=== design 1 ===
**Design 1: cell outlines without signal wires**

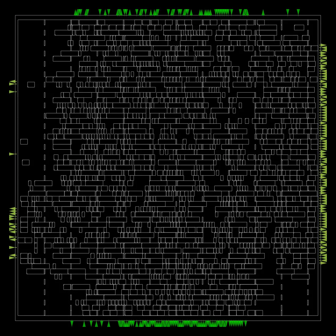

### src/rtl/mu_bus_controller.sv
// Memory-unit bus controller for the B323 CPU memory port.
// Decodes single-word CPU requests to SDRAM, boot ROM, internal I/O registers
// or unmapped space, returns read data on q and raises sticky bus errors.
// Ports:
//   clk, reset (async, active-low)
//   CPU side : address, data, we, start -> q, busy
//   ROM side : rom_addr -> rom_q (one-cycle synchronous read)
//   SDRAM    : sdram_addr, sdram_data, sdram_we, sdram_req <- sdram_ack, sdram_q
//   errors   : err_unmapped, err_timeout (sticky, cleared by a STATUS write)
module mu_bus_controller #(
    parameter int unsigned TIMEOUT = 64
) (
    input  logic        clk,
    input  logic        reset,
    input  logic [26:0] address,
    input  logic [31:0] data,
    input  logic        we,
    input  logic        start,
    output logic [31:0] q,
    output logic        busy,
    output logic [8:0]  rom_addr,
    input  logic [31:0] rom_q,
    output logic [25:0] sdram_addr,
    output logic [31:0] sdram_data,
    output logic        sdram_we,
    output logic        sdram_req,
    input  logic        sdram_ack,
    input  logic [31:0] sdram_q,
    output logic        err_unmapped,
    output logic        err_timeout
);

    localparam int unsigned CNT_W   = 8;
    localparam logic [CNT_W-1:0] CNT_LAST = CNT_W'(TIMEOUT - 1);
    localparam logic [31:0] TIMEOUT_Q = 32'hDEADBEEF;

    typedef enum logic [2:0] {
        IDLE     = 3'd0,
        ROM_WAIT = 3'd1,
        ROM_DONE = 3'd2,
        SDRAM    = 3'd3,
        FINISH   = 3'd4
    } state_t;

    state_t             state, state_next;
    logic [25:0]        addr_r;
    logic [31:0]        data_r;
    logic               we_r;
    logic [31:0]        rd_val, rd_val_next;
    logic [31:0]        scratch, scratch_next;
    logic [31:0]        cycles;
    logic [CNT_W-1:0]   cnt, cnt_next;
    logic [31:0]        q_next;
    logic               busy_next, req_next, eu_next, et_next, lat_en;

    // Address decode of the incoming request (only used in IDLE)
    logic hit_sdram, hit_rom, hit_io;
    assign hit_sdram = ~address[26];
    assign hit_rom   = address[26] & (address[25:9] == 17'h0);
    assign hit_io    = address[26] & (address[25:4] == 22'h20);

    assign rom_addr   = addr_r[8:0];
    assign sdram_addr = addr_r;
    assign sdram_data = data_r;
    assign sdram_we   = we_r;

    // State register
    always_ff @(posedge clk or negedge reset) begin
        if (!reset) state <= IDLE;
        else        state <= state_next;
    end

    // Next-state logic; ack takes priority over timeout
    always_comb begin
        state_next = state;
        case (state)
            IDLE: if (start) begin
                if (hit_sdram)    state_next = SDRAM;
                else if (hit_rom) state_next = ROM_WAIT;
                else              state_next = FINISH;
            end
            ROM_WAIT: state_next = ROM_DONE;
            ROM_DONE: state_next = IDLE;
            FINISH:   state_next = IDLE;
            SDRAM: if (sdram_ack || cnt == CNT_LAST) state_next = IDLE;
            default:  state_next = IDLE;
        endcase
    end

    // Output / datapath next values
    always_comb begin
        q_next       = q;
        busy_next    = busy;
        req_next     = sdram_req;
        eu_next      = err_unmapped;
        et_next      = err_timeout;
        rd_val_next  = rd_val;
        scratch_next = scratch;
        cnt_next     = cnt;
        lat_en       = 1'b0;
        case (state)
            IDLE: if (start) begin
                lat_en    = 1'b1;
                busy_next = 1'b1;
                cnt_next  = '0;
                if (hit_sdram) begin
                    req_next = 1'b1;
                end else if (!hit_rom) begin
                    rd_val_next = '0;
                    if (hit_io) begin
                        case (address[3:0])
                            4'h0: if (we) scratch_next = data;
                                  else    rd_val_next  = scratch;
                            4'h1: if (!we) rd_val_next = cycles;
                            4'h2: if (we) begin
                                      eu_next = 1'b0;
                                      et_next = 1'b0;
                                  end else begin
                                      rd_val_next = {30'b0, err_timeout, err_unmapped};
                                  end
                            default: ;
                        endcase
                    end else begin
                        eu_next = 1'b1;
                    end
                end
            end
            ROM_DONE: begin
                q_next    = we_r ? 32'h0 : rom_q;
                busy_next = 1'b0;
            end
            FINISH: begin
                q_next    = rd_val;
                busy_next = 1'b0;
            end
            SDRAM: begin
                cnt_next = CNT_W'(cnt + 1'b1);
                if (sdram_ack) begin
                    q_next    = we_r ? 32'h0 : sdram_q;
                    req_next  = 1'b0;
                    busy_next = 1'b0;
                end else if (cnt == CNT_LAST) begin
                    q_next    = TIMEOUT_Q;
                    req_next  = 1'b0;
                    et_next   = 1'b1;
                    busy_next = 1'b0;
                end
            end
            default: ;
        endcase
    end

    // Registered outputs and datapath
    always_ff @(posedge clk or negedge reset) begin
        if (!reset) begin
            q            <= '0;
            busy         <= 1'b0;
            sdram_req    <= 1'b0;
            err_unmapped <= 1'b0;
            err_timeout  <= 1'b0;
            rd_val       <= '0;
            scratch      <= '0;
            cnt          <= '0;
            addr_r       <= '0;
            data_r       <= '0;
            we_r         <= 1'b0;
        end else begin
            q            <= q_next;
            busy         <= busy_next;
            sdram_req    <= req_next;
            err_unmapped <= eu_next;
            err_timeout  <= et_next;
            rd_val       <= rd_val_next;
            scratch      <= scratch_next;
            cnt          <= cnt_next;
            if (lat_en) begin
                addr_r <= address[25:0];
                data_r <= data;
                we_r   <= we;
            end
        end
    end

    // Free-running cycle counter
    always_ff @(posedge clk or negedge reset) begin
        if (!reset) cycles <= '0;
        else        cycles <= cycles + 32'd1;
    end

endmodule
### config.mk
export PLATFORM = sky130hd
export DESIGN_NAME = mu_bus_controller
export DESIGN_NICKNAME = d
export VERILOG_FILES = /design/src/rtl/mu_bus_controller.sv
export SDC_FILE = /design/constraint.sdc
export NUM_CORES = 1
export LEC_CHECK = 0
export ABC_AREA = 1
export CELL_PAD_IN_SITES_DETAIL_PLACEMENT = 0
export CELL_PAD_IN_SITES_GLOBAL_PLACEMENT = 1
export CORE_MARGIN = 1
export CORE_UTILIZATION = 40
export CTS_BUF_LIST = sky130_fd_sc_hd__clkbuf_16
export DETAILED_ROUTE_END_ITERATION = 10
export PLACE_DENSITY = 0.88
export SETUP_SLACK_MARGIN = 0.05
export SYNTH_ARGS = -nofsm -noshare
export SYNTH_HDL_FRONTEND = slang
export SYNTH_SLANG_ARGS = --single-unit
export TNS_END_PERCENT = 100
### constraint.sdc
create_clock -name clk -period 2.78 [get_ports clk]
set_clock_uncertainty 0.2 [all_clocks]
set_input_delay 0.834 -clock clk [delete_from_list [all_inputs] [get_ports clk]]
set_output_delay 0.834 -clock clk [all_outputs]
set_load 0.005 [all_outputs]
=== design 2 ===
<file path="config.mk">
export PLATFORM = sky130hd
export DESIGN_NAME = mem_stage
export DESIGN_NICKNAME = d
export VERILOG_FILES = /design/src/rtl/mem_stage.sv
export SDC_FILE = /design/constraint.sdc
export NUM_CORES = 1
export LEC_CHECK = 0
export CORE_MARGIN = 8
export CORE_UTILIZATION = 41
export CTS_BUF_LIST = sky130_fd_sc_hd__clkbuf_16
export CTS_CLUSTER_SIZE = 25
export DETAILED_ROUTE_END_ITERATION = 6
export PLACE_DENSITY_LB_ADDON = 0.15
export SETUP_SLACK_MARGIN = 0.5
export SKIP_CTS_REPAIR_TIMING = 1
export SLEW_MARGIN = 20
export SYNTH_ARGS = -nofsm -noshare
export SYNTH_HDL_FRONTEND = slang
export SYNTH_SLANG_ARGS = --single-unit
export TNS_END_PERCENT = 100
</file>
<file path="constraint.sdc">
create_clock -name clk -period 5.45 [get_ports clk]
set_input_delay 0.545 -clock clk [delete_from_list [all_inputs] [get_ports clk]]
set_output_delay 0.545 -clock clk [all_outputs]
set_load 0.02 [all_outputs]
</file>
<file path="src/rtl/mem_stage.sv">
// Memory stage: data-RAM load/store, stack pointer, 32-bit PC push/pop as two 16-bit word accesses.
// Latency 1 for single-word ops, 2 for wide ops; o_stall freezes upstream during the first wide cycle.
module mem_stage #(
    parameter int WbSize  = 4,
    parameter int MemSize = 6,
    parameter int AddrW   = 12,
    parameter logic [AddrW-1:0] SP_INIT = {AddrW{1'b1}}
) (
    input  logic               clk,
    input  logic               rst,
    input  logic               i_enable,
    input  logic [MemSize-1:0] i_Mem,
    input  logic [WbSize-1:0]  i_WB,
    input  logic [31:0]        i_pc,
    input  logic [2:0]         i_Rdst,
    input  logic [15:0]        i_alu,
    input  logic [15:0]        i_read_data1,
    input  logic [15:0]        i_ram_rdata,
    output logic [AddrW-1:0]   o_ram_addr,
    output logic [15:0]        o_ram_wdata,
    output logic               o_ram_we,
    output logic [WbSize-1:0]  o_WB,
    output logic [2:0]         o_Rdst,
    output logic [15:0]        o_alu,
    output logic [15:0]        o_mem_data,
    output logic [31:0]        o_pc_restore,
    output logic               o_pc_load,
    output logic               o_stall,
    output logic               o_stack_err
);

    typedef enum logic {IDLE, WIDE2} state_t;

    state_t           state, state_nxt;
    logic [AddrW-1:0] sp, sp_nxt;
    logic [15:0]      pc_lo_q, pop_lo_q;
    logic             wide_pop_q;
    logic             mem_read, mem_write, stack, wide, memop, go, start_wide;
    logic             push_step, pop_step, err_set;

    wire unused_bits = ^{i_Mem[MemSize-1:4], i_alu[15:AddrW]};

    assign mem_read   = i_Mem[0];
    assign mem_write  = i_Mem[1];
    assign stack      = i_Mem[2];
    assign wide       = i_Mem[3];
    assign memop      = mem_read ^ mem_write;
    assign go         = i_enable & ~rst;
    assign start_wide = (state == IDLE) & stack & wide & memop;

    always_comb begin
        state_nxt   = state;
        sp_nxt      = sp;
        o_ram_addr  = i_alu[AddrW-1:0];
        o_ram_wdata = i_read_data1;
        o_ram_we    = 1'b0;
        o_stall     = 1'b0;
        err_set     = 1'b0;
        push_step   = 1'b0;
        pop_step    = 1'b0;
        if (go) begin
            if (state == WIDE2) begin
                state_nxt = IDLE;
                if (wide_pop_q) begin
                    pop_step = 1'b1;
                end else begin
                    push_step   = 1'b1;
                    o_ram_wdata = pc_lo_q;
                end
            end else if (memop) begin
                if (stack) begin
                    push_step = mem_write;
                    pop_step  = mem_read;
                    if (wide) begin
                        state_nxt = WIDE2;
                        o_stall   = 1'b1;
                        if (mem_write) o_ram_wdata = i_pc[31:16];
                    end
                end else begin
                    o_ram_we = mem_write;
                end
            end
            // Push writes at SP then decrements; pop pre-increments and reads.
            if (push_step) begin
                o_ram_addr = sp;
                o_ram_we   = 1'b1;
                sp_nxt     = sp - AddrW'(1);
                err_set    = (sp == '0);
            end
            if (pop_step) begin
                o_ram_addr = sp + AddrW'(1);
                sp_nxt     = sp + AddrW'(1);
                err_set    = (sp == SP_INIT);
            end
        end
    end

    always_ff @(posedge clk or posedge rst) begin
        if (rst) begin
            state        <= IDLE;
            sp           <= SP_INIT;
            pc_lo_q      <= '0;
            pop_lo_q     <= '0;
            wide_pop_q   <= 1'b0;
            o_WB         <= '0;
            o_Rdst       <= '0;
            o_alu        <= '0;
            o_mem_data   <= '0;
            o_pc_restore <= '0;
            o_pc_load    <= 1'b0;
            o_stack_err  <= 1'b0;
        end else begin
            state <= state_nxt;
            sp    <= sp_nxt;
            if (err_set) o_stack_err <= 1'b1;
            if (i_enable) begin
                o_Rdst     <= i_Rdst;
                o_alu      <= i_alu;
                o_pc_load  <= 1'b0;
                o_mem_data <= '0;
                if (state == WIDE2) begin
                    o_WB <= i_WB;
                    if (wide_pop_q) begin
                        o_pc_restore <= {i_ram_rdata, pop_lo_q};
                        o_pc_load    <= 1'b1;
                    end
                end else if (start_wide) begin
                    o_WB       <= '0;
                    pc_lo_q    <= i_pc[15:0];
                    pop_lo_q   <= i_ram_rdata;
                    wide_pop_q <= mem_read;
                end else begin
                    o_WB <= i_WB;
                    if (memop && mem_read) o_mem_data <= i_ram_rdata;
                end
            end
        end
    end

endmodule

</file>

## Gallery

Routed clock nets over the placement.
(a)
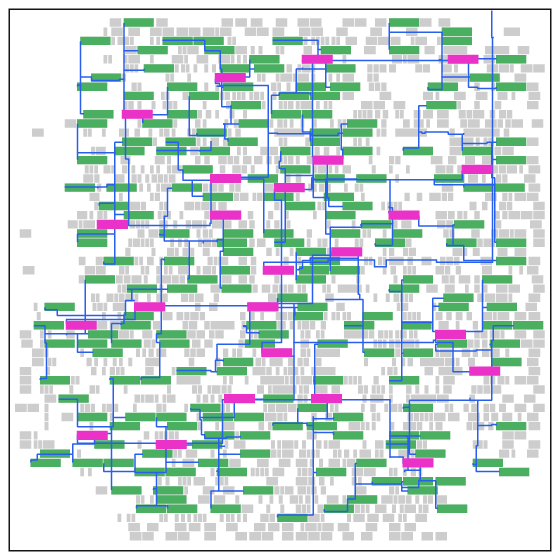
(b)
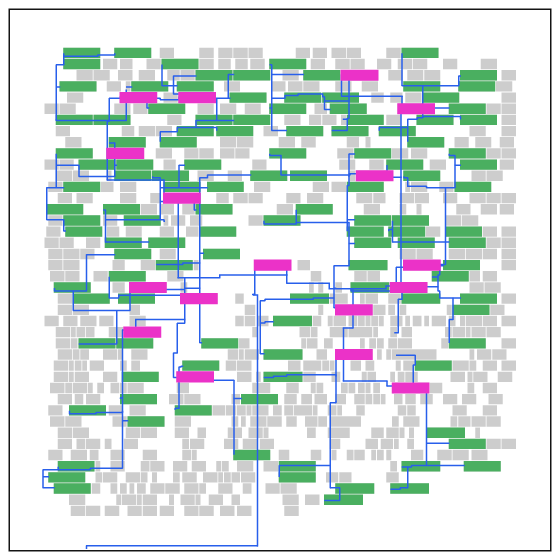
- (a) = design 1
- (b) = design 2

**Design 1: signal metal coverage by tile**

The bar under the picture is 50 um long. The die is cut into 32 by 32 equal tiles; dark purple is low, yellow is high, scaled to the fullest tile. Values are wire area over tile area, all layers added.
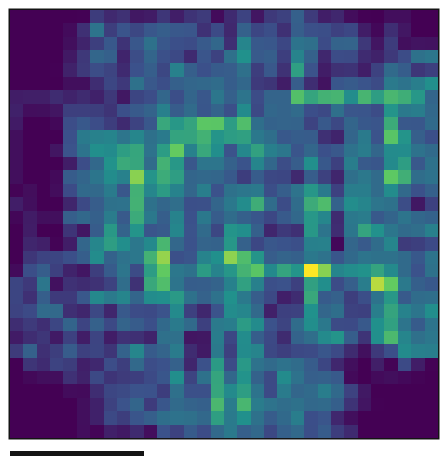
fullest tile: 0.65
tiles over half the peak: 10%
mean over tiles: 0.18
nearly empty tiles: 10%

Notes on 'cell outlines without signal wires' of design 1 above:
FF+latch count: 202
fin util: 55.5%
core area: 24400 sq um

==> flow_summary.toml, design 1 <==
# synthesis and place-and-route metrics
[status]
status = "finished clean"

[setup_path]
critPathBufInv = 1
worstSetupPathDepth = 1

[global_route]
grt_max_degree = 88
met1_usage_pct = 33.1

[route]
wl_mm = 28.9
drtIter0Drc = 770
routed_via_density = 4.95

[synthesis]
ys_seq_share_pct = 50.5
ys_ff = 202
topCellsByArea = "dfrtp_1, nand2_1, nand3_1, inv_1, nor2_1"
yosys_warnings = 0
ys_area_sq_um = 10000

[power]
switching_share_pct = 31.4
power_frac_comb_pct = 35.8
power.share.clock_pct = 27.2

[final_layout]
layout.cells.most_common = "nand2_1"
layout-drive-gt1-share_pct = 9.27
num-nonclk-buffers = 272
layout_top_cells = "nand2_1, clkdlybuf4s50_1, dfrtp_1"

[final_timing]
setup_violations = 0

[die]
taps = 324

[flow_run]
warnings = 26

[min_path]
hold_class = "in -> async"

[clock_tree]
worstSkewPairLatency_ns = 0.51
## design 1: synth_stat cells (all sizes together)
library cell	n
nand2	348
o31ai	30
ha	2
and2	1
xnor2	10
or2	2
nor3b	1
inv	131
xor2	21
clkbuf	34
a21oi	59
and3	9
nor3	12
clkinv	1
nand4	13
o21ai	86
a22oi	1
nand3	109
buf	40
nor2	88
dfrtp	202
a31oi	24
o22ai	1
## design 1: registers in the layout (all words and copies together), names as in the netlist
| register | flops |
|---|---|
| err_timeout | 1 |
| cnt | 8 |
| err_unmapped | 1 |
| sdram_data | 32 |
| sdram_we | 1 |
| sdram_addr | 26 |
| q | 32 |
| busy | 1 |
| cycles | 32 |
| state | 3 |
| rd_val | 32 |
| sdram_req | 1 |
| scratch | 32 |
## design 1: metrics by stage
stage | worst slack (ns) | cell area (sq um) | setup TNS (ns)
after floorplan | 0.672 | 10000 | 0
after global placement | -0.0638 | 12800 | -0.269
after detailed placement | -0.0643 | 12800 | -0.360
after CTS | 0.282 | 13500 | 0
after global routing | 0.241 | 13500 | 0
final | 0.306 | 13500 | 0
**Design 2: cell outlines without signal wires**

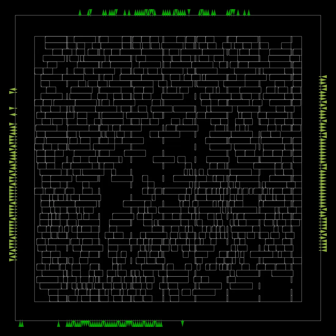
core area: 13100 sq um
FF+latch count: 119
final std cells w/o fill: 833
Well-Tap Cells: 176

==> flow_summary.toml, design 2 <==
# synthesis and place-and-route metrics
[status]
status = "finished clean"

[final_layout]
layout-drive-gt1-share_pct = 22.2
syn2layout_area_growth_pct = 48.0
comb_cells = 295
fin_util_pct = 61.6
fin_area_sq_um = 8090

[die]
fp.dieH_um = 131

[placement]
dpl_worst_slack_ns = 1.23
dpl.cell_count = 802

[synthesis]
syn-num-nets = 552
topCellsByArea = "dfrtp_1, mux2_2, dfstp_2, a22o_1, a21oi_1"
syn_area_sq_um = 5470
topCombFamilyByArea = "multiplexers"

[clock_tree]
worstSkewPairLatency_ns = 0.41
clockBufferDepth = 2

[power]
powerDensity_nw_per_um2 = 407
p_total_mw = 3.30

[setup_path]
cp_top_family = "buffers and inverters"
crit_path_start = "i_Mem[1]"

[final_timing]
finalSetupTns_ns = 0
layout_setup_ws_ns = 1.22
setup_violations = 0
hold_viol = 0

[min_path]
holdCritStartpoint = "pop_lo_q[3]"

[global_route]
grt_antenna_before_repair = 0
use_met2_pct = 31.5

[route]
wl_mm = 15.9
vias = 4374

[flow_run]
warnings = 30
design 2: path summary, 6_finish.rpt:
check | end | depth (start not counted)
setup / recovery | o_ram_addr[10] | 10
setup reg to reg | sp[7] | 4
hold reg to reg | o_pc_restore[3] | 1
min in group asynchronous | state | 3
max in group asynchronous | o_alu[4] | 4
hold / removal | o_pc_restore[3] | 1
design 2: power by group:
group	switching (mW)	leakage [nW]	internal, mW
logic	0.493	1.67	0.534
clock network	0.377	0.270	0.609
registers	0.157	1.46	1.13
design 2: synthesized netlist by cell type, types with 2 or more instances:
cell and count:
dfrtp_1 107, mux2_2 84, nor2_1 36, a21oi_1 28
a22o_1 22, nand2_1 20, o22ai_1 18, buf_2 12
clkbuf_1 12, dfstp_2 12, o21ai_0 8, inv_1 7
xnor2_1 6, xor2_1 6, a21oi_2 4, and3_1 4
ha_1 4, nand3_1 4, a211oi_1 3, nand4_1 3
nor3_1 3, a22oi_1 2, a311oi_1 2, a31oi_1 2
and4_1 2, buf_1 2, buf_4 2, buf_6 2
nand2b_1 2, nand3b_1 2, nor3_2 2, nor4_1 2
o211ai_1 2, o21a_1 2, o21ai_1 2, o311ai_1 2

=== design 3 ===
**Design 3: routed clock nets over the placement**

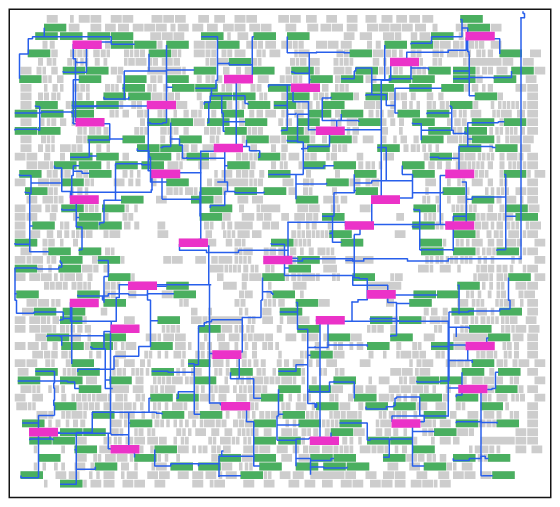

$ cat config.mk
export PLATFORM = sky130hd
export DESIGN_NAME = ysyx22041405_lsu
export DESIGN_NICKNAME = d
export VERILOG_FILES = /design/src/rtl/ysyx22041405_pkg.sv /design/src/rtl/ysyx22041405_load_ext.sv /design/src/rtl/ysyx22041405_lsu.sv
export SDC_FILE = /design/constraint.sdc
export NUM_CORES = 1
export LEC_CHECK = 0
export ABC_AREA = 1
export CAP_MARGIN = 20
export CORE_ASPECT_RATIO = 0.9
export CORE_UTILIZATION = 45
export CTS_BUF_LIST = sky130_fd_sc_hd__clkbuf_16
export DETAILED_ROUTE_END_ITERATION = 16
export PLACE_DENSITY = 0.75
export SLEW_MARGIN = 10
export SYNTH_ARGS = -nofsm -noshare
export SYNTH_HDL_FRONTEND = slang
export SYNTH_SLANG_ARGS = --single-unit
$ cat constraint.sdc
create_clock -name clk -period 4.6 [get_ports clk]
set_input_delay 0.46 -clock clk [delete_from_list [all_inputs] [get_ports clk]]
set_output_delay 0.46 -clock clk [all_outputs]
set_load 0.02 [all_outputs]
$ cat src/rtl/ysyx22041405_pkg.sv
// Shared definitions for the ysyx22041405 core: inter-stage bundle widths, load masks,
// load/store funct3 codes, LSU state encodings and small lane helpers.
package ysyx22041405_pkg;

    localparam int IF_ID_WIDTH       = 64;
    localparam int EX_BASE_MES_WIDTH = 141;
    localparam int LS_DATA_WIDTH     = 133;
    localparam int LS_CTRL_WIDTH     = 11;
    localparam int LS_WB_WIDTH       = LS_DATA_WIDTH + LS_CTRL_WIDTH;

    localparam logic [7:0] MASK_BYTE = 8'h01;
    localparam logic [7:0] MASK_HALF = 8'h03;
    localparam logic [7:0] MASK_WORD = 8'h0F;

    localparam logic [2:0] F3_LB  = 3'b000;
    localparam logic [2:0] F3_LH  = 3'b001;
    localparam logic [2:0] F3_LW  = 3'b010;
    localparam logic [2:0] F3_LBU = 3'b100;
    localparam logic [2:0] F3_LHU = 3'b101;
    localparam logic [2:0] F3_SB  = 3'b000;
    localparam logic [2:0] F3_SH  = 3'b001;
    localparam logic [2:0] F3_SW  = 3'b010;

    typedef enum logic [1:0] {
        LS_IDLE = 2'b00,
        LS_REQ  = 2'b01,
        LS_WAIT = 2'b10
    } ls_state_e;

    function automatic logic is_misaligned(input logic [2:0] funct3, input logic [1:0] addr);
        case (funct3[1:0])
            2'b01:   return addr[0];
            2'b10:   return addr != 2'b00;
            default: return 1'b0;
        endcase
    endfunction

    function automatic logic store_illegal(input logic [2:0] funct3);
        return funct3[2] || (funct3[1:0] == 2'b11);
    endfunction

    function automatic logic [7:0] load_rmask(input logic [2:0] funct3);
        case (funct3[1:0])
            2'b00:   return MASK_BYTE;
            2'b01:   return MASK_HALF;
            2'b10:   return MASK_WORD;
            default: return 8'h00;
        endcase
    endfunction

    function automatic logic [3:0] store_strb(input logic [2:0] funct3, input logic [1:0] addr);
        case (funct3[1:0])
            2'b00:   return 4'b0001 << addr;
            2'b01:   return 4'b0011 << addr;
            default: return 4'b1111;
        endcase
    endfunction

    // Narrow stores replicate across lanes so the strobe alone selects the bytes.
    function automatic logic [31:0] store_wdata(input logic [2:0] funct3, input logic [31:0] data);
        case (funct3[1:0])
            2'b00:   return {4{data[7:0]}};
            2'b01:   return {2{data[15:0]}};
            default: return data;
        endcase
    endfunction

endpackage

$ cat src/rtl/ysyx22041405_load_ext.sv
// Load data aligner: shifts the bus word down to the addressed byte lane and
// sign/zero-extends it according to funct3; flags funct3 codes that are not loads.
module ysyx22041405_load_ext
    import ysyx22041405_pkg::*;
#(
    parameter int WIDTH = 32
) (
    input  logic [WIDTH-1:0] rdata,
    input  logic [1:0]       addr,
    input  logic [2:0]       funct3,
    output logic [WIDTH-1:0] ext_data,
    output logic             illegal
);

    logic [WIDTH-1:0]   shifted;
    logic signed [7:0]  byte_s;
    logic signed [15:0] half_s;

    assign shifted = rdata >> {addr, 3'b000};
    assign byte_s  = shifted[7:0];
    assign half_s  = shifted[15:0];

    always_comb begin
        ext_data = '0;
        illegal  = 1'b0;
        case (funct3)
            F3_LB:   ext_data = WIDTH'(byte_s);
            F3_LBU:  ext_data = WIDTH'(shifted[7:0]);
            F3_LH:   ext_data = WIDTH'(half_s);
            F3_LHU:  ext_data = WIDTH'(shifted[15:0]);
            F3_LW:   ext_data = shifted;
            default: illegal  = 1'b1;
        endcase
    end

endmodule

$ cat src/rtl/ysyx22041405_lsu.sv
// Load/store stage: single-outstanding data-memory transactions with a registered
// LS->WB bundle that is all-zero (a bubble) in every cycle nothing retires.
module ysyx22041405_lsu
    import ysyx22041405_pkg::*;
#(
    parameter int WIDTH = 32
) (
    input  logic                   clk,
    input  logic                   rst,
    input  logic                   ex_valid,
    output logic                   ex_ready,
    input  logic [31:0]            ex_pc,
    input  logic [31:0]            ex_inst,
    input  logic [WIDTH-1:0]       ex_alu_result,
    input  logic [WIDTH-1:0]       ex_store_data,
    input  logic [4:0]             ex_rf_waddr,
    input  logic                   ex_rf_we,
    input  logic                   ex_mem_re,
    input  logic                   ex_mem_we,
    input  logic [2:0]             ex_funct3,
    input  logic                   ex_ebreak,
    input  logic                   ex_inst_valid,
    output logic                   dm_req,
    output logic                   dm_we,
    output logic [WIDTH-1:0]       dm_addr,
    output logic [WIDTH-1:0]       dm_wdata,
    output logic [3:0]             dm_wstrb,
    input  logic                   dm_gnt,
    input  logic                   dm_rvalid,
    input  logic [WIDTH-1:0]       dm_rdata,
    output logic [LS_WB_WIDTH-1:0] LS_WB_message,
    output logic                   ls_busy
);

    ls_state_e              state;
    logic [31:0]            hold_pc_p1;
    logic [31:0]            hold_inst_p1;
    logic [WIDTH-1:0]       hold_addr_p1;
    logic [WIDTH-1:0]       hold_sdata_p1;
    logic [4:0]             hold_waddr_p1;
    logic                   hold_rf_we_p1;
    logic                   hold_we_p1;
    logic [2:0]             hold_funct3_p1;
    logic                   hold_ebreak_p1;
    logic                   hold_inst_valid_p1;
    logic [LS_WB_WIDTH-1:0] ls_wb_p2;

    logic             accept;
    logic             is_mem;
    logic             access_bad;
    logic [1:0]       ext_addr;
    logic [2:0]       ext_funct3;
    logic [WIDTH-1:0] ext_data;
    logic             ext_illegal;

    assign ex_ready      = (state == LS_IDLE);
    assign ls_busy       = (state != LS_IDLE);
    assign accept        = ex_valid && ex_ready;
    assign is_mem        = ex_mem_re || ex_mem_we;
    assign dm_req        = (state == LS_REQ);
    assign dm_we         = hold_we_p1;
    assign dm_addr       = hold_addr_p1;
    assign dm_wdata      = store_wdata(hold_funct3_p1, hold_sdata_p1);
    assign dm_wstrb      = store_strb(hold_funct3_p1, hold_addr_p1[1:0]);
    assign LS_WB_message = ls_wb_p2;

    // The extender legality-checks the incoming load in IDLE and aligns returning data later.
    assign ext_addr   = (state == LS_IDLE) ? ex_alu_result[1:0] : hold_addr_p1[1:0];
    assign ext_funct3 = (state == LS_IDLE) ? ex_funct3 : hold_funct3_p1;

    assign access_bad = is_misaligned(ex_funct3, ex_alu_result[1:0]) ||
                        (ex_mem_re ? ext_illegal : store_illegal(ex_funct3));

    ysyx22041405_load_ext #(.WIDTH(WIDTH)) u_load_ext (
        .rdata    (dm_rdata),
        .addr     (ext_addr),
        .funct3   (ext_funct3),
        .ext_data (ext_data),
        .illegal  (ext_illegal)
    );

    // p1: holding register / FSM, p2: LS->WB output register
    always_ff @(posedge clk) begin
        if (rst) begin
            state              <= LS_IDLE;
            hold_pc_p1         <= '0;
            hold_inst_p1       <= '0;
            hold_addr_p1       <= '0;
            hold_sdata_p1      <= '0;
            hold_waddr_p1      <= '0;
            hold_rf_we_p1      <= 1'b0;
            hold_we_p1         <= 1'b0;
            hold_funct3_p1     <= '0;
            hold_ebreak_p1     <= 1'b0;
            hold_inst_valid_p1 <= 1'b0;
            ls_wb_p2           <= '0;
        end else begin
            ls_wb_p2 <= '0;
            case (state)
                LS_IDLE: begin
                    if (accept) begin
                        if (!is_mem) begin
                            ls_wb_p2 <= {ex_rf_waddr, ex_alu_result, 32'h0, ex_pc, ex_inst,
                                         ex_ebreak, ex_inst_valid, ex_rf_we, 8'h00};
                        end else if (access_bad) begin
                            ls_wb_p2 <= {ex_rf_waddr, 32'h0, 32'h0, ex_pc, ex_inst,
                                         ex_ebreak, 1'b0, 1'b0, 8'h00};
                        end else begin
                            hold_pc_p1         <= ex_pc;
                            hold_inst_p1       <= ex_inst;
                            hold_addr_p1       <= ex_alu_result;
                            hold_sdata_p1      <= ex_store_data;
                            hold_waddr_p1      <= ex_rf_waddr;
                            hold_rf_we_p1      <= ex_rf_we;
                            hold_we_p1         <= ex_mem_we;
                            hold_funct3_p1     <= ex_funct3;
                            hold_ebreak_p1     <= ex_ebreak;
                            hold_inst_valid_p1 <= ex_inst_valid;
                            state              <= LS_REQ;
                        end
                    end
                end
                LS_REQ: begin
                    if (dm_gnt) begin
                        if (hold_we_p1) begin
                            ls_wb_p2 <= {hold_waddr_p1, 32'h0, 32'h0, hold_pc_p1, hold_inst_p1,
                                         hold_ebreak_p1, hold_inst_valid_p1, hold_rf_we_p1, 8'h00};
                            state    <= LS_IDLE;
                        end else begin
                            state <= LS_WAIT;
                        end
                    end
                end
                LS_WAIT: begin
                    if (dm_rvalid) begin
                        ls_wb_p2 <= {hold_waddr_p1, ext_data, dm_rdata, hold_pc_p1, hold_inst_p1,
                                     hold_ebreak_p1, hold_inst_valid_p1, hold_rf_we_p1,
                                     load_rmask(hold_funct3_p1)};
                        state    <= LS_IDLE;
                    end
                end
                default: state <= LS_IDLE;
            endcase
        end
    end

endmodule

=== design 4 ===
### config.mk
export PLATFORM = sky130hd
export DESIGN_NAME = id_ex_pipe
export DESIGN_NICKNAME = d
export VERILOG_FILES = /design/src/rtl/id_ex_pipe_pkg.sv /design/src/rtl/id_ex_pipe_load_use_detect.sv /design/src/rtl/id_ex_pipe.sv
export SDC_FILE = /design/constraint.sdc
export NUM_CORES = 1
export LEC_CHECK = 0
export CORE_ASPECT_RATIO = 0.75
export CORE_MARGIN = 4
export CORE_UTILIZATION = 30
export DETAILED_ROUTE_END_ITERATION = 10
export GPL_TIMING_DRIVEN = 0
export MAX_ROUTING_LAYER = met4
export SLEW_MARGIN = 40
export SYNTH_ARGS = -nofsm -noshare
export SYNTH_HDL_FRONTEND = slang
export SYNTH_SLANG_ARGS = --single-unit
### constraint.sdc
create_clock -name clk -period 5.3 [get_ports clk]
set_clock_uncertainty 0.1 [all_clocks]
set_input_delay 0.53 -clock clk [delete_from_list [all_inputs] [get_ports clk]]
set_output_delay 0.53 -clock clk [all_outputs]
set_load 0.01 [all_outputs]
### src/rtl/id_ex_pipe_pkg.sv
// Shared widths, ID->EX payload type and bubble constant for the ID->EX pipeline register.
package id_ex_pipe_pkg;

  localparam int unsigned REG_LOG = 5;
  localparam int unsigned DATA_W  = 32;
  localparam int unsigned CTRL_W  = 16;
  localparam int unsigned NUM_SRC = 3;
  localparam int unsigned CNT_W   = 32;

  localparam logic [REG_LOG-1:0] ZERO_REG = '0;
  localparam logic [CTRL_W-1:0]  CTRL_NOP = '0;

  typedef struct packed {
    logic                        valid;
    logic [NUM_SRC*REG_LOG-1:0]  rs;
    logic [REG_LOG-1:0]          rd;
    logic                        reg_write;
    logic                        mem_read;
    logic [NUM_SRC*DATA_W-1:0]   opnd;
    logic [DATA_W-1:0]           imm;
    logic [CTRL_W-1:0]           ctrl;
  } id_ex_t;

  typedef enum logic [1:0] {
    SEL_LOAD   = 2'd0,
    SEL_HOLD   = 2'd1,
    SEL_BUBBLE = 2'd2,
    SEL_FLUSH  = 2'd3
  } ex_sel_e;

  // All-zero payload so forwarding/interlock can never match a bubble.
  function automatic id_ex_t bubble_pkt();
    id_ex_t b;
    b      = '0;
    b.ctrl = CTRL_NOP;
    return b;
  endfunction

endpackage

### src/rtl/id_ex_pipe_load_use_detect.sv
// Combinational load-use hazard detector: ID source read vs. load destination sitting in EX.
module id_ex_pipe_load_use_detect
  import id_ex_pipe_pkg::*;
(
  input  logic                       valid_ID,
  input  logic [NUM_SRC*REG_LOG-1:0] rs_ID,
  input  logic [NUM_SRC-1:0]         rs_used_ID,
  input  logic                       valid_EX,
  input  logic                       MEM_read_EX,
  input  logic [REG_LOG-1:0]         rd_EX,
  output logic                       hz
);

  logic [NUM_SRC-1:0] match;

  // Source g lives at the g-th field from the MSB ({rs0,rs1,rs2}, {u0,u1,u2}).
  for (genvar g = 0; g < NUM_SRC; g++) begin : g_src
    assign match[g] = rs_used_ID[NUM_SRC-1-g] &
                      (rs_ID[(NUM_SRC-g)*REG_LOG-1 -: REG_LOG] == rd_EX);
  end

  assign hz = valid_ID & valid_EX & MEM_read_EX & (rd_EX != ZERO_REG) & (|match);

endmodule

### src/rtl/id_ex_pipe.sv
// ID->EX pipeline register with load-use interlock, bubble injection and EX flush.
// Optional perf counters (bubble_cnt, flush_cnt) when ID_EX_PERF_CNT_EN is defined.
module id_ex_pipe
  import id_ex_pipe_pkg::*;
(
  input  logic                       clk,
  input  logic                       rstn,
  input  logic                       valid_ID,
  input  logic [NUM_SRC*REG_LOG-1:0] rs_ID,
  input  logic [NUM_SRC-1:0]         rs_used_ID,
  input  logic [REG_LOG-1:0]         rd_ID,
  input  logic                       REG_write_ID,
  input  logic                       MEM_read_ID,
  input  logic [NUM_SRC*DATA_W-1:0]  opnd_ID,
  input  logic [DATA_W-1:0]          imm_ID,
  input  logic [CTRL_W-1:0]          ctrl_ID,
  input  logic                       flush_EX,
  input  logic                       stall_ext,
  output logic                       valid_EX,
  output logic [NUM_SRC*REG_LOG-1:0] rs_EX,
  output logic [REG_LOG-1:0]         rd_EX,
  output logic                       REG_write_EX,
  output logic                       MEM_read_EX,
  output logic [NUM_SRC*DATA_W-1:0]  opnd_EX,
  output logic [DATA_W-1:0]          imm_EX,
  output logic [CTRL_W-1:0]          ctrl_EX,
  output logic                       stall_ID
`ifdef ID_EX_PERF_CNT_EN
  ,
  output logic [CNT_W-1:0]           bubble_cnt,
  output logic [CNT_W-1:0]           flush_cnt
`endif
);

  id_ex_t  ex_q;
  id_ex_t  ex_d;
  id_ex_t  id_pkt;
  ex_sel_e sel;
  logic    hz;

  id_ex_pipe_load_use_detect u_lud (
    .valid_ID    (valid_ID),
    .rs_ID       (rs_ID),
    .rs_used_ID  (rs_used_ID),
    .valid_EX    (ex_q.valid),
    .MEM_read_EX (ex_q.mem_read),
    .rd_EX       (ex_q.rd),
    .hz          (hz)
  );

  assign stall_ID = (hz & ~flush_EX) | stall_ext;

  always_comb begin
    id_pkt.valid     = 1'b1;
    id_pkt.rs        = rs_ID;
    id_pkt.rd        = rd_ID;
    id_pkt.reg_write = REG_write_ID;
    id_pkt.mem_read  = MEM_read_ID;
    id_pkt.opnd      = opnd_ID;
    id_pkt.imm       = imm_ID;
    id_pkt.ctrl      = ctrl_ID;
  end

  // Priority: flush > external stall > load-use bubble > normal advance.
  always_comb begin
    sel = SEL_LOAD;
    if (flush_EX)       sel = SEL_FLUSH;
    else if (stall_ext) sel = SEL_HOLD;
    else if (hz)        sel = SEL_BUBBLE;
  end

  always_comb begin
    ex_d = ex_q;
    unique case (sel)
      SEL_FLUSH, SEL_BUBBLE: ex_d = bubble_pkt();
      SEL_HOLD:              ex_d = ex_q;
      default:               ex_d = valid_ID ? id_pkt : bubble_pkt();
    endcase
  end

  always_ff @(posedge clk or negedge rstn) begin
    if (!rstn) ex_q <= '0;
    else       ex_q <= ex_d;
  end

  assign valid_EX     = ex_q.valid;
  assign rs_EX        = ex_q.rs;
  assign rd_EX        = ex_q.rd;
  assign REG_write_EX = ex_q.reg_write & ex_q.valid;
  assign MEM_read_EX  = ex_q.mem_read & ex_q.valid;
  assign opnd_EX      = ex_q.opnd;
  assign imm_EX       = ex_q.imm;
  assign ctrl_EX      = ex_q.ctrl;

`ifdef ID_EX_PERF_CNT_EN
  // Flushes count only when they kill a real instruction.
  always_ff @(posedge clk or negedge rstn) begin
    if (!rstn) begin
      bubble_cnt <= '0;
      flush_cnt  <= '0;
    end else begin
      if (sel == SEL_BUBBLE)              bubble_cnt <= bubble_cnt + CNT_W'(1);
      if (sel == SEL_FLUSH && ex_q.valid) flush_cnt  <= flush_cnt + CNT_W'(1);
    end
  end
`endif

endmodule

=== design 5 ===
## src/rtl/chan_packet_fir_coeff_stage_if.sv

```systemverilog
// Register-word input and FIR tap outputs for the b20/b21 coefficient stage.
// The master drives the register word and frame sync; the slave returns the active taps and status.
interface chan_packet_fir_coeff_stage_if;
    logic [31:0] reg_data;
    logic        sync_in;
    logic [15:0] coeff_b20;
    logic [15:0] coeff_b21;
    logic        coeff_valid;
    logic        update_pulse;
    logic        pending;
    logic        sync_missing;
    logic [15:0] update_count;

    modport master (
        output reg_data, sync_in,
        input  coeff_b20, coeff_b21, coeff_valid, update_pulse,
               pending, sync_missing, update_count
    );

    modport slave (
        input  reg_data, sync_in,
        output coeff_b20, coeff_b21, coeff_valid, update_pulse,
               pending, sync_missing, update_count
    );
endinterface

```

## src/rtl/chan_packet_fir_coeff_stage.sv

```systemverilog
// Accepts the FIR_b20b21 register word once it has been stable, then swaps both taps together
// on the next frame sync, or on a timeout if sync never arrives.
module chan_packet_fir_coeff_stage #(
    parameter int STABLE_CYCLES = 4,
    parameter int SYNC_TIMEOUT  = 65535
) (
    input  logic                          user_clk,
    input  logic                          user_rst,
    chan_packet_fir_coeff_stage_if.slave  bus
);

    typedef enum logic [1:0] {
        IDLE   = 2'd0,
        SETTLE = 2'd1,
        ARMED  = 2'd2
    } state_e;

    localparam logic [7:0]  STAB_LAST = 8'(STABLE_CYCLES - 1);
    localparam logic [15:0] TO_LAST   = 16'(SYNC_TIMEOUT - 1);

    state_e      state_q, state_d;
    logic [31:0] active_q, active_d;
    logic [31:0] cand_q, cand_d;
    logic [7:0]  stab_cnt_q, stab_cnt_d;
    logic [15:0] to_cnt_q, to_cnt_d;
    logic        valid_q, valid_d;
    logic        pulse_q, pulse_d;
    logic        pending_q;
    logic        missing_q, missing_d;
    logic [15:0] count_q, count_d;
    logic        commit;

    always_comb begin
        state_d    = state_q;
        cand_d     = cand_q;
        stab_cnt_d = stab_cnt_q;
        to_cnt_d   = to_cnt_q;
        missing_d  = missing_q;
        commit     = 1'b0;

        case (state_q)
            IDLE: begin
                if (!valid_q || (bus.reg_data != active_q)) begin
                    cand_d     = bus.reg_data;
                    stab_cnt_d = 8'd0;
                    state_d    = SETTLE;
                end
            end
            SETTLE: begin
                if (bus.reg_data != cand_q) begin
                    cand_d     = bus.reg_data;
                    stab_cnt_d = 8'd0;
                end else if (valid_q && (cand_q == active_q)) begin
                    // Software wrote back the value already in use: nothing to commit.
                    state_d = IDLE;
                end else if (stab_cnt_q == STAB_LAST) begin
                    to_cnt_d = 16'd0;
                    state_d  = ARMED;
                end else begin
                    stab_cnt_d = stab_cnt_q + 8'd1;
                end
            end
            ARMED: begin
                // A word change outranks a coincident sync so a half-written word is never committed.
                if (bus.reg_data != cand_q) begin
                    cand_d     = bus.reg_data;
                    stab_cnt_d = 8'd0;
                    state_d    = SETTLE;
                end else if (bus.sync_in) begin
                    commit  = 1'b1;
                    state_d = IDLE;
                end else if (to_cnt_q == TO_LAST) begin
                    commit    = 1'b1;
                    missing_d = 1'b1;
                    state_d   = IDLE;
                end else begin
                    to_cnt_d = to_cnt_q + 16'd1;
                end
            end
            default: state_d = IDLE;
        endcase

        active_d = active_q;
        valid_d  = valid_q;
        count_d  = count_q;
        pulse_d  = commit;
        if (commit) begin
            active_d = cand_q;
            valid_d  = 1'b1;
            count_d  = count_q + 16'd1;
        end
    end

    always_ff @(posedge user_clk) begin
        if (user_rst) begin
            state_q    <= IDLE;
            active_q   <= 32'd0;
            cand_q     <= 32'd0;
            stab_cnt_q <= 8'd0;
            to_cnt_q   <= 16'd0;
            valid_q    <= 1'b0;
            pulse_q    <= 1'b0;
            pending_q  <= 1'b0;
            missing_q  <= 1'b0;
            count_q    <= 16'd0;
        end else begin
            state_q    <= state_d;
            active_q   <= active_d;
            cand_q     <= cand_d;
            stab_cnt_q <= stab_cnt_d;
            to_cnt_q   <= to_cnt_d;
            valid_q    <= valid_d;
            pulse_q    <= pulse_d;
            pending_q  <= (state_d != IDLE);
            missing_q  <= missing_d;
            count_q    <= count_d;
        end
    end

    assign bus.coeff_b20    = active_q[31:16];
    assign bus.coeff_b21    = active_q[15:0];
    assign bus.coeff_valid  = valid_q;
    assign bus.update_pulse = pulse_q;
    assign bus.pending      = pending_q;
    assign bus.sync_missing = missing_q;
    assign bus.update_count = count_q;

endmodule

```

## src/flat_wrapper.sv

```systemverilog
// flat-port wrapper written by rule: the top's interface ports become plain ports
module chan_packet_fir_coeff_stage_flat 
#(
    parameter int STABLE_CYCLES = 4,
    parameter int SYNC_TIMEOUT  = 65535
)
  (user_clk, user_rst, bus_reg_data, bus_sync_in, bus_coeff_b20, bus_coeff_b21, bus_coeff_valid, bus_update_pulse, bus_pending, bus_sync_missing, bus_update_count);
  chan_packet_fir_coeff_stage_if bus_i ();
  input  logic user_clk;
  input  logic user_rst;
  input wire logic [$bits(bus_i.reg_data)-1:0] bus_reg_data;
  input wire logic [$bits(bus_i.sync_in)-1:0] bus_sync_in;
  output wire logic [$bits(bus_i.coeff_b20)-1:0] bus_coeff_b20;
  output wire logic [$bits(bus_i.coeff_b21)-1:0] bus_coeff_b21;
  output wire logic [$bits(bus_i.coeff_valid)-1:0] bus_coeff_valid;
  output wire logic [$bits(bus_i.update_pulse)-1:0] bus_update_pulse;
  output wire logic [$bits(bus_i.pending)-1:0] bus_pending;
  output wire logic [$bits(bus_i.sync_missing)-1:0] bus_sync_missing;
  output wire logic [$bits(bus_i.update_count)-1:0] bus_update_count;
  assign bus_i.reg_data = bus_reg_data;
  assign bus_i.sync_in = bus_sync_in;
  assign bus_coeff_b20 = bus_i.coeff_b20;
  assign bus_coeff_b21 = bus_i.coeff_b21;
  assign bus_coeff_valid = bus_i.coeff_valid;
  assign bus_update_pulse = bus_i.update_pulse;
  assign bus_pending = bus_i.pending;
  assign bus_sync_missing = bus_i.sync_missing;
  assign bus_update_count = bus_i.update_count;
  chan_packet_fir_coeff_stage #(.STABLE_CYCLES(STABLE_CYCLES), .SYNC_TIMEOUT(SYNC_TIMEOUT)) u_core (.user_clk(user_clk), .user_rst(user_rst), .bus(bus_i));
endmodule
```

## config.mk

```make
export PLATFORM = sky130hd
export DESIGN_NAME = chan_packet_fir_coeff_stage_flat
export DESIGN_NICKNAME = d
export VERILOG_FILES = /design/src/rtl/chan_packet_fir_coeff_stage_if.sv /design/src/rtl/chan_packet_fir_coeff_stage.sv /design/src/flat_wrapper.sv
export SDC_FILE = /design/constraint.sdc
export NUM_CORES = 1
export LEC_CHECK = 0
export ABC_AREA = 1
export CAP_MARGIN = 20
export CORE_MARGIN = 2
export CORE_UTILIZATION = 51
export CTS_CLUSTER_SIZE = 20
export DETAILED_ROUTE_END_ITERATION = 10
export GPL_TIMING_DRIVEN = 0
export PLACE_DENSITY = 0.77
export SYNTH_ARGS = -nofsm -noshare
export SYNTH_HDL_FRONTEND = slang
export SYNTH_SLANG_ARGS = --single-unit
```

## constraint.sdc

```tcl
create_clock -name user_clk -period 1.83 [get_ports user_clk]
set_input_delay 0.2745 -clock user_clk [delete_from_list [all_inputs] [get_ports user_clk]]
set_output_delay 0.2745 -clock user_clk [all_outputs]
set_load 0.02 [all_outputs]
```

=== design 6 ===
`src/rtl/change_dispense_ctrl.sv`:
```
// Change dispenser: pays a requested amount with greedy 10/5/1 coins from
// per-denomination inventory, handshaking each coin with the ejector.
module change_dispense_ctrl #(
    parameter int AMT_W       = 8,
    parameter int CNT_W       = 8,
    parameter int INIT_INV    = 20,
    parameter int ACK_TIMEOUT = 16
) (
    input  logic             clk,
    input  logic             reset,
    input  logic             req_valid,
    input  logic [AMT_W-1:0] req_amount,
    output logic             req_ready,
    input  logic             refill_valid,
    input  logic [1:0]       refill_sel,
    input  logic [CNT_W-1:0] refill_count,
    output logic             eject_valid,
    output logic [1:0]       eject_coin,
    input  logic             eject_ack,
    output logic             done,
    output logic [AMT_W-1:0] done_short,
    output logic             busy,
    output logic             fault,
    output logic [CNT_W-1:0] inv_1,
    output logic [CNT_W-1:0] inv_5,
    output logic [CNT_W-1:0] inv_10
);

    typedef enum logic [2:0] {
        S_IDLE,
        S_SELECT,
        S_EJECT,
        S_DONE,
        S_FAULT
    } state_t;

    localparam logic [1:0] COIN_1  = 2'd0;
    localparam logic [1:0] COIN_5  = 2'd1;
    localparam logic [1:0] COIN_10 = 2'd2;

    localparam int TMO_W = $clog2(ACK_TIMEOUT + 1);
    localparam logic [TMO_W-1:0] TMO_LAST = TMO_W'(ACK_TIMEOUT - 1);
    localparam logic [CNT_W-1:0] INV_RESET = CNT_W'(INIT_INV);

    state_t           state, state_nxt;
    logic [AMT_W-1:0] rem;
    logic [1:0]       coin;
    logic [1:0]       coin_sel;
    logic             coin_hit;
    logic [TMO_W-1:0] tmo_cnt;
    logic             ack_take;

    function automatic logic [AMT_W-1:0] coin_value(input logic [1:0] c);
        case (c)
            COIN_10: coin_value = AMT_W'(10);
            COIN_5:  coin_value = AMT_W'(5);
            default: coin_value = AMT_W'(1);
        endcase
    endfunction

    function automatic logic [CNT_W-1:0] sat_add(input logic [CNT_W-1:0] a,
                                                 input logic [CNT_W-1:0] b);
        logic [CNT_W:0] sum;
        sum = {1'b0, a} + {1'b0, b};
        sat_add = sum[CNT_W] ? {CNT_W{1'b1}} : sum[CNT_W-1:0];
    endfunction

    assign ack_take = (state == S_EJECT) && eject_ack;

    // NOTE: every signal written here gets a default first, so no path through
    // the case statement can leave one unassigned and infer a latch.
    always_comb begin
        state_nxt = state;
        coin_sel  = COIN_1;
        coin_hit  = 1'b0;
        if (rem >= AMT_W'(10) && inv_10 != '0) begin
            coin_sel = COIN_10;
            coin_hit = 1'b1;
        end else if (rem >= AMT_W'(5) && inv_5 != '0) begin
            coin_sel = COIN_5;
            coin_hit = 1'b1;
        end else if (rem >= AMT_W'(1) && inv_1 != '0) begin
            coin_sel = COIN_1;
            coin_hit = 1'b1;
        end

        case (state)
            S_IDLE:   if (req_valid) state_nxt = S_SELECT;
            S_SELECT: state_nxt = coin_hit ? S_EJECT : S_DONE;
            S_EJECT: begin
                // An ack on the last allowed cycle still wins over the timeout.
                if (eject_ack)                 state_nxt = S_SELECT;
                else if (tmo_cnt == TMO_LAST)  state_nxt = S_FAULT;
            end
            S_DONE:   state_nxt = S_IDLE;
            S_FAULT:  state_nxt = S_FAULT;
            default:  state_nxt = S_IDLE;
        endcase
    end

    // NOTE: state registers use non-blocking assignments so every register
    // samples pre-edge values regardless of statement order.
    always_ff @(posedge clk) begin
        if (reset) begin
            state   <= S_IDLE;
            rem     <= '0;
            coin    <= COIN_1;
            tmo_cnt <= '0;
        end else begin
            state <= state_nxt;
            case (state)
                S_IDLE:   if (req_valid) rem <= req_amount;
                S_SELECT: begin
                    tmo_cnt <= '0;
                    if (coin_hit) coin <= coin_sel;
                end
                S_EJECT: begin
                    if (eject_ack) rem <= rem - coin_value(coin);
                    else           tmo_cnt <= tmo_cnt + 1'b1;
                end
                default: ;
            endcase
        end
    end

    // Refill and coin decrement never coincide: refill only lands in IDLE.
    always_ff @(posedge clk) begin
        if (reset) begin
            inv_1  <= INV_RESET;
            inv_5  <= INV_RESET;
            inv_10 <= INV_RESET;
        end else if (state == S_IDLE && refill_valid) begin
            case (refill_sel)
                2'd0:    inv_1  <= sat_add(inv_1,  refill_count);
                2'd1:    inv_5  <= sat_add(inv_5,  refill_count);
                2'd2:    inv_10 <= sat_add(inv_10, refill_count);
                default: ;
            endcase
        end else if (ack_take) begin
            case (coin)
                COIN_10: inv_10 <= inv_10 - 1'b1;
                COIN_5:  inv_5  <= inv_5  - 1'b1;
                default: inv_1  <= inv_1  - 1'b1;
            endcase
        end
    end

    assign req_ready   = (state == S_IDLE);
    assign busy        = (state != S_IDLE);
    assign fault       = (state == S_FAULT);
    assign eject_valid = (state == S_EJECT);
    assign eject_coin  = coin;
    assign done        = (state == S_DONE);
    assign done_short  = done ? rem : '0;

endmodule

```
`config.mk`:
```
export PLATFORM = sky130hd
export DESIGN_NAME = change_dispense_ctrl
export DESIGN_NICKNAME = d
export VERILOG_FILES = /design/src/rtl/change_dispense_ctrl.sv
export SDC_FILE = /design/constraint.sdc
export NUM_CORES = 1
export LEC_CHECK = 0
export ABC_AREA = 1
export CAP_MARGIN = 40
export CORE_MARGIN = 1.5
export CORE_UTILIZATION = 55
export CTS_CLUSTER_SIZE = 28
export DETAILED_ROUTE_END_ITERATION = 10
export PLACE_DENSITY_LB_ADDON = 0.1
export SLEW_MARGIN = 15
export SYNTH_ARGS = -nofsm -noshare
export SYNTH_HDL_FRONTEND = slang
export SYNTH_SLANG_ARGS = --single-unit
```
`constraint.sdc`:
```
create_clock -name clk -period 2.3 [get_ports clk]
set_input_delay 0.69 -clock clk [delete_from_list [all_inputs] [get_ports clk]]
set_output_delay 0.69 -clock clk [all_outputs]
set_load 0.01 [all_outputs]
```
**Design 5: cell outlines without signal wires**

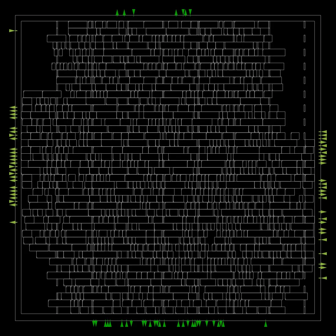
flop share of the area: 23.5%
FF+latch count: 110

==> flow_summary.toml, design 5 <==
# synthesis and place-and-route metrics
[status]
status = "finished, violations left"
violations = "setup timing"

[power]
seqPwrFrac_pct = 41.9
switching_share_pct = 29.6

[final_timing]
setup_violations = 109
layout_setup_ws_ns = -0.228

[die]
fp.dieH_um = 119

[global_route]
grt_pass1_vias = 6866
gr-usage-met3_pct = 6.37
grt_antenna_before_repair = 0
overflow = 0

[placement]
dpl_worst_slack_ns = -0.859
dp_hpwl_mm = 15.2

[final_layout]
n_antenna_cell = 0
comb_area_share_pct = 48.0

[min_path]
hold_depth = 3
holdCritStartpoint = "bus_reg_data[4]"

[route]
final_antenna_net_count = 0
wl_per_cell_um = 18.3
vias = 8097
drtIter0Drc = 932

[setup_path]
ff2ff_path_depth = 11
critPathSlowestCell = "dfxtp_4"
design 5: layout by cell type (no fill, tap or decap), types with 3 or more instances in the layout:
master,netlist,final
nand2_1,287,242
nor2_1,168,115
inv_1,118,99
clkdlybuf4s50_1,0,54
buf_4,3,46
o21ai_0,79,45
nand3_1,54,42
dfxtp_2,0,41
nand2_2,8,39
dfxtp_1,110,38
nor2_4,5,37
a21oi_1,62,33
dlygate4sd2_1,0,32
inv_2,16,31
dfxtp_4,0,31
a21oi_2,0,29
nor2_2,6,27
o21ai_1,10,26
nand4_1,23,23
buf_6,6,21
xor2_1,17,17
xnor2_1,32,16
nand2_4,2,15
o21ai_2,0,15
clkbuf_16,0,14
xnor2_2,0,13
nand3_2,2,12
clkbuf_1,11,11
nor3_1,11,8
buf_12,0,7
ha_1,8,6
buf_8,0,5
nor3b_1,5,5
inv_4,0,4
xnor2_4,0,3
nor2_8,3,3
o21ai_4,0,3
nor3_4,0,3
bufinv_16,0,3
design 5: critical path: cells and delay by family (launching register included):
kind | cells | cell delay, ns
AND/OR/NAND/NOR | 8 | 1.19
flip-flops | 1 | 0.40
buffers and inverters | 3 | 0.35
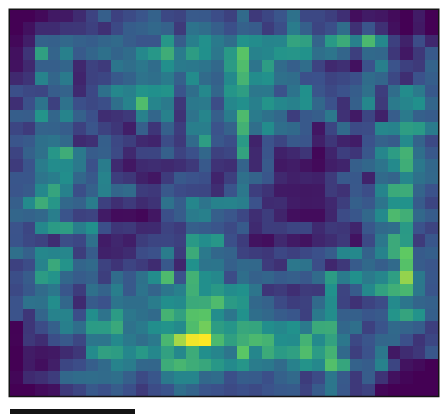
**Above:** design 3 (signal metal coverage by tile).
The bar under the picture is 50 um long. The die is cut into 34 by 31 equal tiles; dark purple is low, yellow is high, scaled to the fullest tile. Values are wire area over tile area, all layers added.
densest ninth of the die: bottom middle
tiles over half the peak: 13%
mean over tiles: 0.25
DR vias: 11900
Routed WL per cell: 17.6 um
global router's overall resource usage: 28.6%
Post-Route WL: 39.0 mm

About 'routed clock nets over the placement' of design 3:
[magenta] clock-net drivers | count: 30
[green] flip-flops | count: 281
[blue] clock wires | length: 3510 um
routed clock nets: 31

==> flow_summary.toml, design 3 <==
# synthesis and place-and-route metrics
[placement]
dpl_worst_slack_ns = 1.35
io_buffers = 389

[synthesis]
synth_top_area_share_pct = 48.8
ys_cells = 1548
ys_area_sq_um = 11500

[power]
power_frac_comb_pct = 18.2
powerDensity_nw_per_um2 = 396
maxPowerGroup = "the clock network"

[final_layout]
buffer_area_share_pct = 24.4
nFillCells = 2160
fin_cells = 2215
fin_util_pct = 65.4

[global_route]
grt_antenna_before_repair = 5

[status]
status = "finished clean"

[setup_path]
r2r_end = "hold_sdata_p1[20]"

[final_timing]
finalCriticalPeriod_ns = 3.63

[die]
fp.coreArea_sq_um = 25100
[design 3: placed cells by master, fill, tap and decap left out, types with 29 or more instances in the layout]
master	count
a21oi_1	221
clkbuf_16	31
clkdlybuf4s50_1	388
dfxtp_1	281
inv_1	83
nand2_1	398
nand3_1	122
nand4_1	115
nor2_1	101
o21ai_0	29
[design 3: registers in the layout (all words and copies together), names as in the netlist]
signal              cells
dm_we                   1
hold_sdata_p1          32
hold_inst_p1           32
dm_addr                32
hold_pc_p1             32
hold_ebreak_p1          1
hold_rf_we_p1           1
hold_funct3_p1          3
hold_waddr_p1           5
hold_inst_valid_p1      1
state                   2
LS_WB_message         139
[design 3: how the worst min path moves through the flow]
stage,start,end,slack (ns),cells past startpoint
after floorplan,hold_funct3_p1[2],hold_funct3_p1[2],0.44,2
after global placement,hold_waddr_p1[1],hold_waddr_p1[1],0.45,2
after detailed placement,hold_inst_p1[24],hold_inst_p1[24],0.45,2
after CTS,rst,LS_WB_message[31],0.42,2
after global routing,rst,LS_WB_message[30],0.45,2
final,rst,hold_inst_p1[20],0.42,2
[design 3: per-layer routing]
metal	global-route usage, %	share of wire (%)
met5	0	0.033
met4	15.4	5.1
met3	5.95	8.6
met2	44.2	45
met1	37.3	41
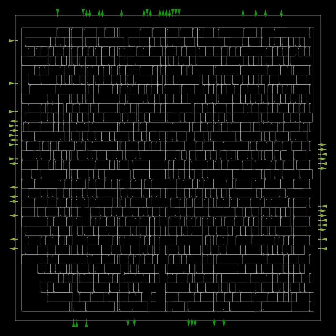
**Above:** design 6 (cell outlines without signal wires).
flop share of the area: 15.9%
core area: 6870 sq um
final std cells w/o fill: 873
row count: 30
FF+latch count: 42

==> flow_summary.toml, design 6 <==
# synthesis and place-and-route metrics
[final_layout]
num-nonclk-buffers = 122
comb_area_share_pct = 52.1
finalNetCount = 840
num-nonclk-inverters = 108

[global_route]
grt_antenna_before_repair = 0
grt_pass1_wl_mm = 18.8

[power]
seqPwrFrac_pct = 27.8
power.leakage_nw = 2.76
power.share.clock_pct = 14.5

[synthesis]
ys_seq_share_pct = 21.2
topCellsByArea = "dfxtp_1, nand2_1, ha_1, inv_1, nand3_1"
avgSynthCellArea_sq_um = 6.03
async_reset_ff_share_pct = 0
syn-num-nets = 722

[clock_tree]
ctsHoldBuffers = 0

[placement]
io_buffers = 61

[flow_run]
cap_violations = 0
warnings = 29

[final_timing]
fin_crit_sh_pct = 96.2
max_freq_mhz = 452

[setup_path]
ff2ff_path_depth = 12

[die]
initial_core_util_pct = 57.7
taps = 96

[status]
status = "finished clean"

[route]
wl_mm = 11.5
## design 6: stage by stage
step	worst slack, ns	power [mW]	area (sq um)	TNS [ns]
global route	-0.0190	3.89	5280	-0.0394
floorplan	0.142	2.24	3970	0
global placement	-0.455	2.91	5100	-8.93
detailed placement	-0.551	2.98	5100	-10.77
CTS	0.00141	3.52	5210	0
finish	0.0867	3.58	5280	0
## design 6: metal layers
layer | track usage, % | routed length [um]
met5 | 0 | 0
met4 | 8.51 | 213
met3 | 3.58 | 589
met2 | 54.8 | 5690
met1 | 38.5 | 5040
## design 6: cell families (layout without fill, tap and decap cells)
group	count (synthesis)	after routing	share of synthesized area [%]
xor+xnor	15	15	3.31
buf+inv	119	238	11.6
simple gates	329	329	35.4
fa+ha+maj	41	41	13.7
flops	42	42	21.2
compound gates	112	112	14.8
## design 6: power groups by stage
stage | Clock (mW) | Sequential (mW) | Combinational, mW
2_1_floorplan | 0 | 0.994 | 1.24
3_3_place_gp | 0 | 0.999 | 1.92
3_5_place_dp | 0 | 1.01 | 1.98
4_1_cts | 0.529 | 0.989 | 2.00
5_1_grt | 0.547 | 1.01 | 2.33
6_report | 0.519 | 0.994 | 2.07
**Design 4: cell outlines without signal wires**

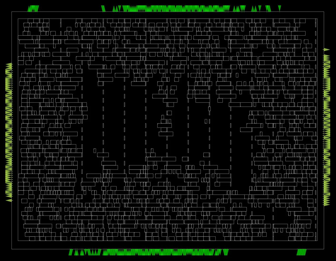
core area: 28100 sq um
row count: 53
FF+latch count: 167
flop share of the area: 31.7%
fin util: 46.9%

**Design 4: signal metal coverage by tile**

The bar under the picture is 50 um long. The die is cut into 20 by 15 equal tiles; dark purple is low, yellow is high, scaled to the fullest tile. Values are wire area over tile area, all layers added.
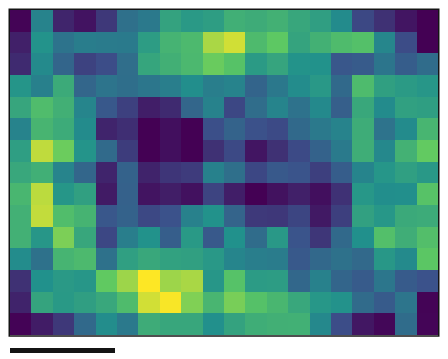
tiles over half the peak: 42%
mean over tiles: 0.13
nearly empty tiles: 4.0%
fullest tile: 0.31
densest ninth of the die: bottom middle
emptiest ninth of the die: middle
Routed WL per cell: 15.9 um
Post-Route WL: 26.7 mm
DR vias: 7036

==> flow_summary.toml, design 4 <==
# synthesis and place-and-route metrics
[status]
status = "finished clean"

[synthesis]
yosys_warnings = 0
adder_share_pct = 0
synthXorXnorAreaFrac_pct = 1.54
topCellsByArea = "dfrtp_1, nand2_1, buf_4, o21ai_2, o21ai_0"
aoi_share_pct = 14.7

[setup_path]
crit_path_start = "rs_ID[11]"
cp_max_fo = 10
crit_path_end_kind = "output port"

[final_timing]
layout_setup_ws_ns = 1.88
worstMarginPinSlew_ns = 0.676

[placement]
io_buffers = 341
dp_hpwl_mm = 20.2

[global_route]
grt_antenna_before_repair = 1

[die]
initial_core_util_pct = 30.5
ios = 342

[final_layout]
fin_area_sq_um = 13200

[power]
power_switching_mw = 0.771

[flow_run]
warnings = 26
cap_violations = 0
-- design 4: synthesized netlist by cell type --
cell type,n
or4_1,1
buf_6,4
a31oi_4,1
nor2_1,1
clkbuf_1,37
o21ai_0,64
inv_1,1
nand3_1,3
dfrtp_1,167
nor4_2,1
clkbuf_2,4
buf_4,164
nor4_1,2
nor2b_1,1
o21ai_2,100
nand2_1,334
xor2_1,12
xnor2_1,3
and2_1,2
buf_12,11
o21ai_1,2
o31ai_1,1
o211ai_2,1
a21o_1,1
-- design 4: layout by cell type, fill, tap and decap left out, types with 11 or more instances in the layout --
master           count
buf_12              11
buf_4              164
clkbuf_1            36
clkbuf_16           17
clkdlybuf4s50_1    340
dfrtp_1            167
nand2_1            334
o21ai_0             64
o21ai_2            100
xor2_1              12
-- design 4: final cells by class --
class                   count  area (sq um)  area share (%)
clock buffers              18           429            3.26
repair buffers            344          3480            26.5
well taps                 385           482            3.66
diodes                      1          2.50          0.0190
flip-flops and latches    167          4180            31.7
multi-input cells         530          2710            20.6
clock inverters            14           221            1.68
plain buffers             220          1660            12.6
inverters                   1          3.75          0.0285
-- design 4: repair_timing --
action | in CTS | in global routing
hold endpoints to repair | 54 | 0
hold buffers | 1 | 0
setup buffers | 0 | 0

==> layout pictures side by side <==
Register map, names as in the netlist.
Other sequential cells in the stronger gray, the rest of the logic in the fainter gray.
image #1
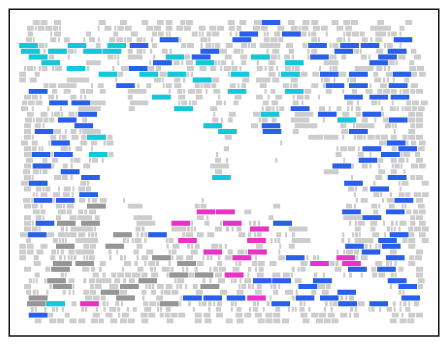
image #2
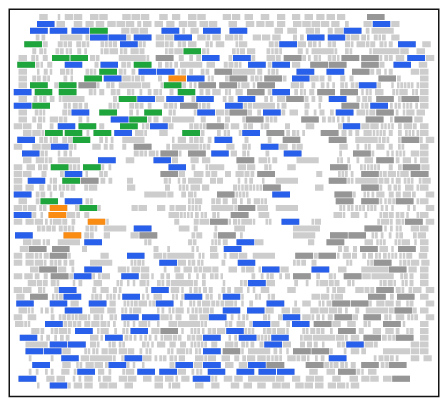
image #3
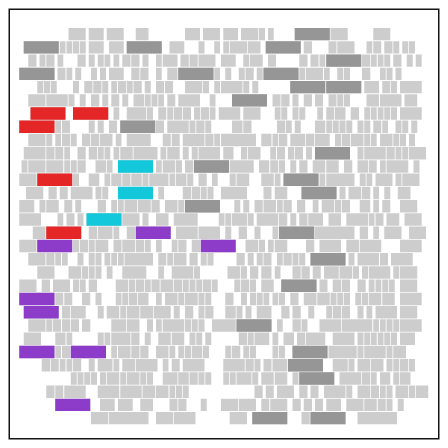
image #4
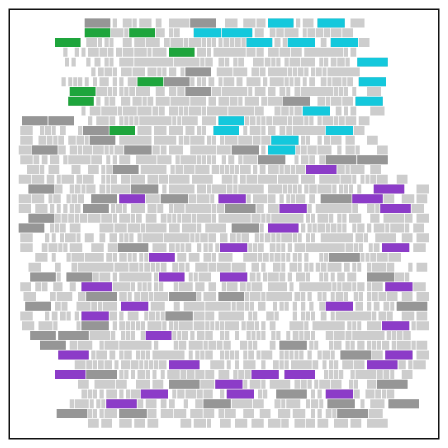
Of these, most cells: image #2
image #1: design 4
image #2: design 3
image #3: design 6
image #4: design 5



## Gallery

Routed clock nets over the placement.
shot_01.png
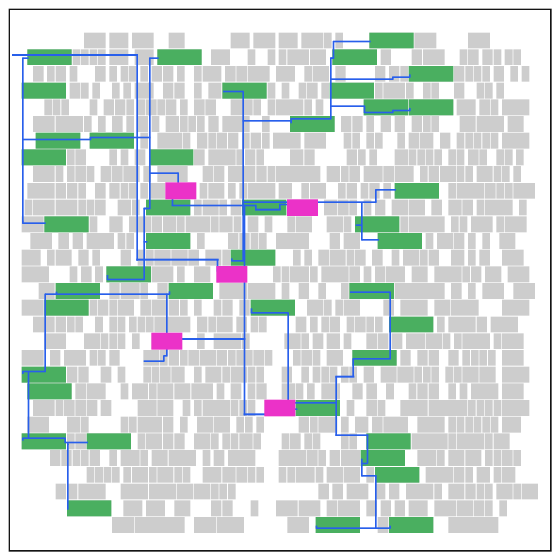
shot_02.png
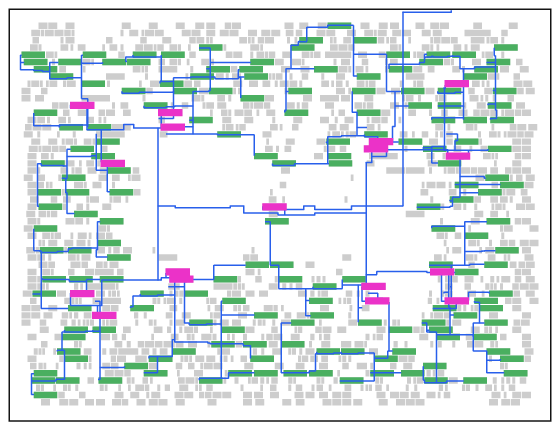
shot_03.png
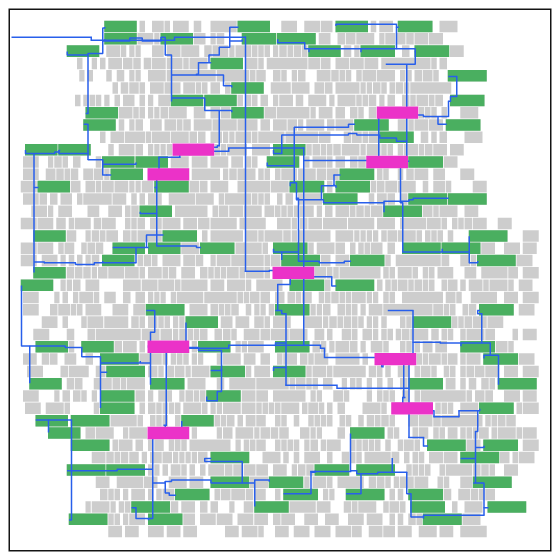
shot_02.png -> design 4
shot_01.png -> design 6
shot_03.png -> design 5
The one with the fewest sequential cells is shot_01.png.

Key to shot_02.png:
[green] flip-flops | count: 167
[blue] clock wires | length: 2490 um
[magenta] clock-net drivers | count: 17
flops lie: all over the die


==> screenshots <==
Signal wires on met4.
panel A
The bar under the picture is 50 um long. Supply wires on this layer in gray.
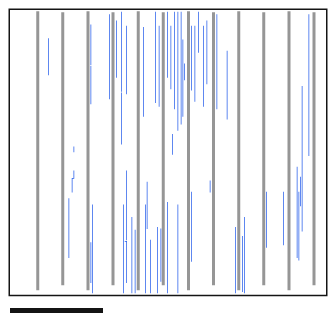
panel B
The bar under the picture is 50 um long. Supply wires on this layer in gray.
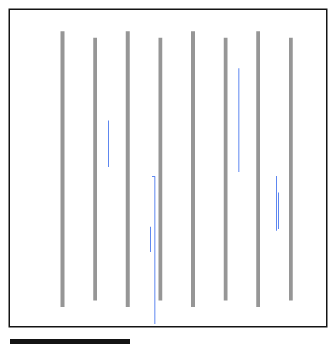
panel C
The bar under the picture is 50 um long. Supply wires on this layer in gray.
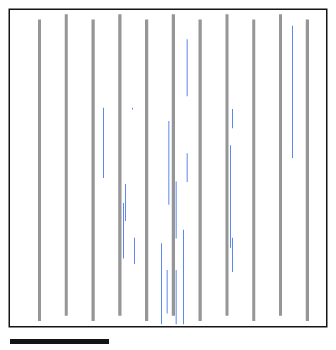
panel D
The bar under the picture is 20 um long. Supply wires on this layer in gray.
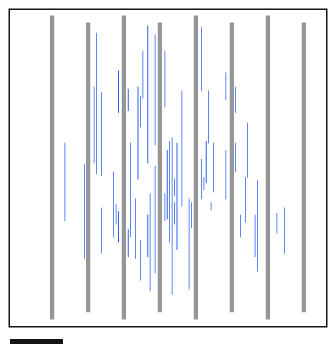
panel E
The bar under the picture is 20 um long. Supply wires on this layer in gray.
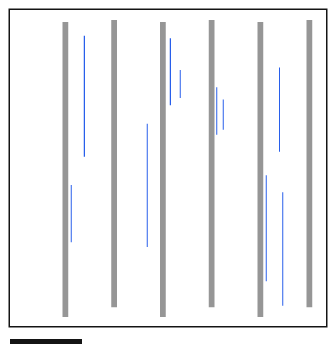
panel F
The bar under the picture is 50 um long. Supply wires on this layer in gray.
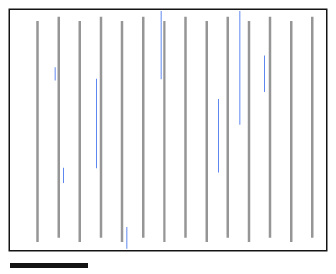
design 3: panel A
design 1: panel C
design 5: panel D
design 4: panel F
design 6: panel E
design 2: panel B

No activity file was given, so power comes from the tool's default toggle rates.
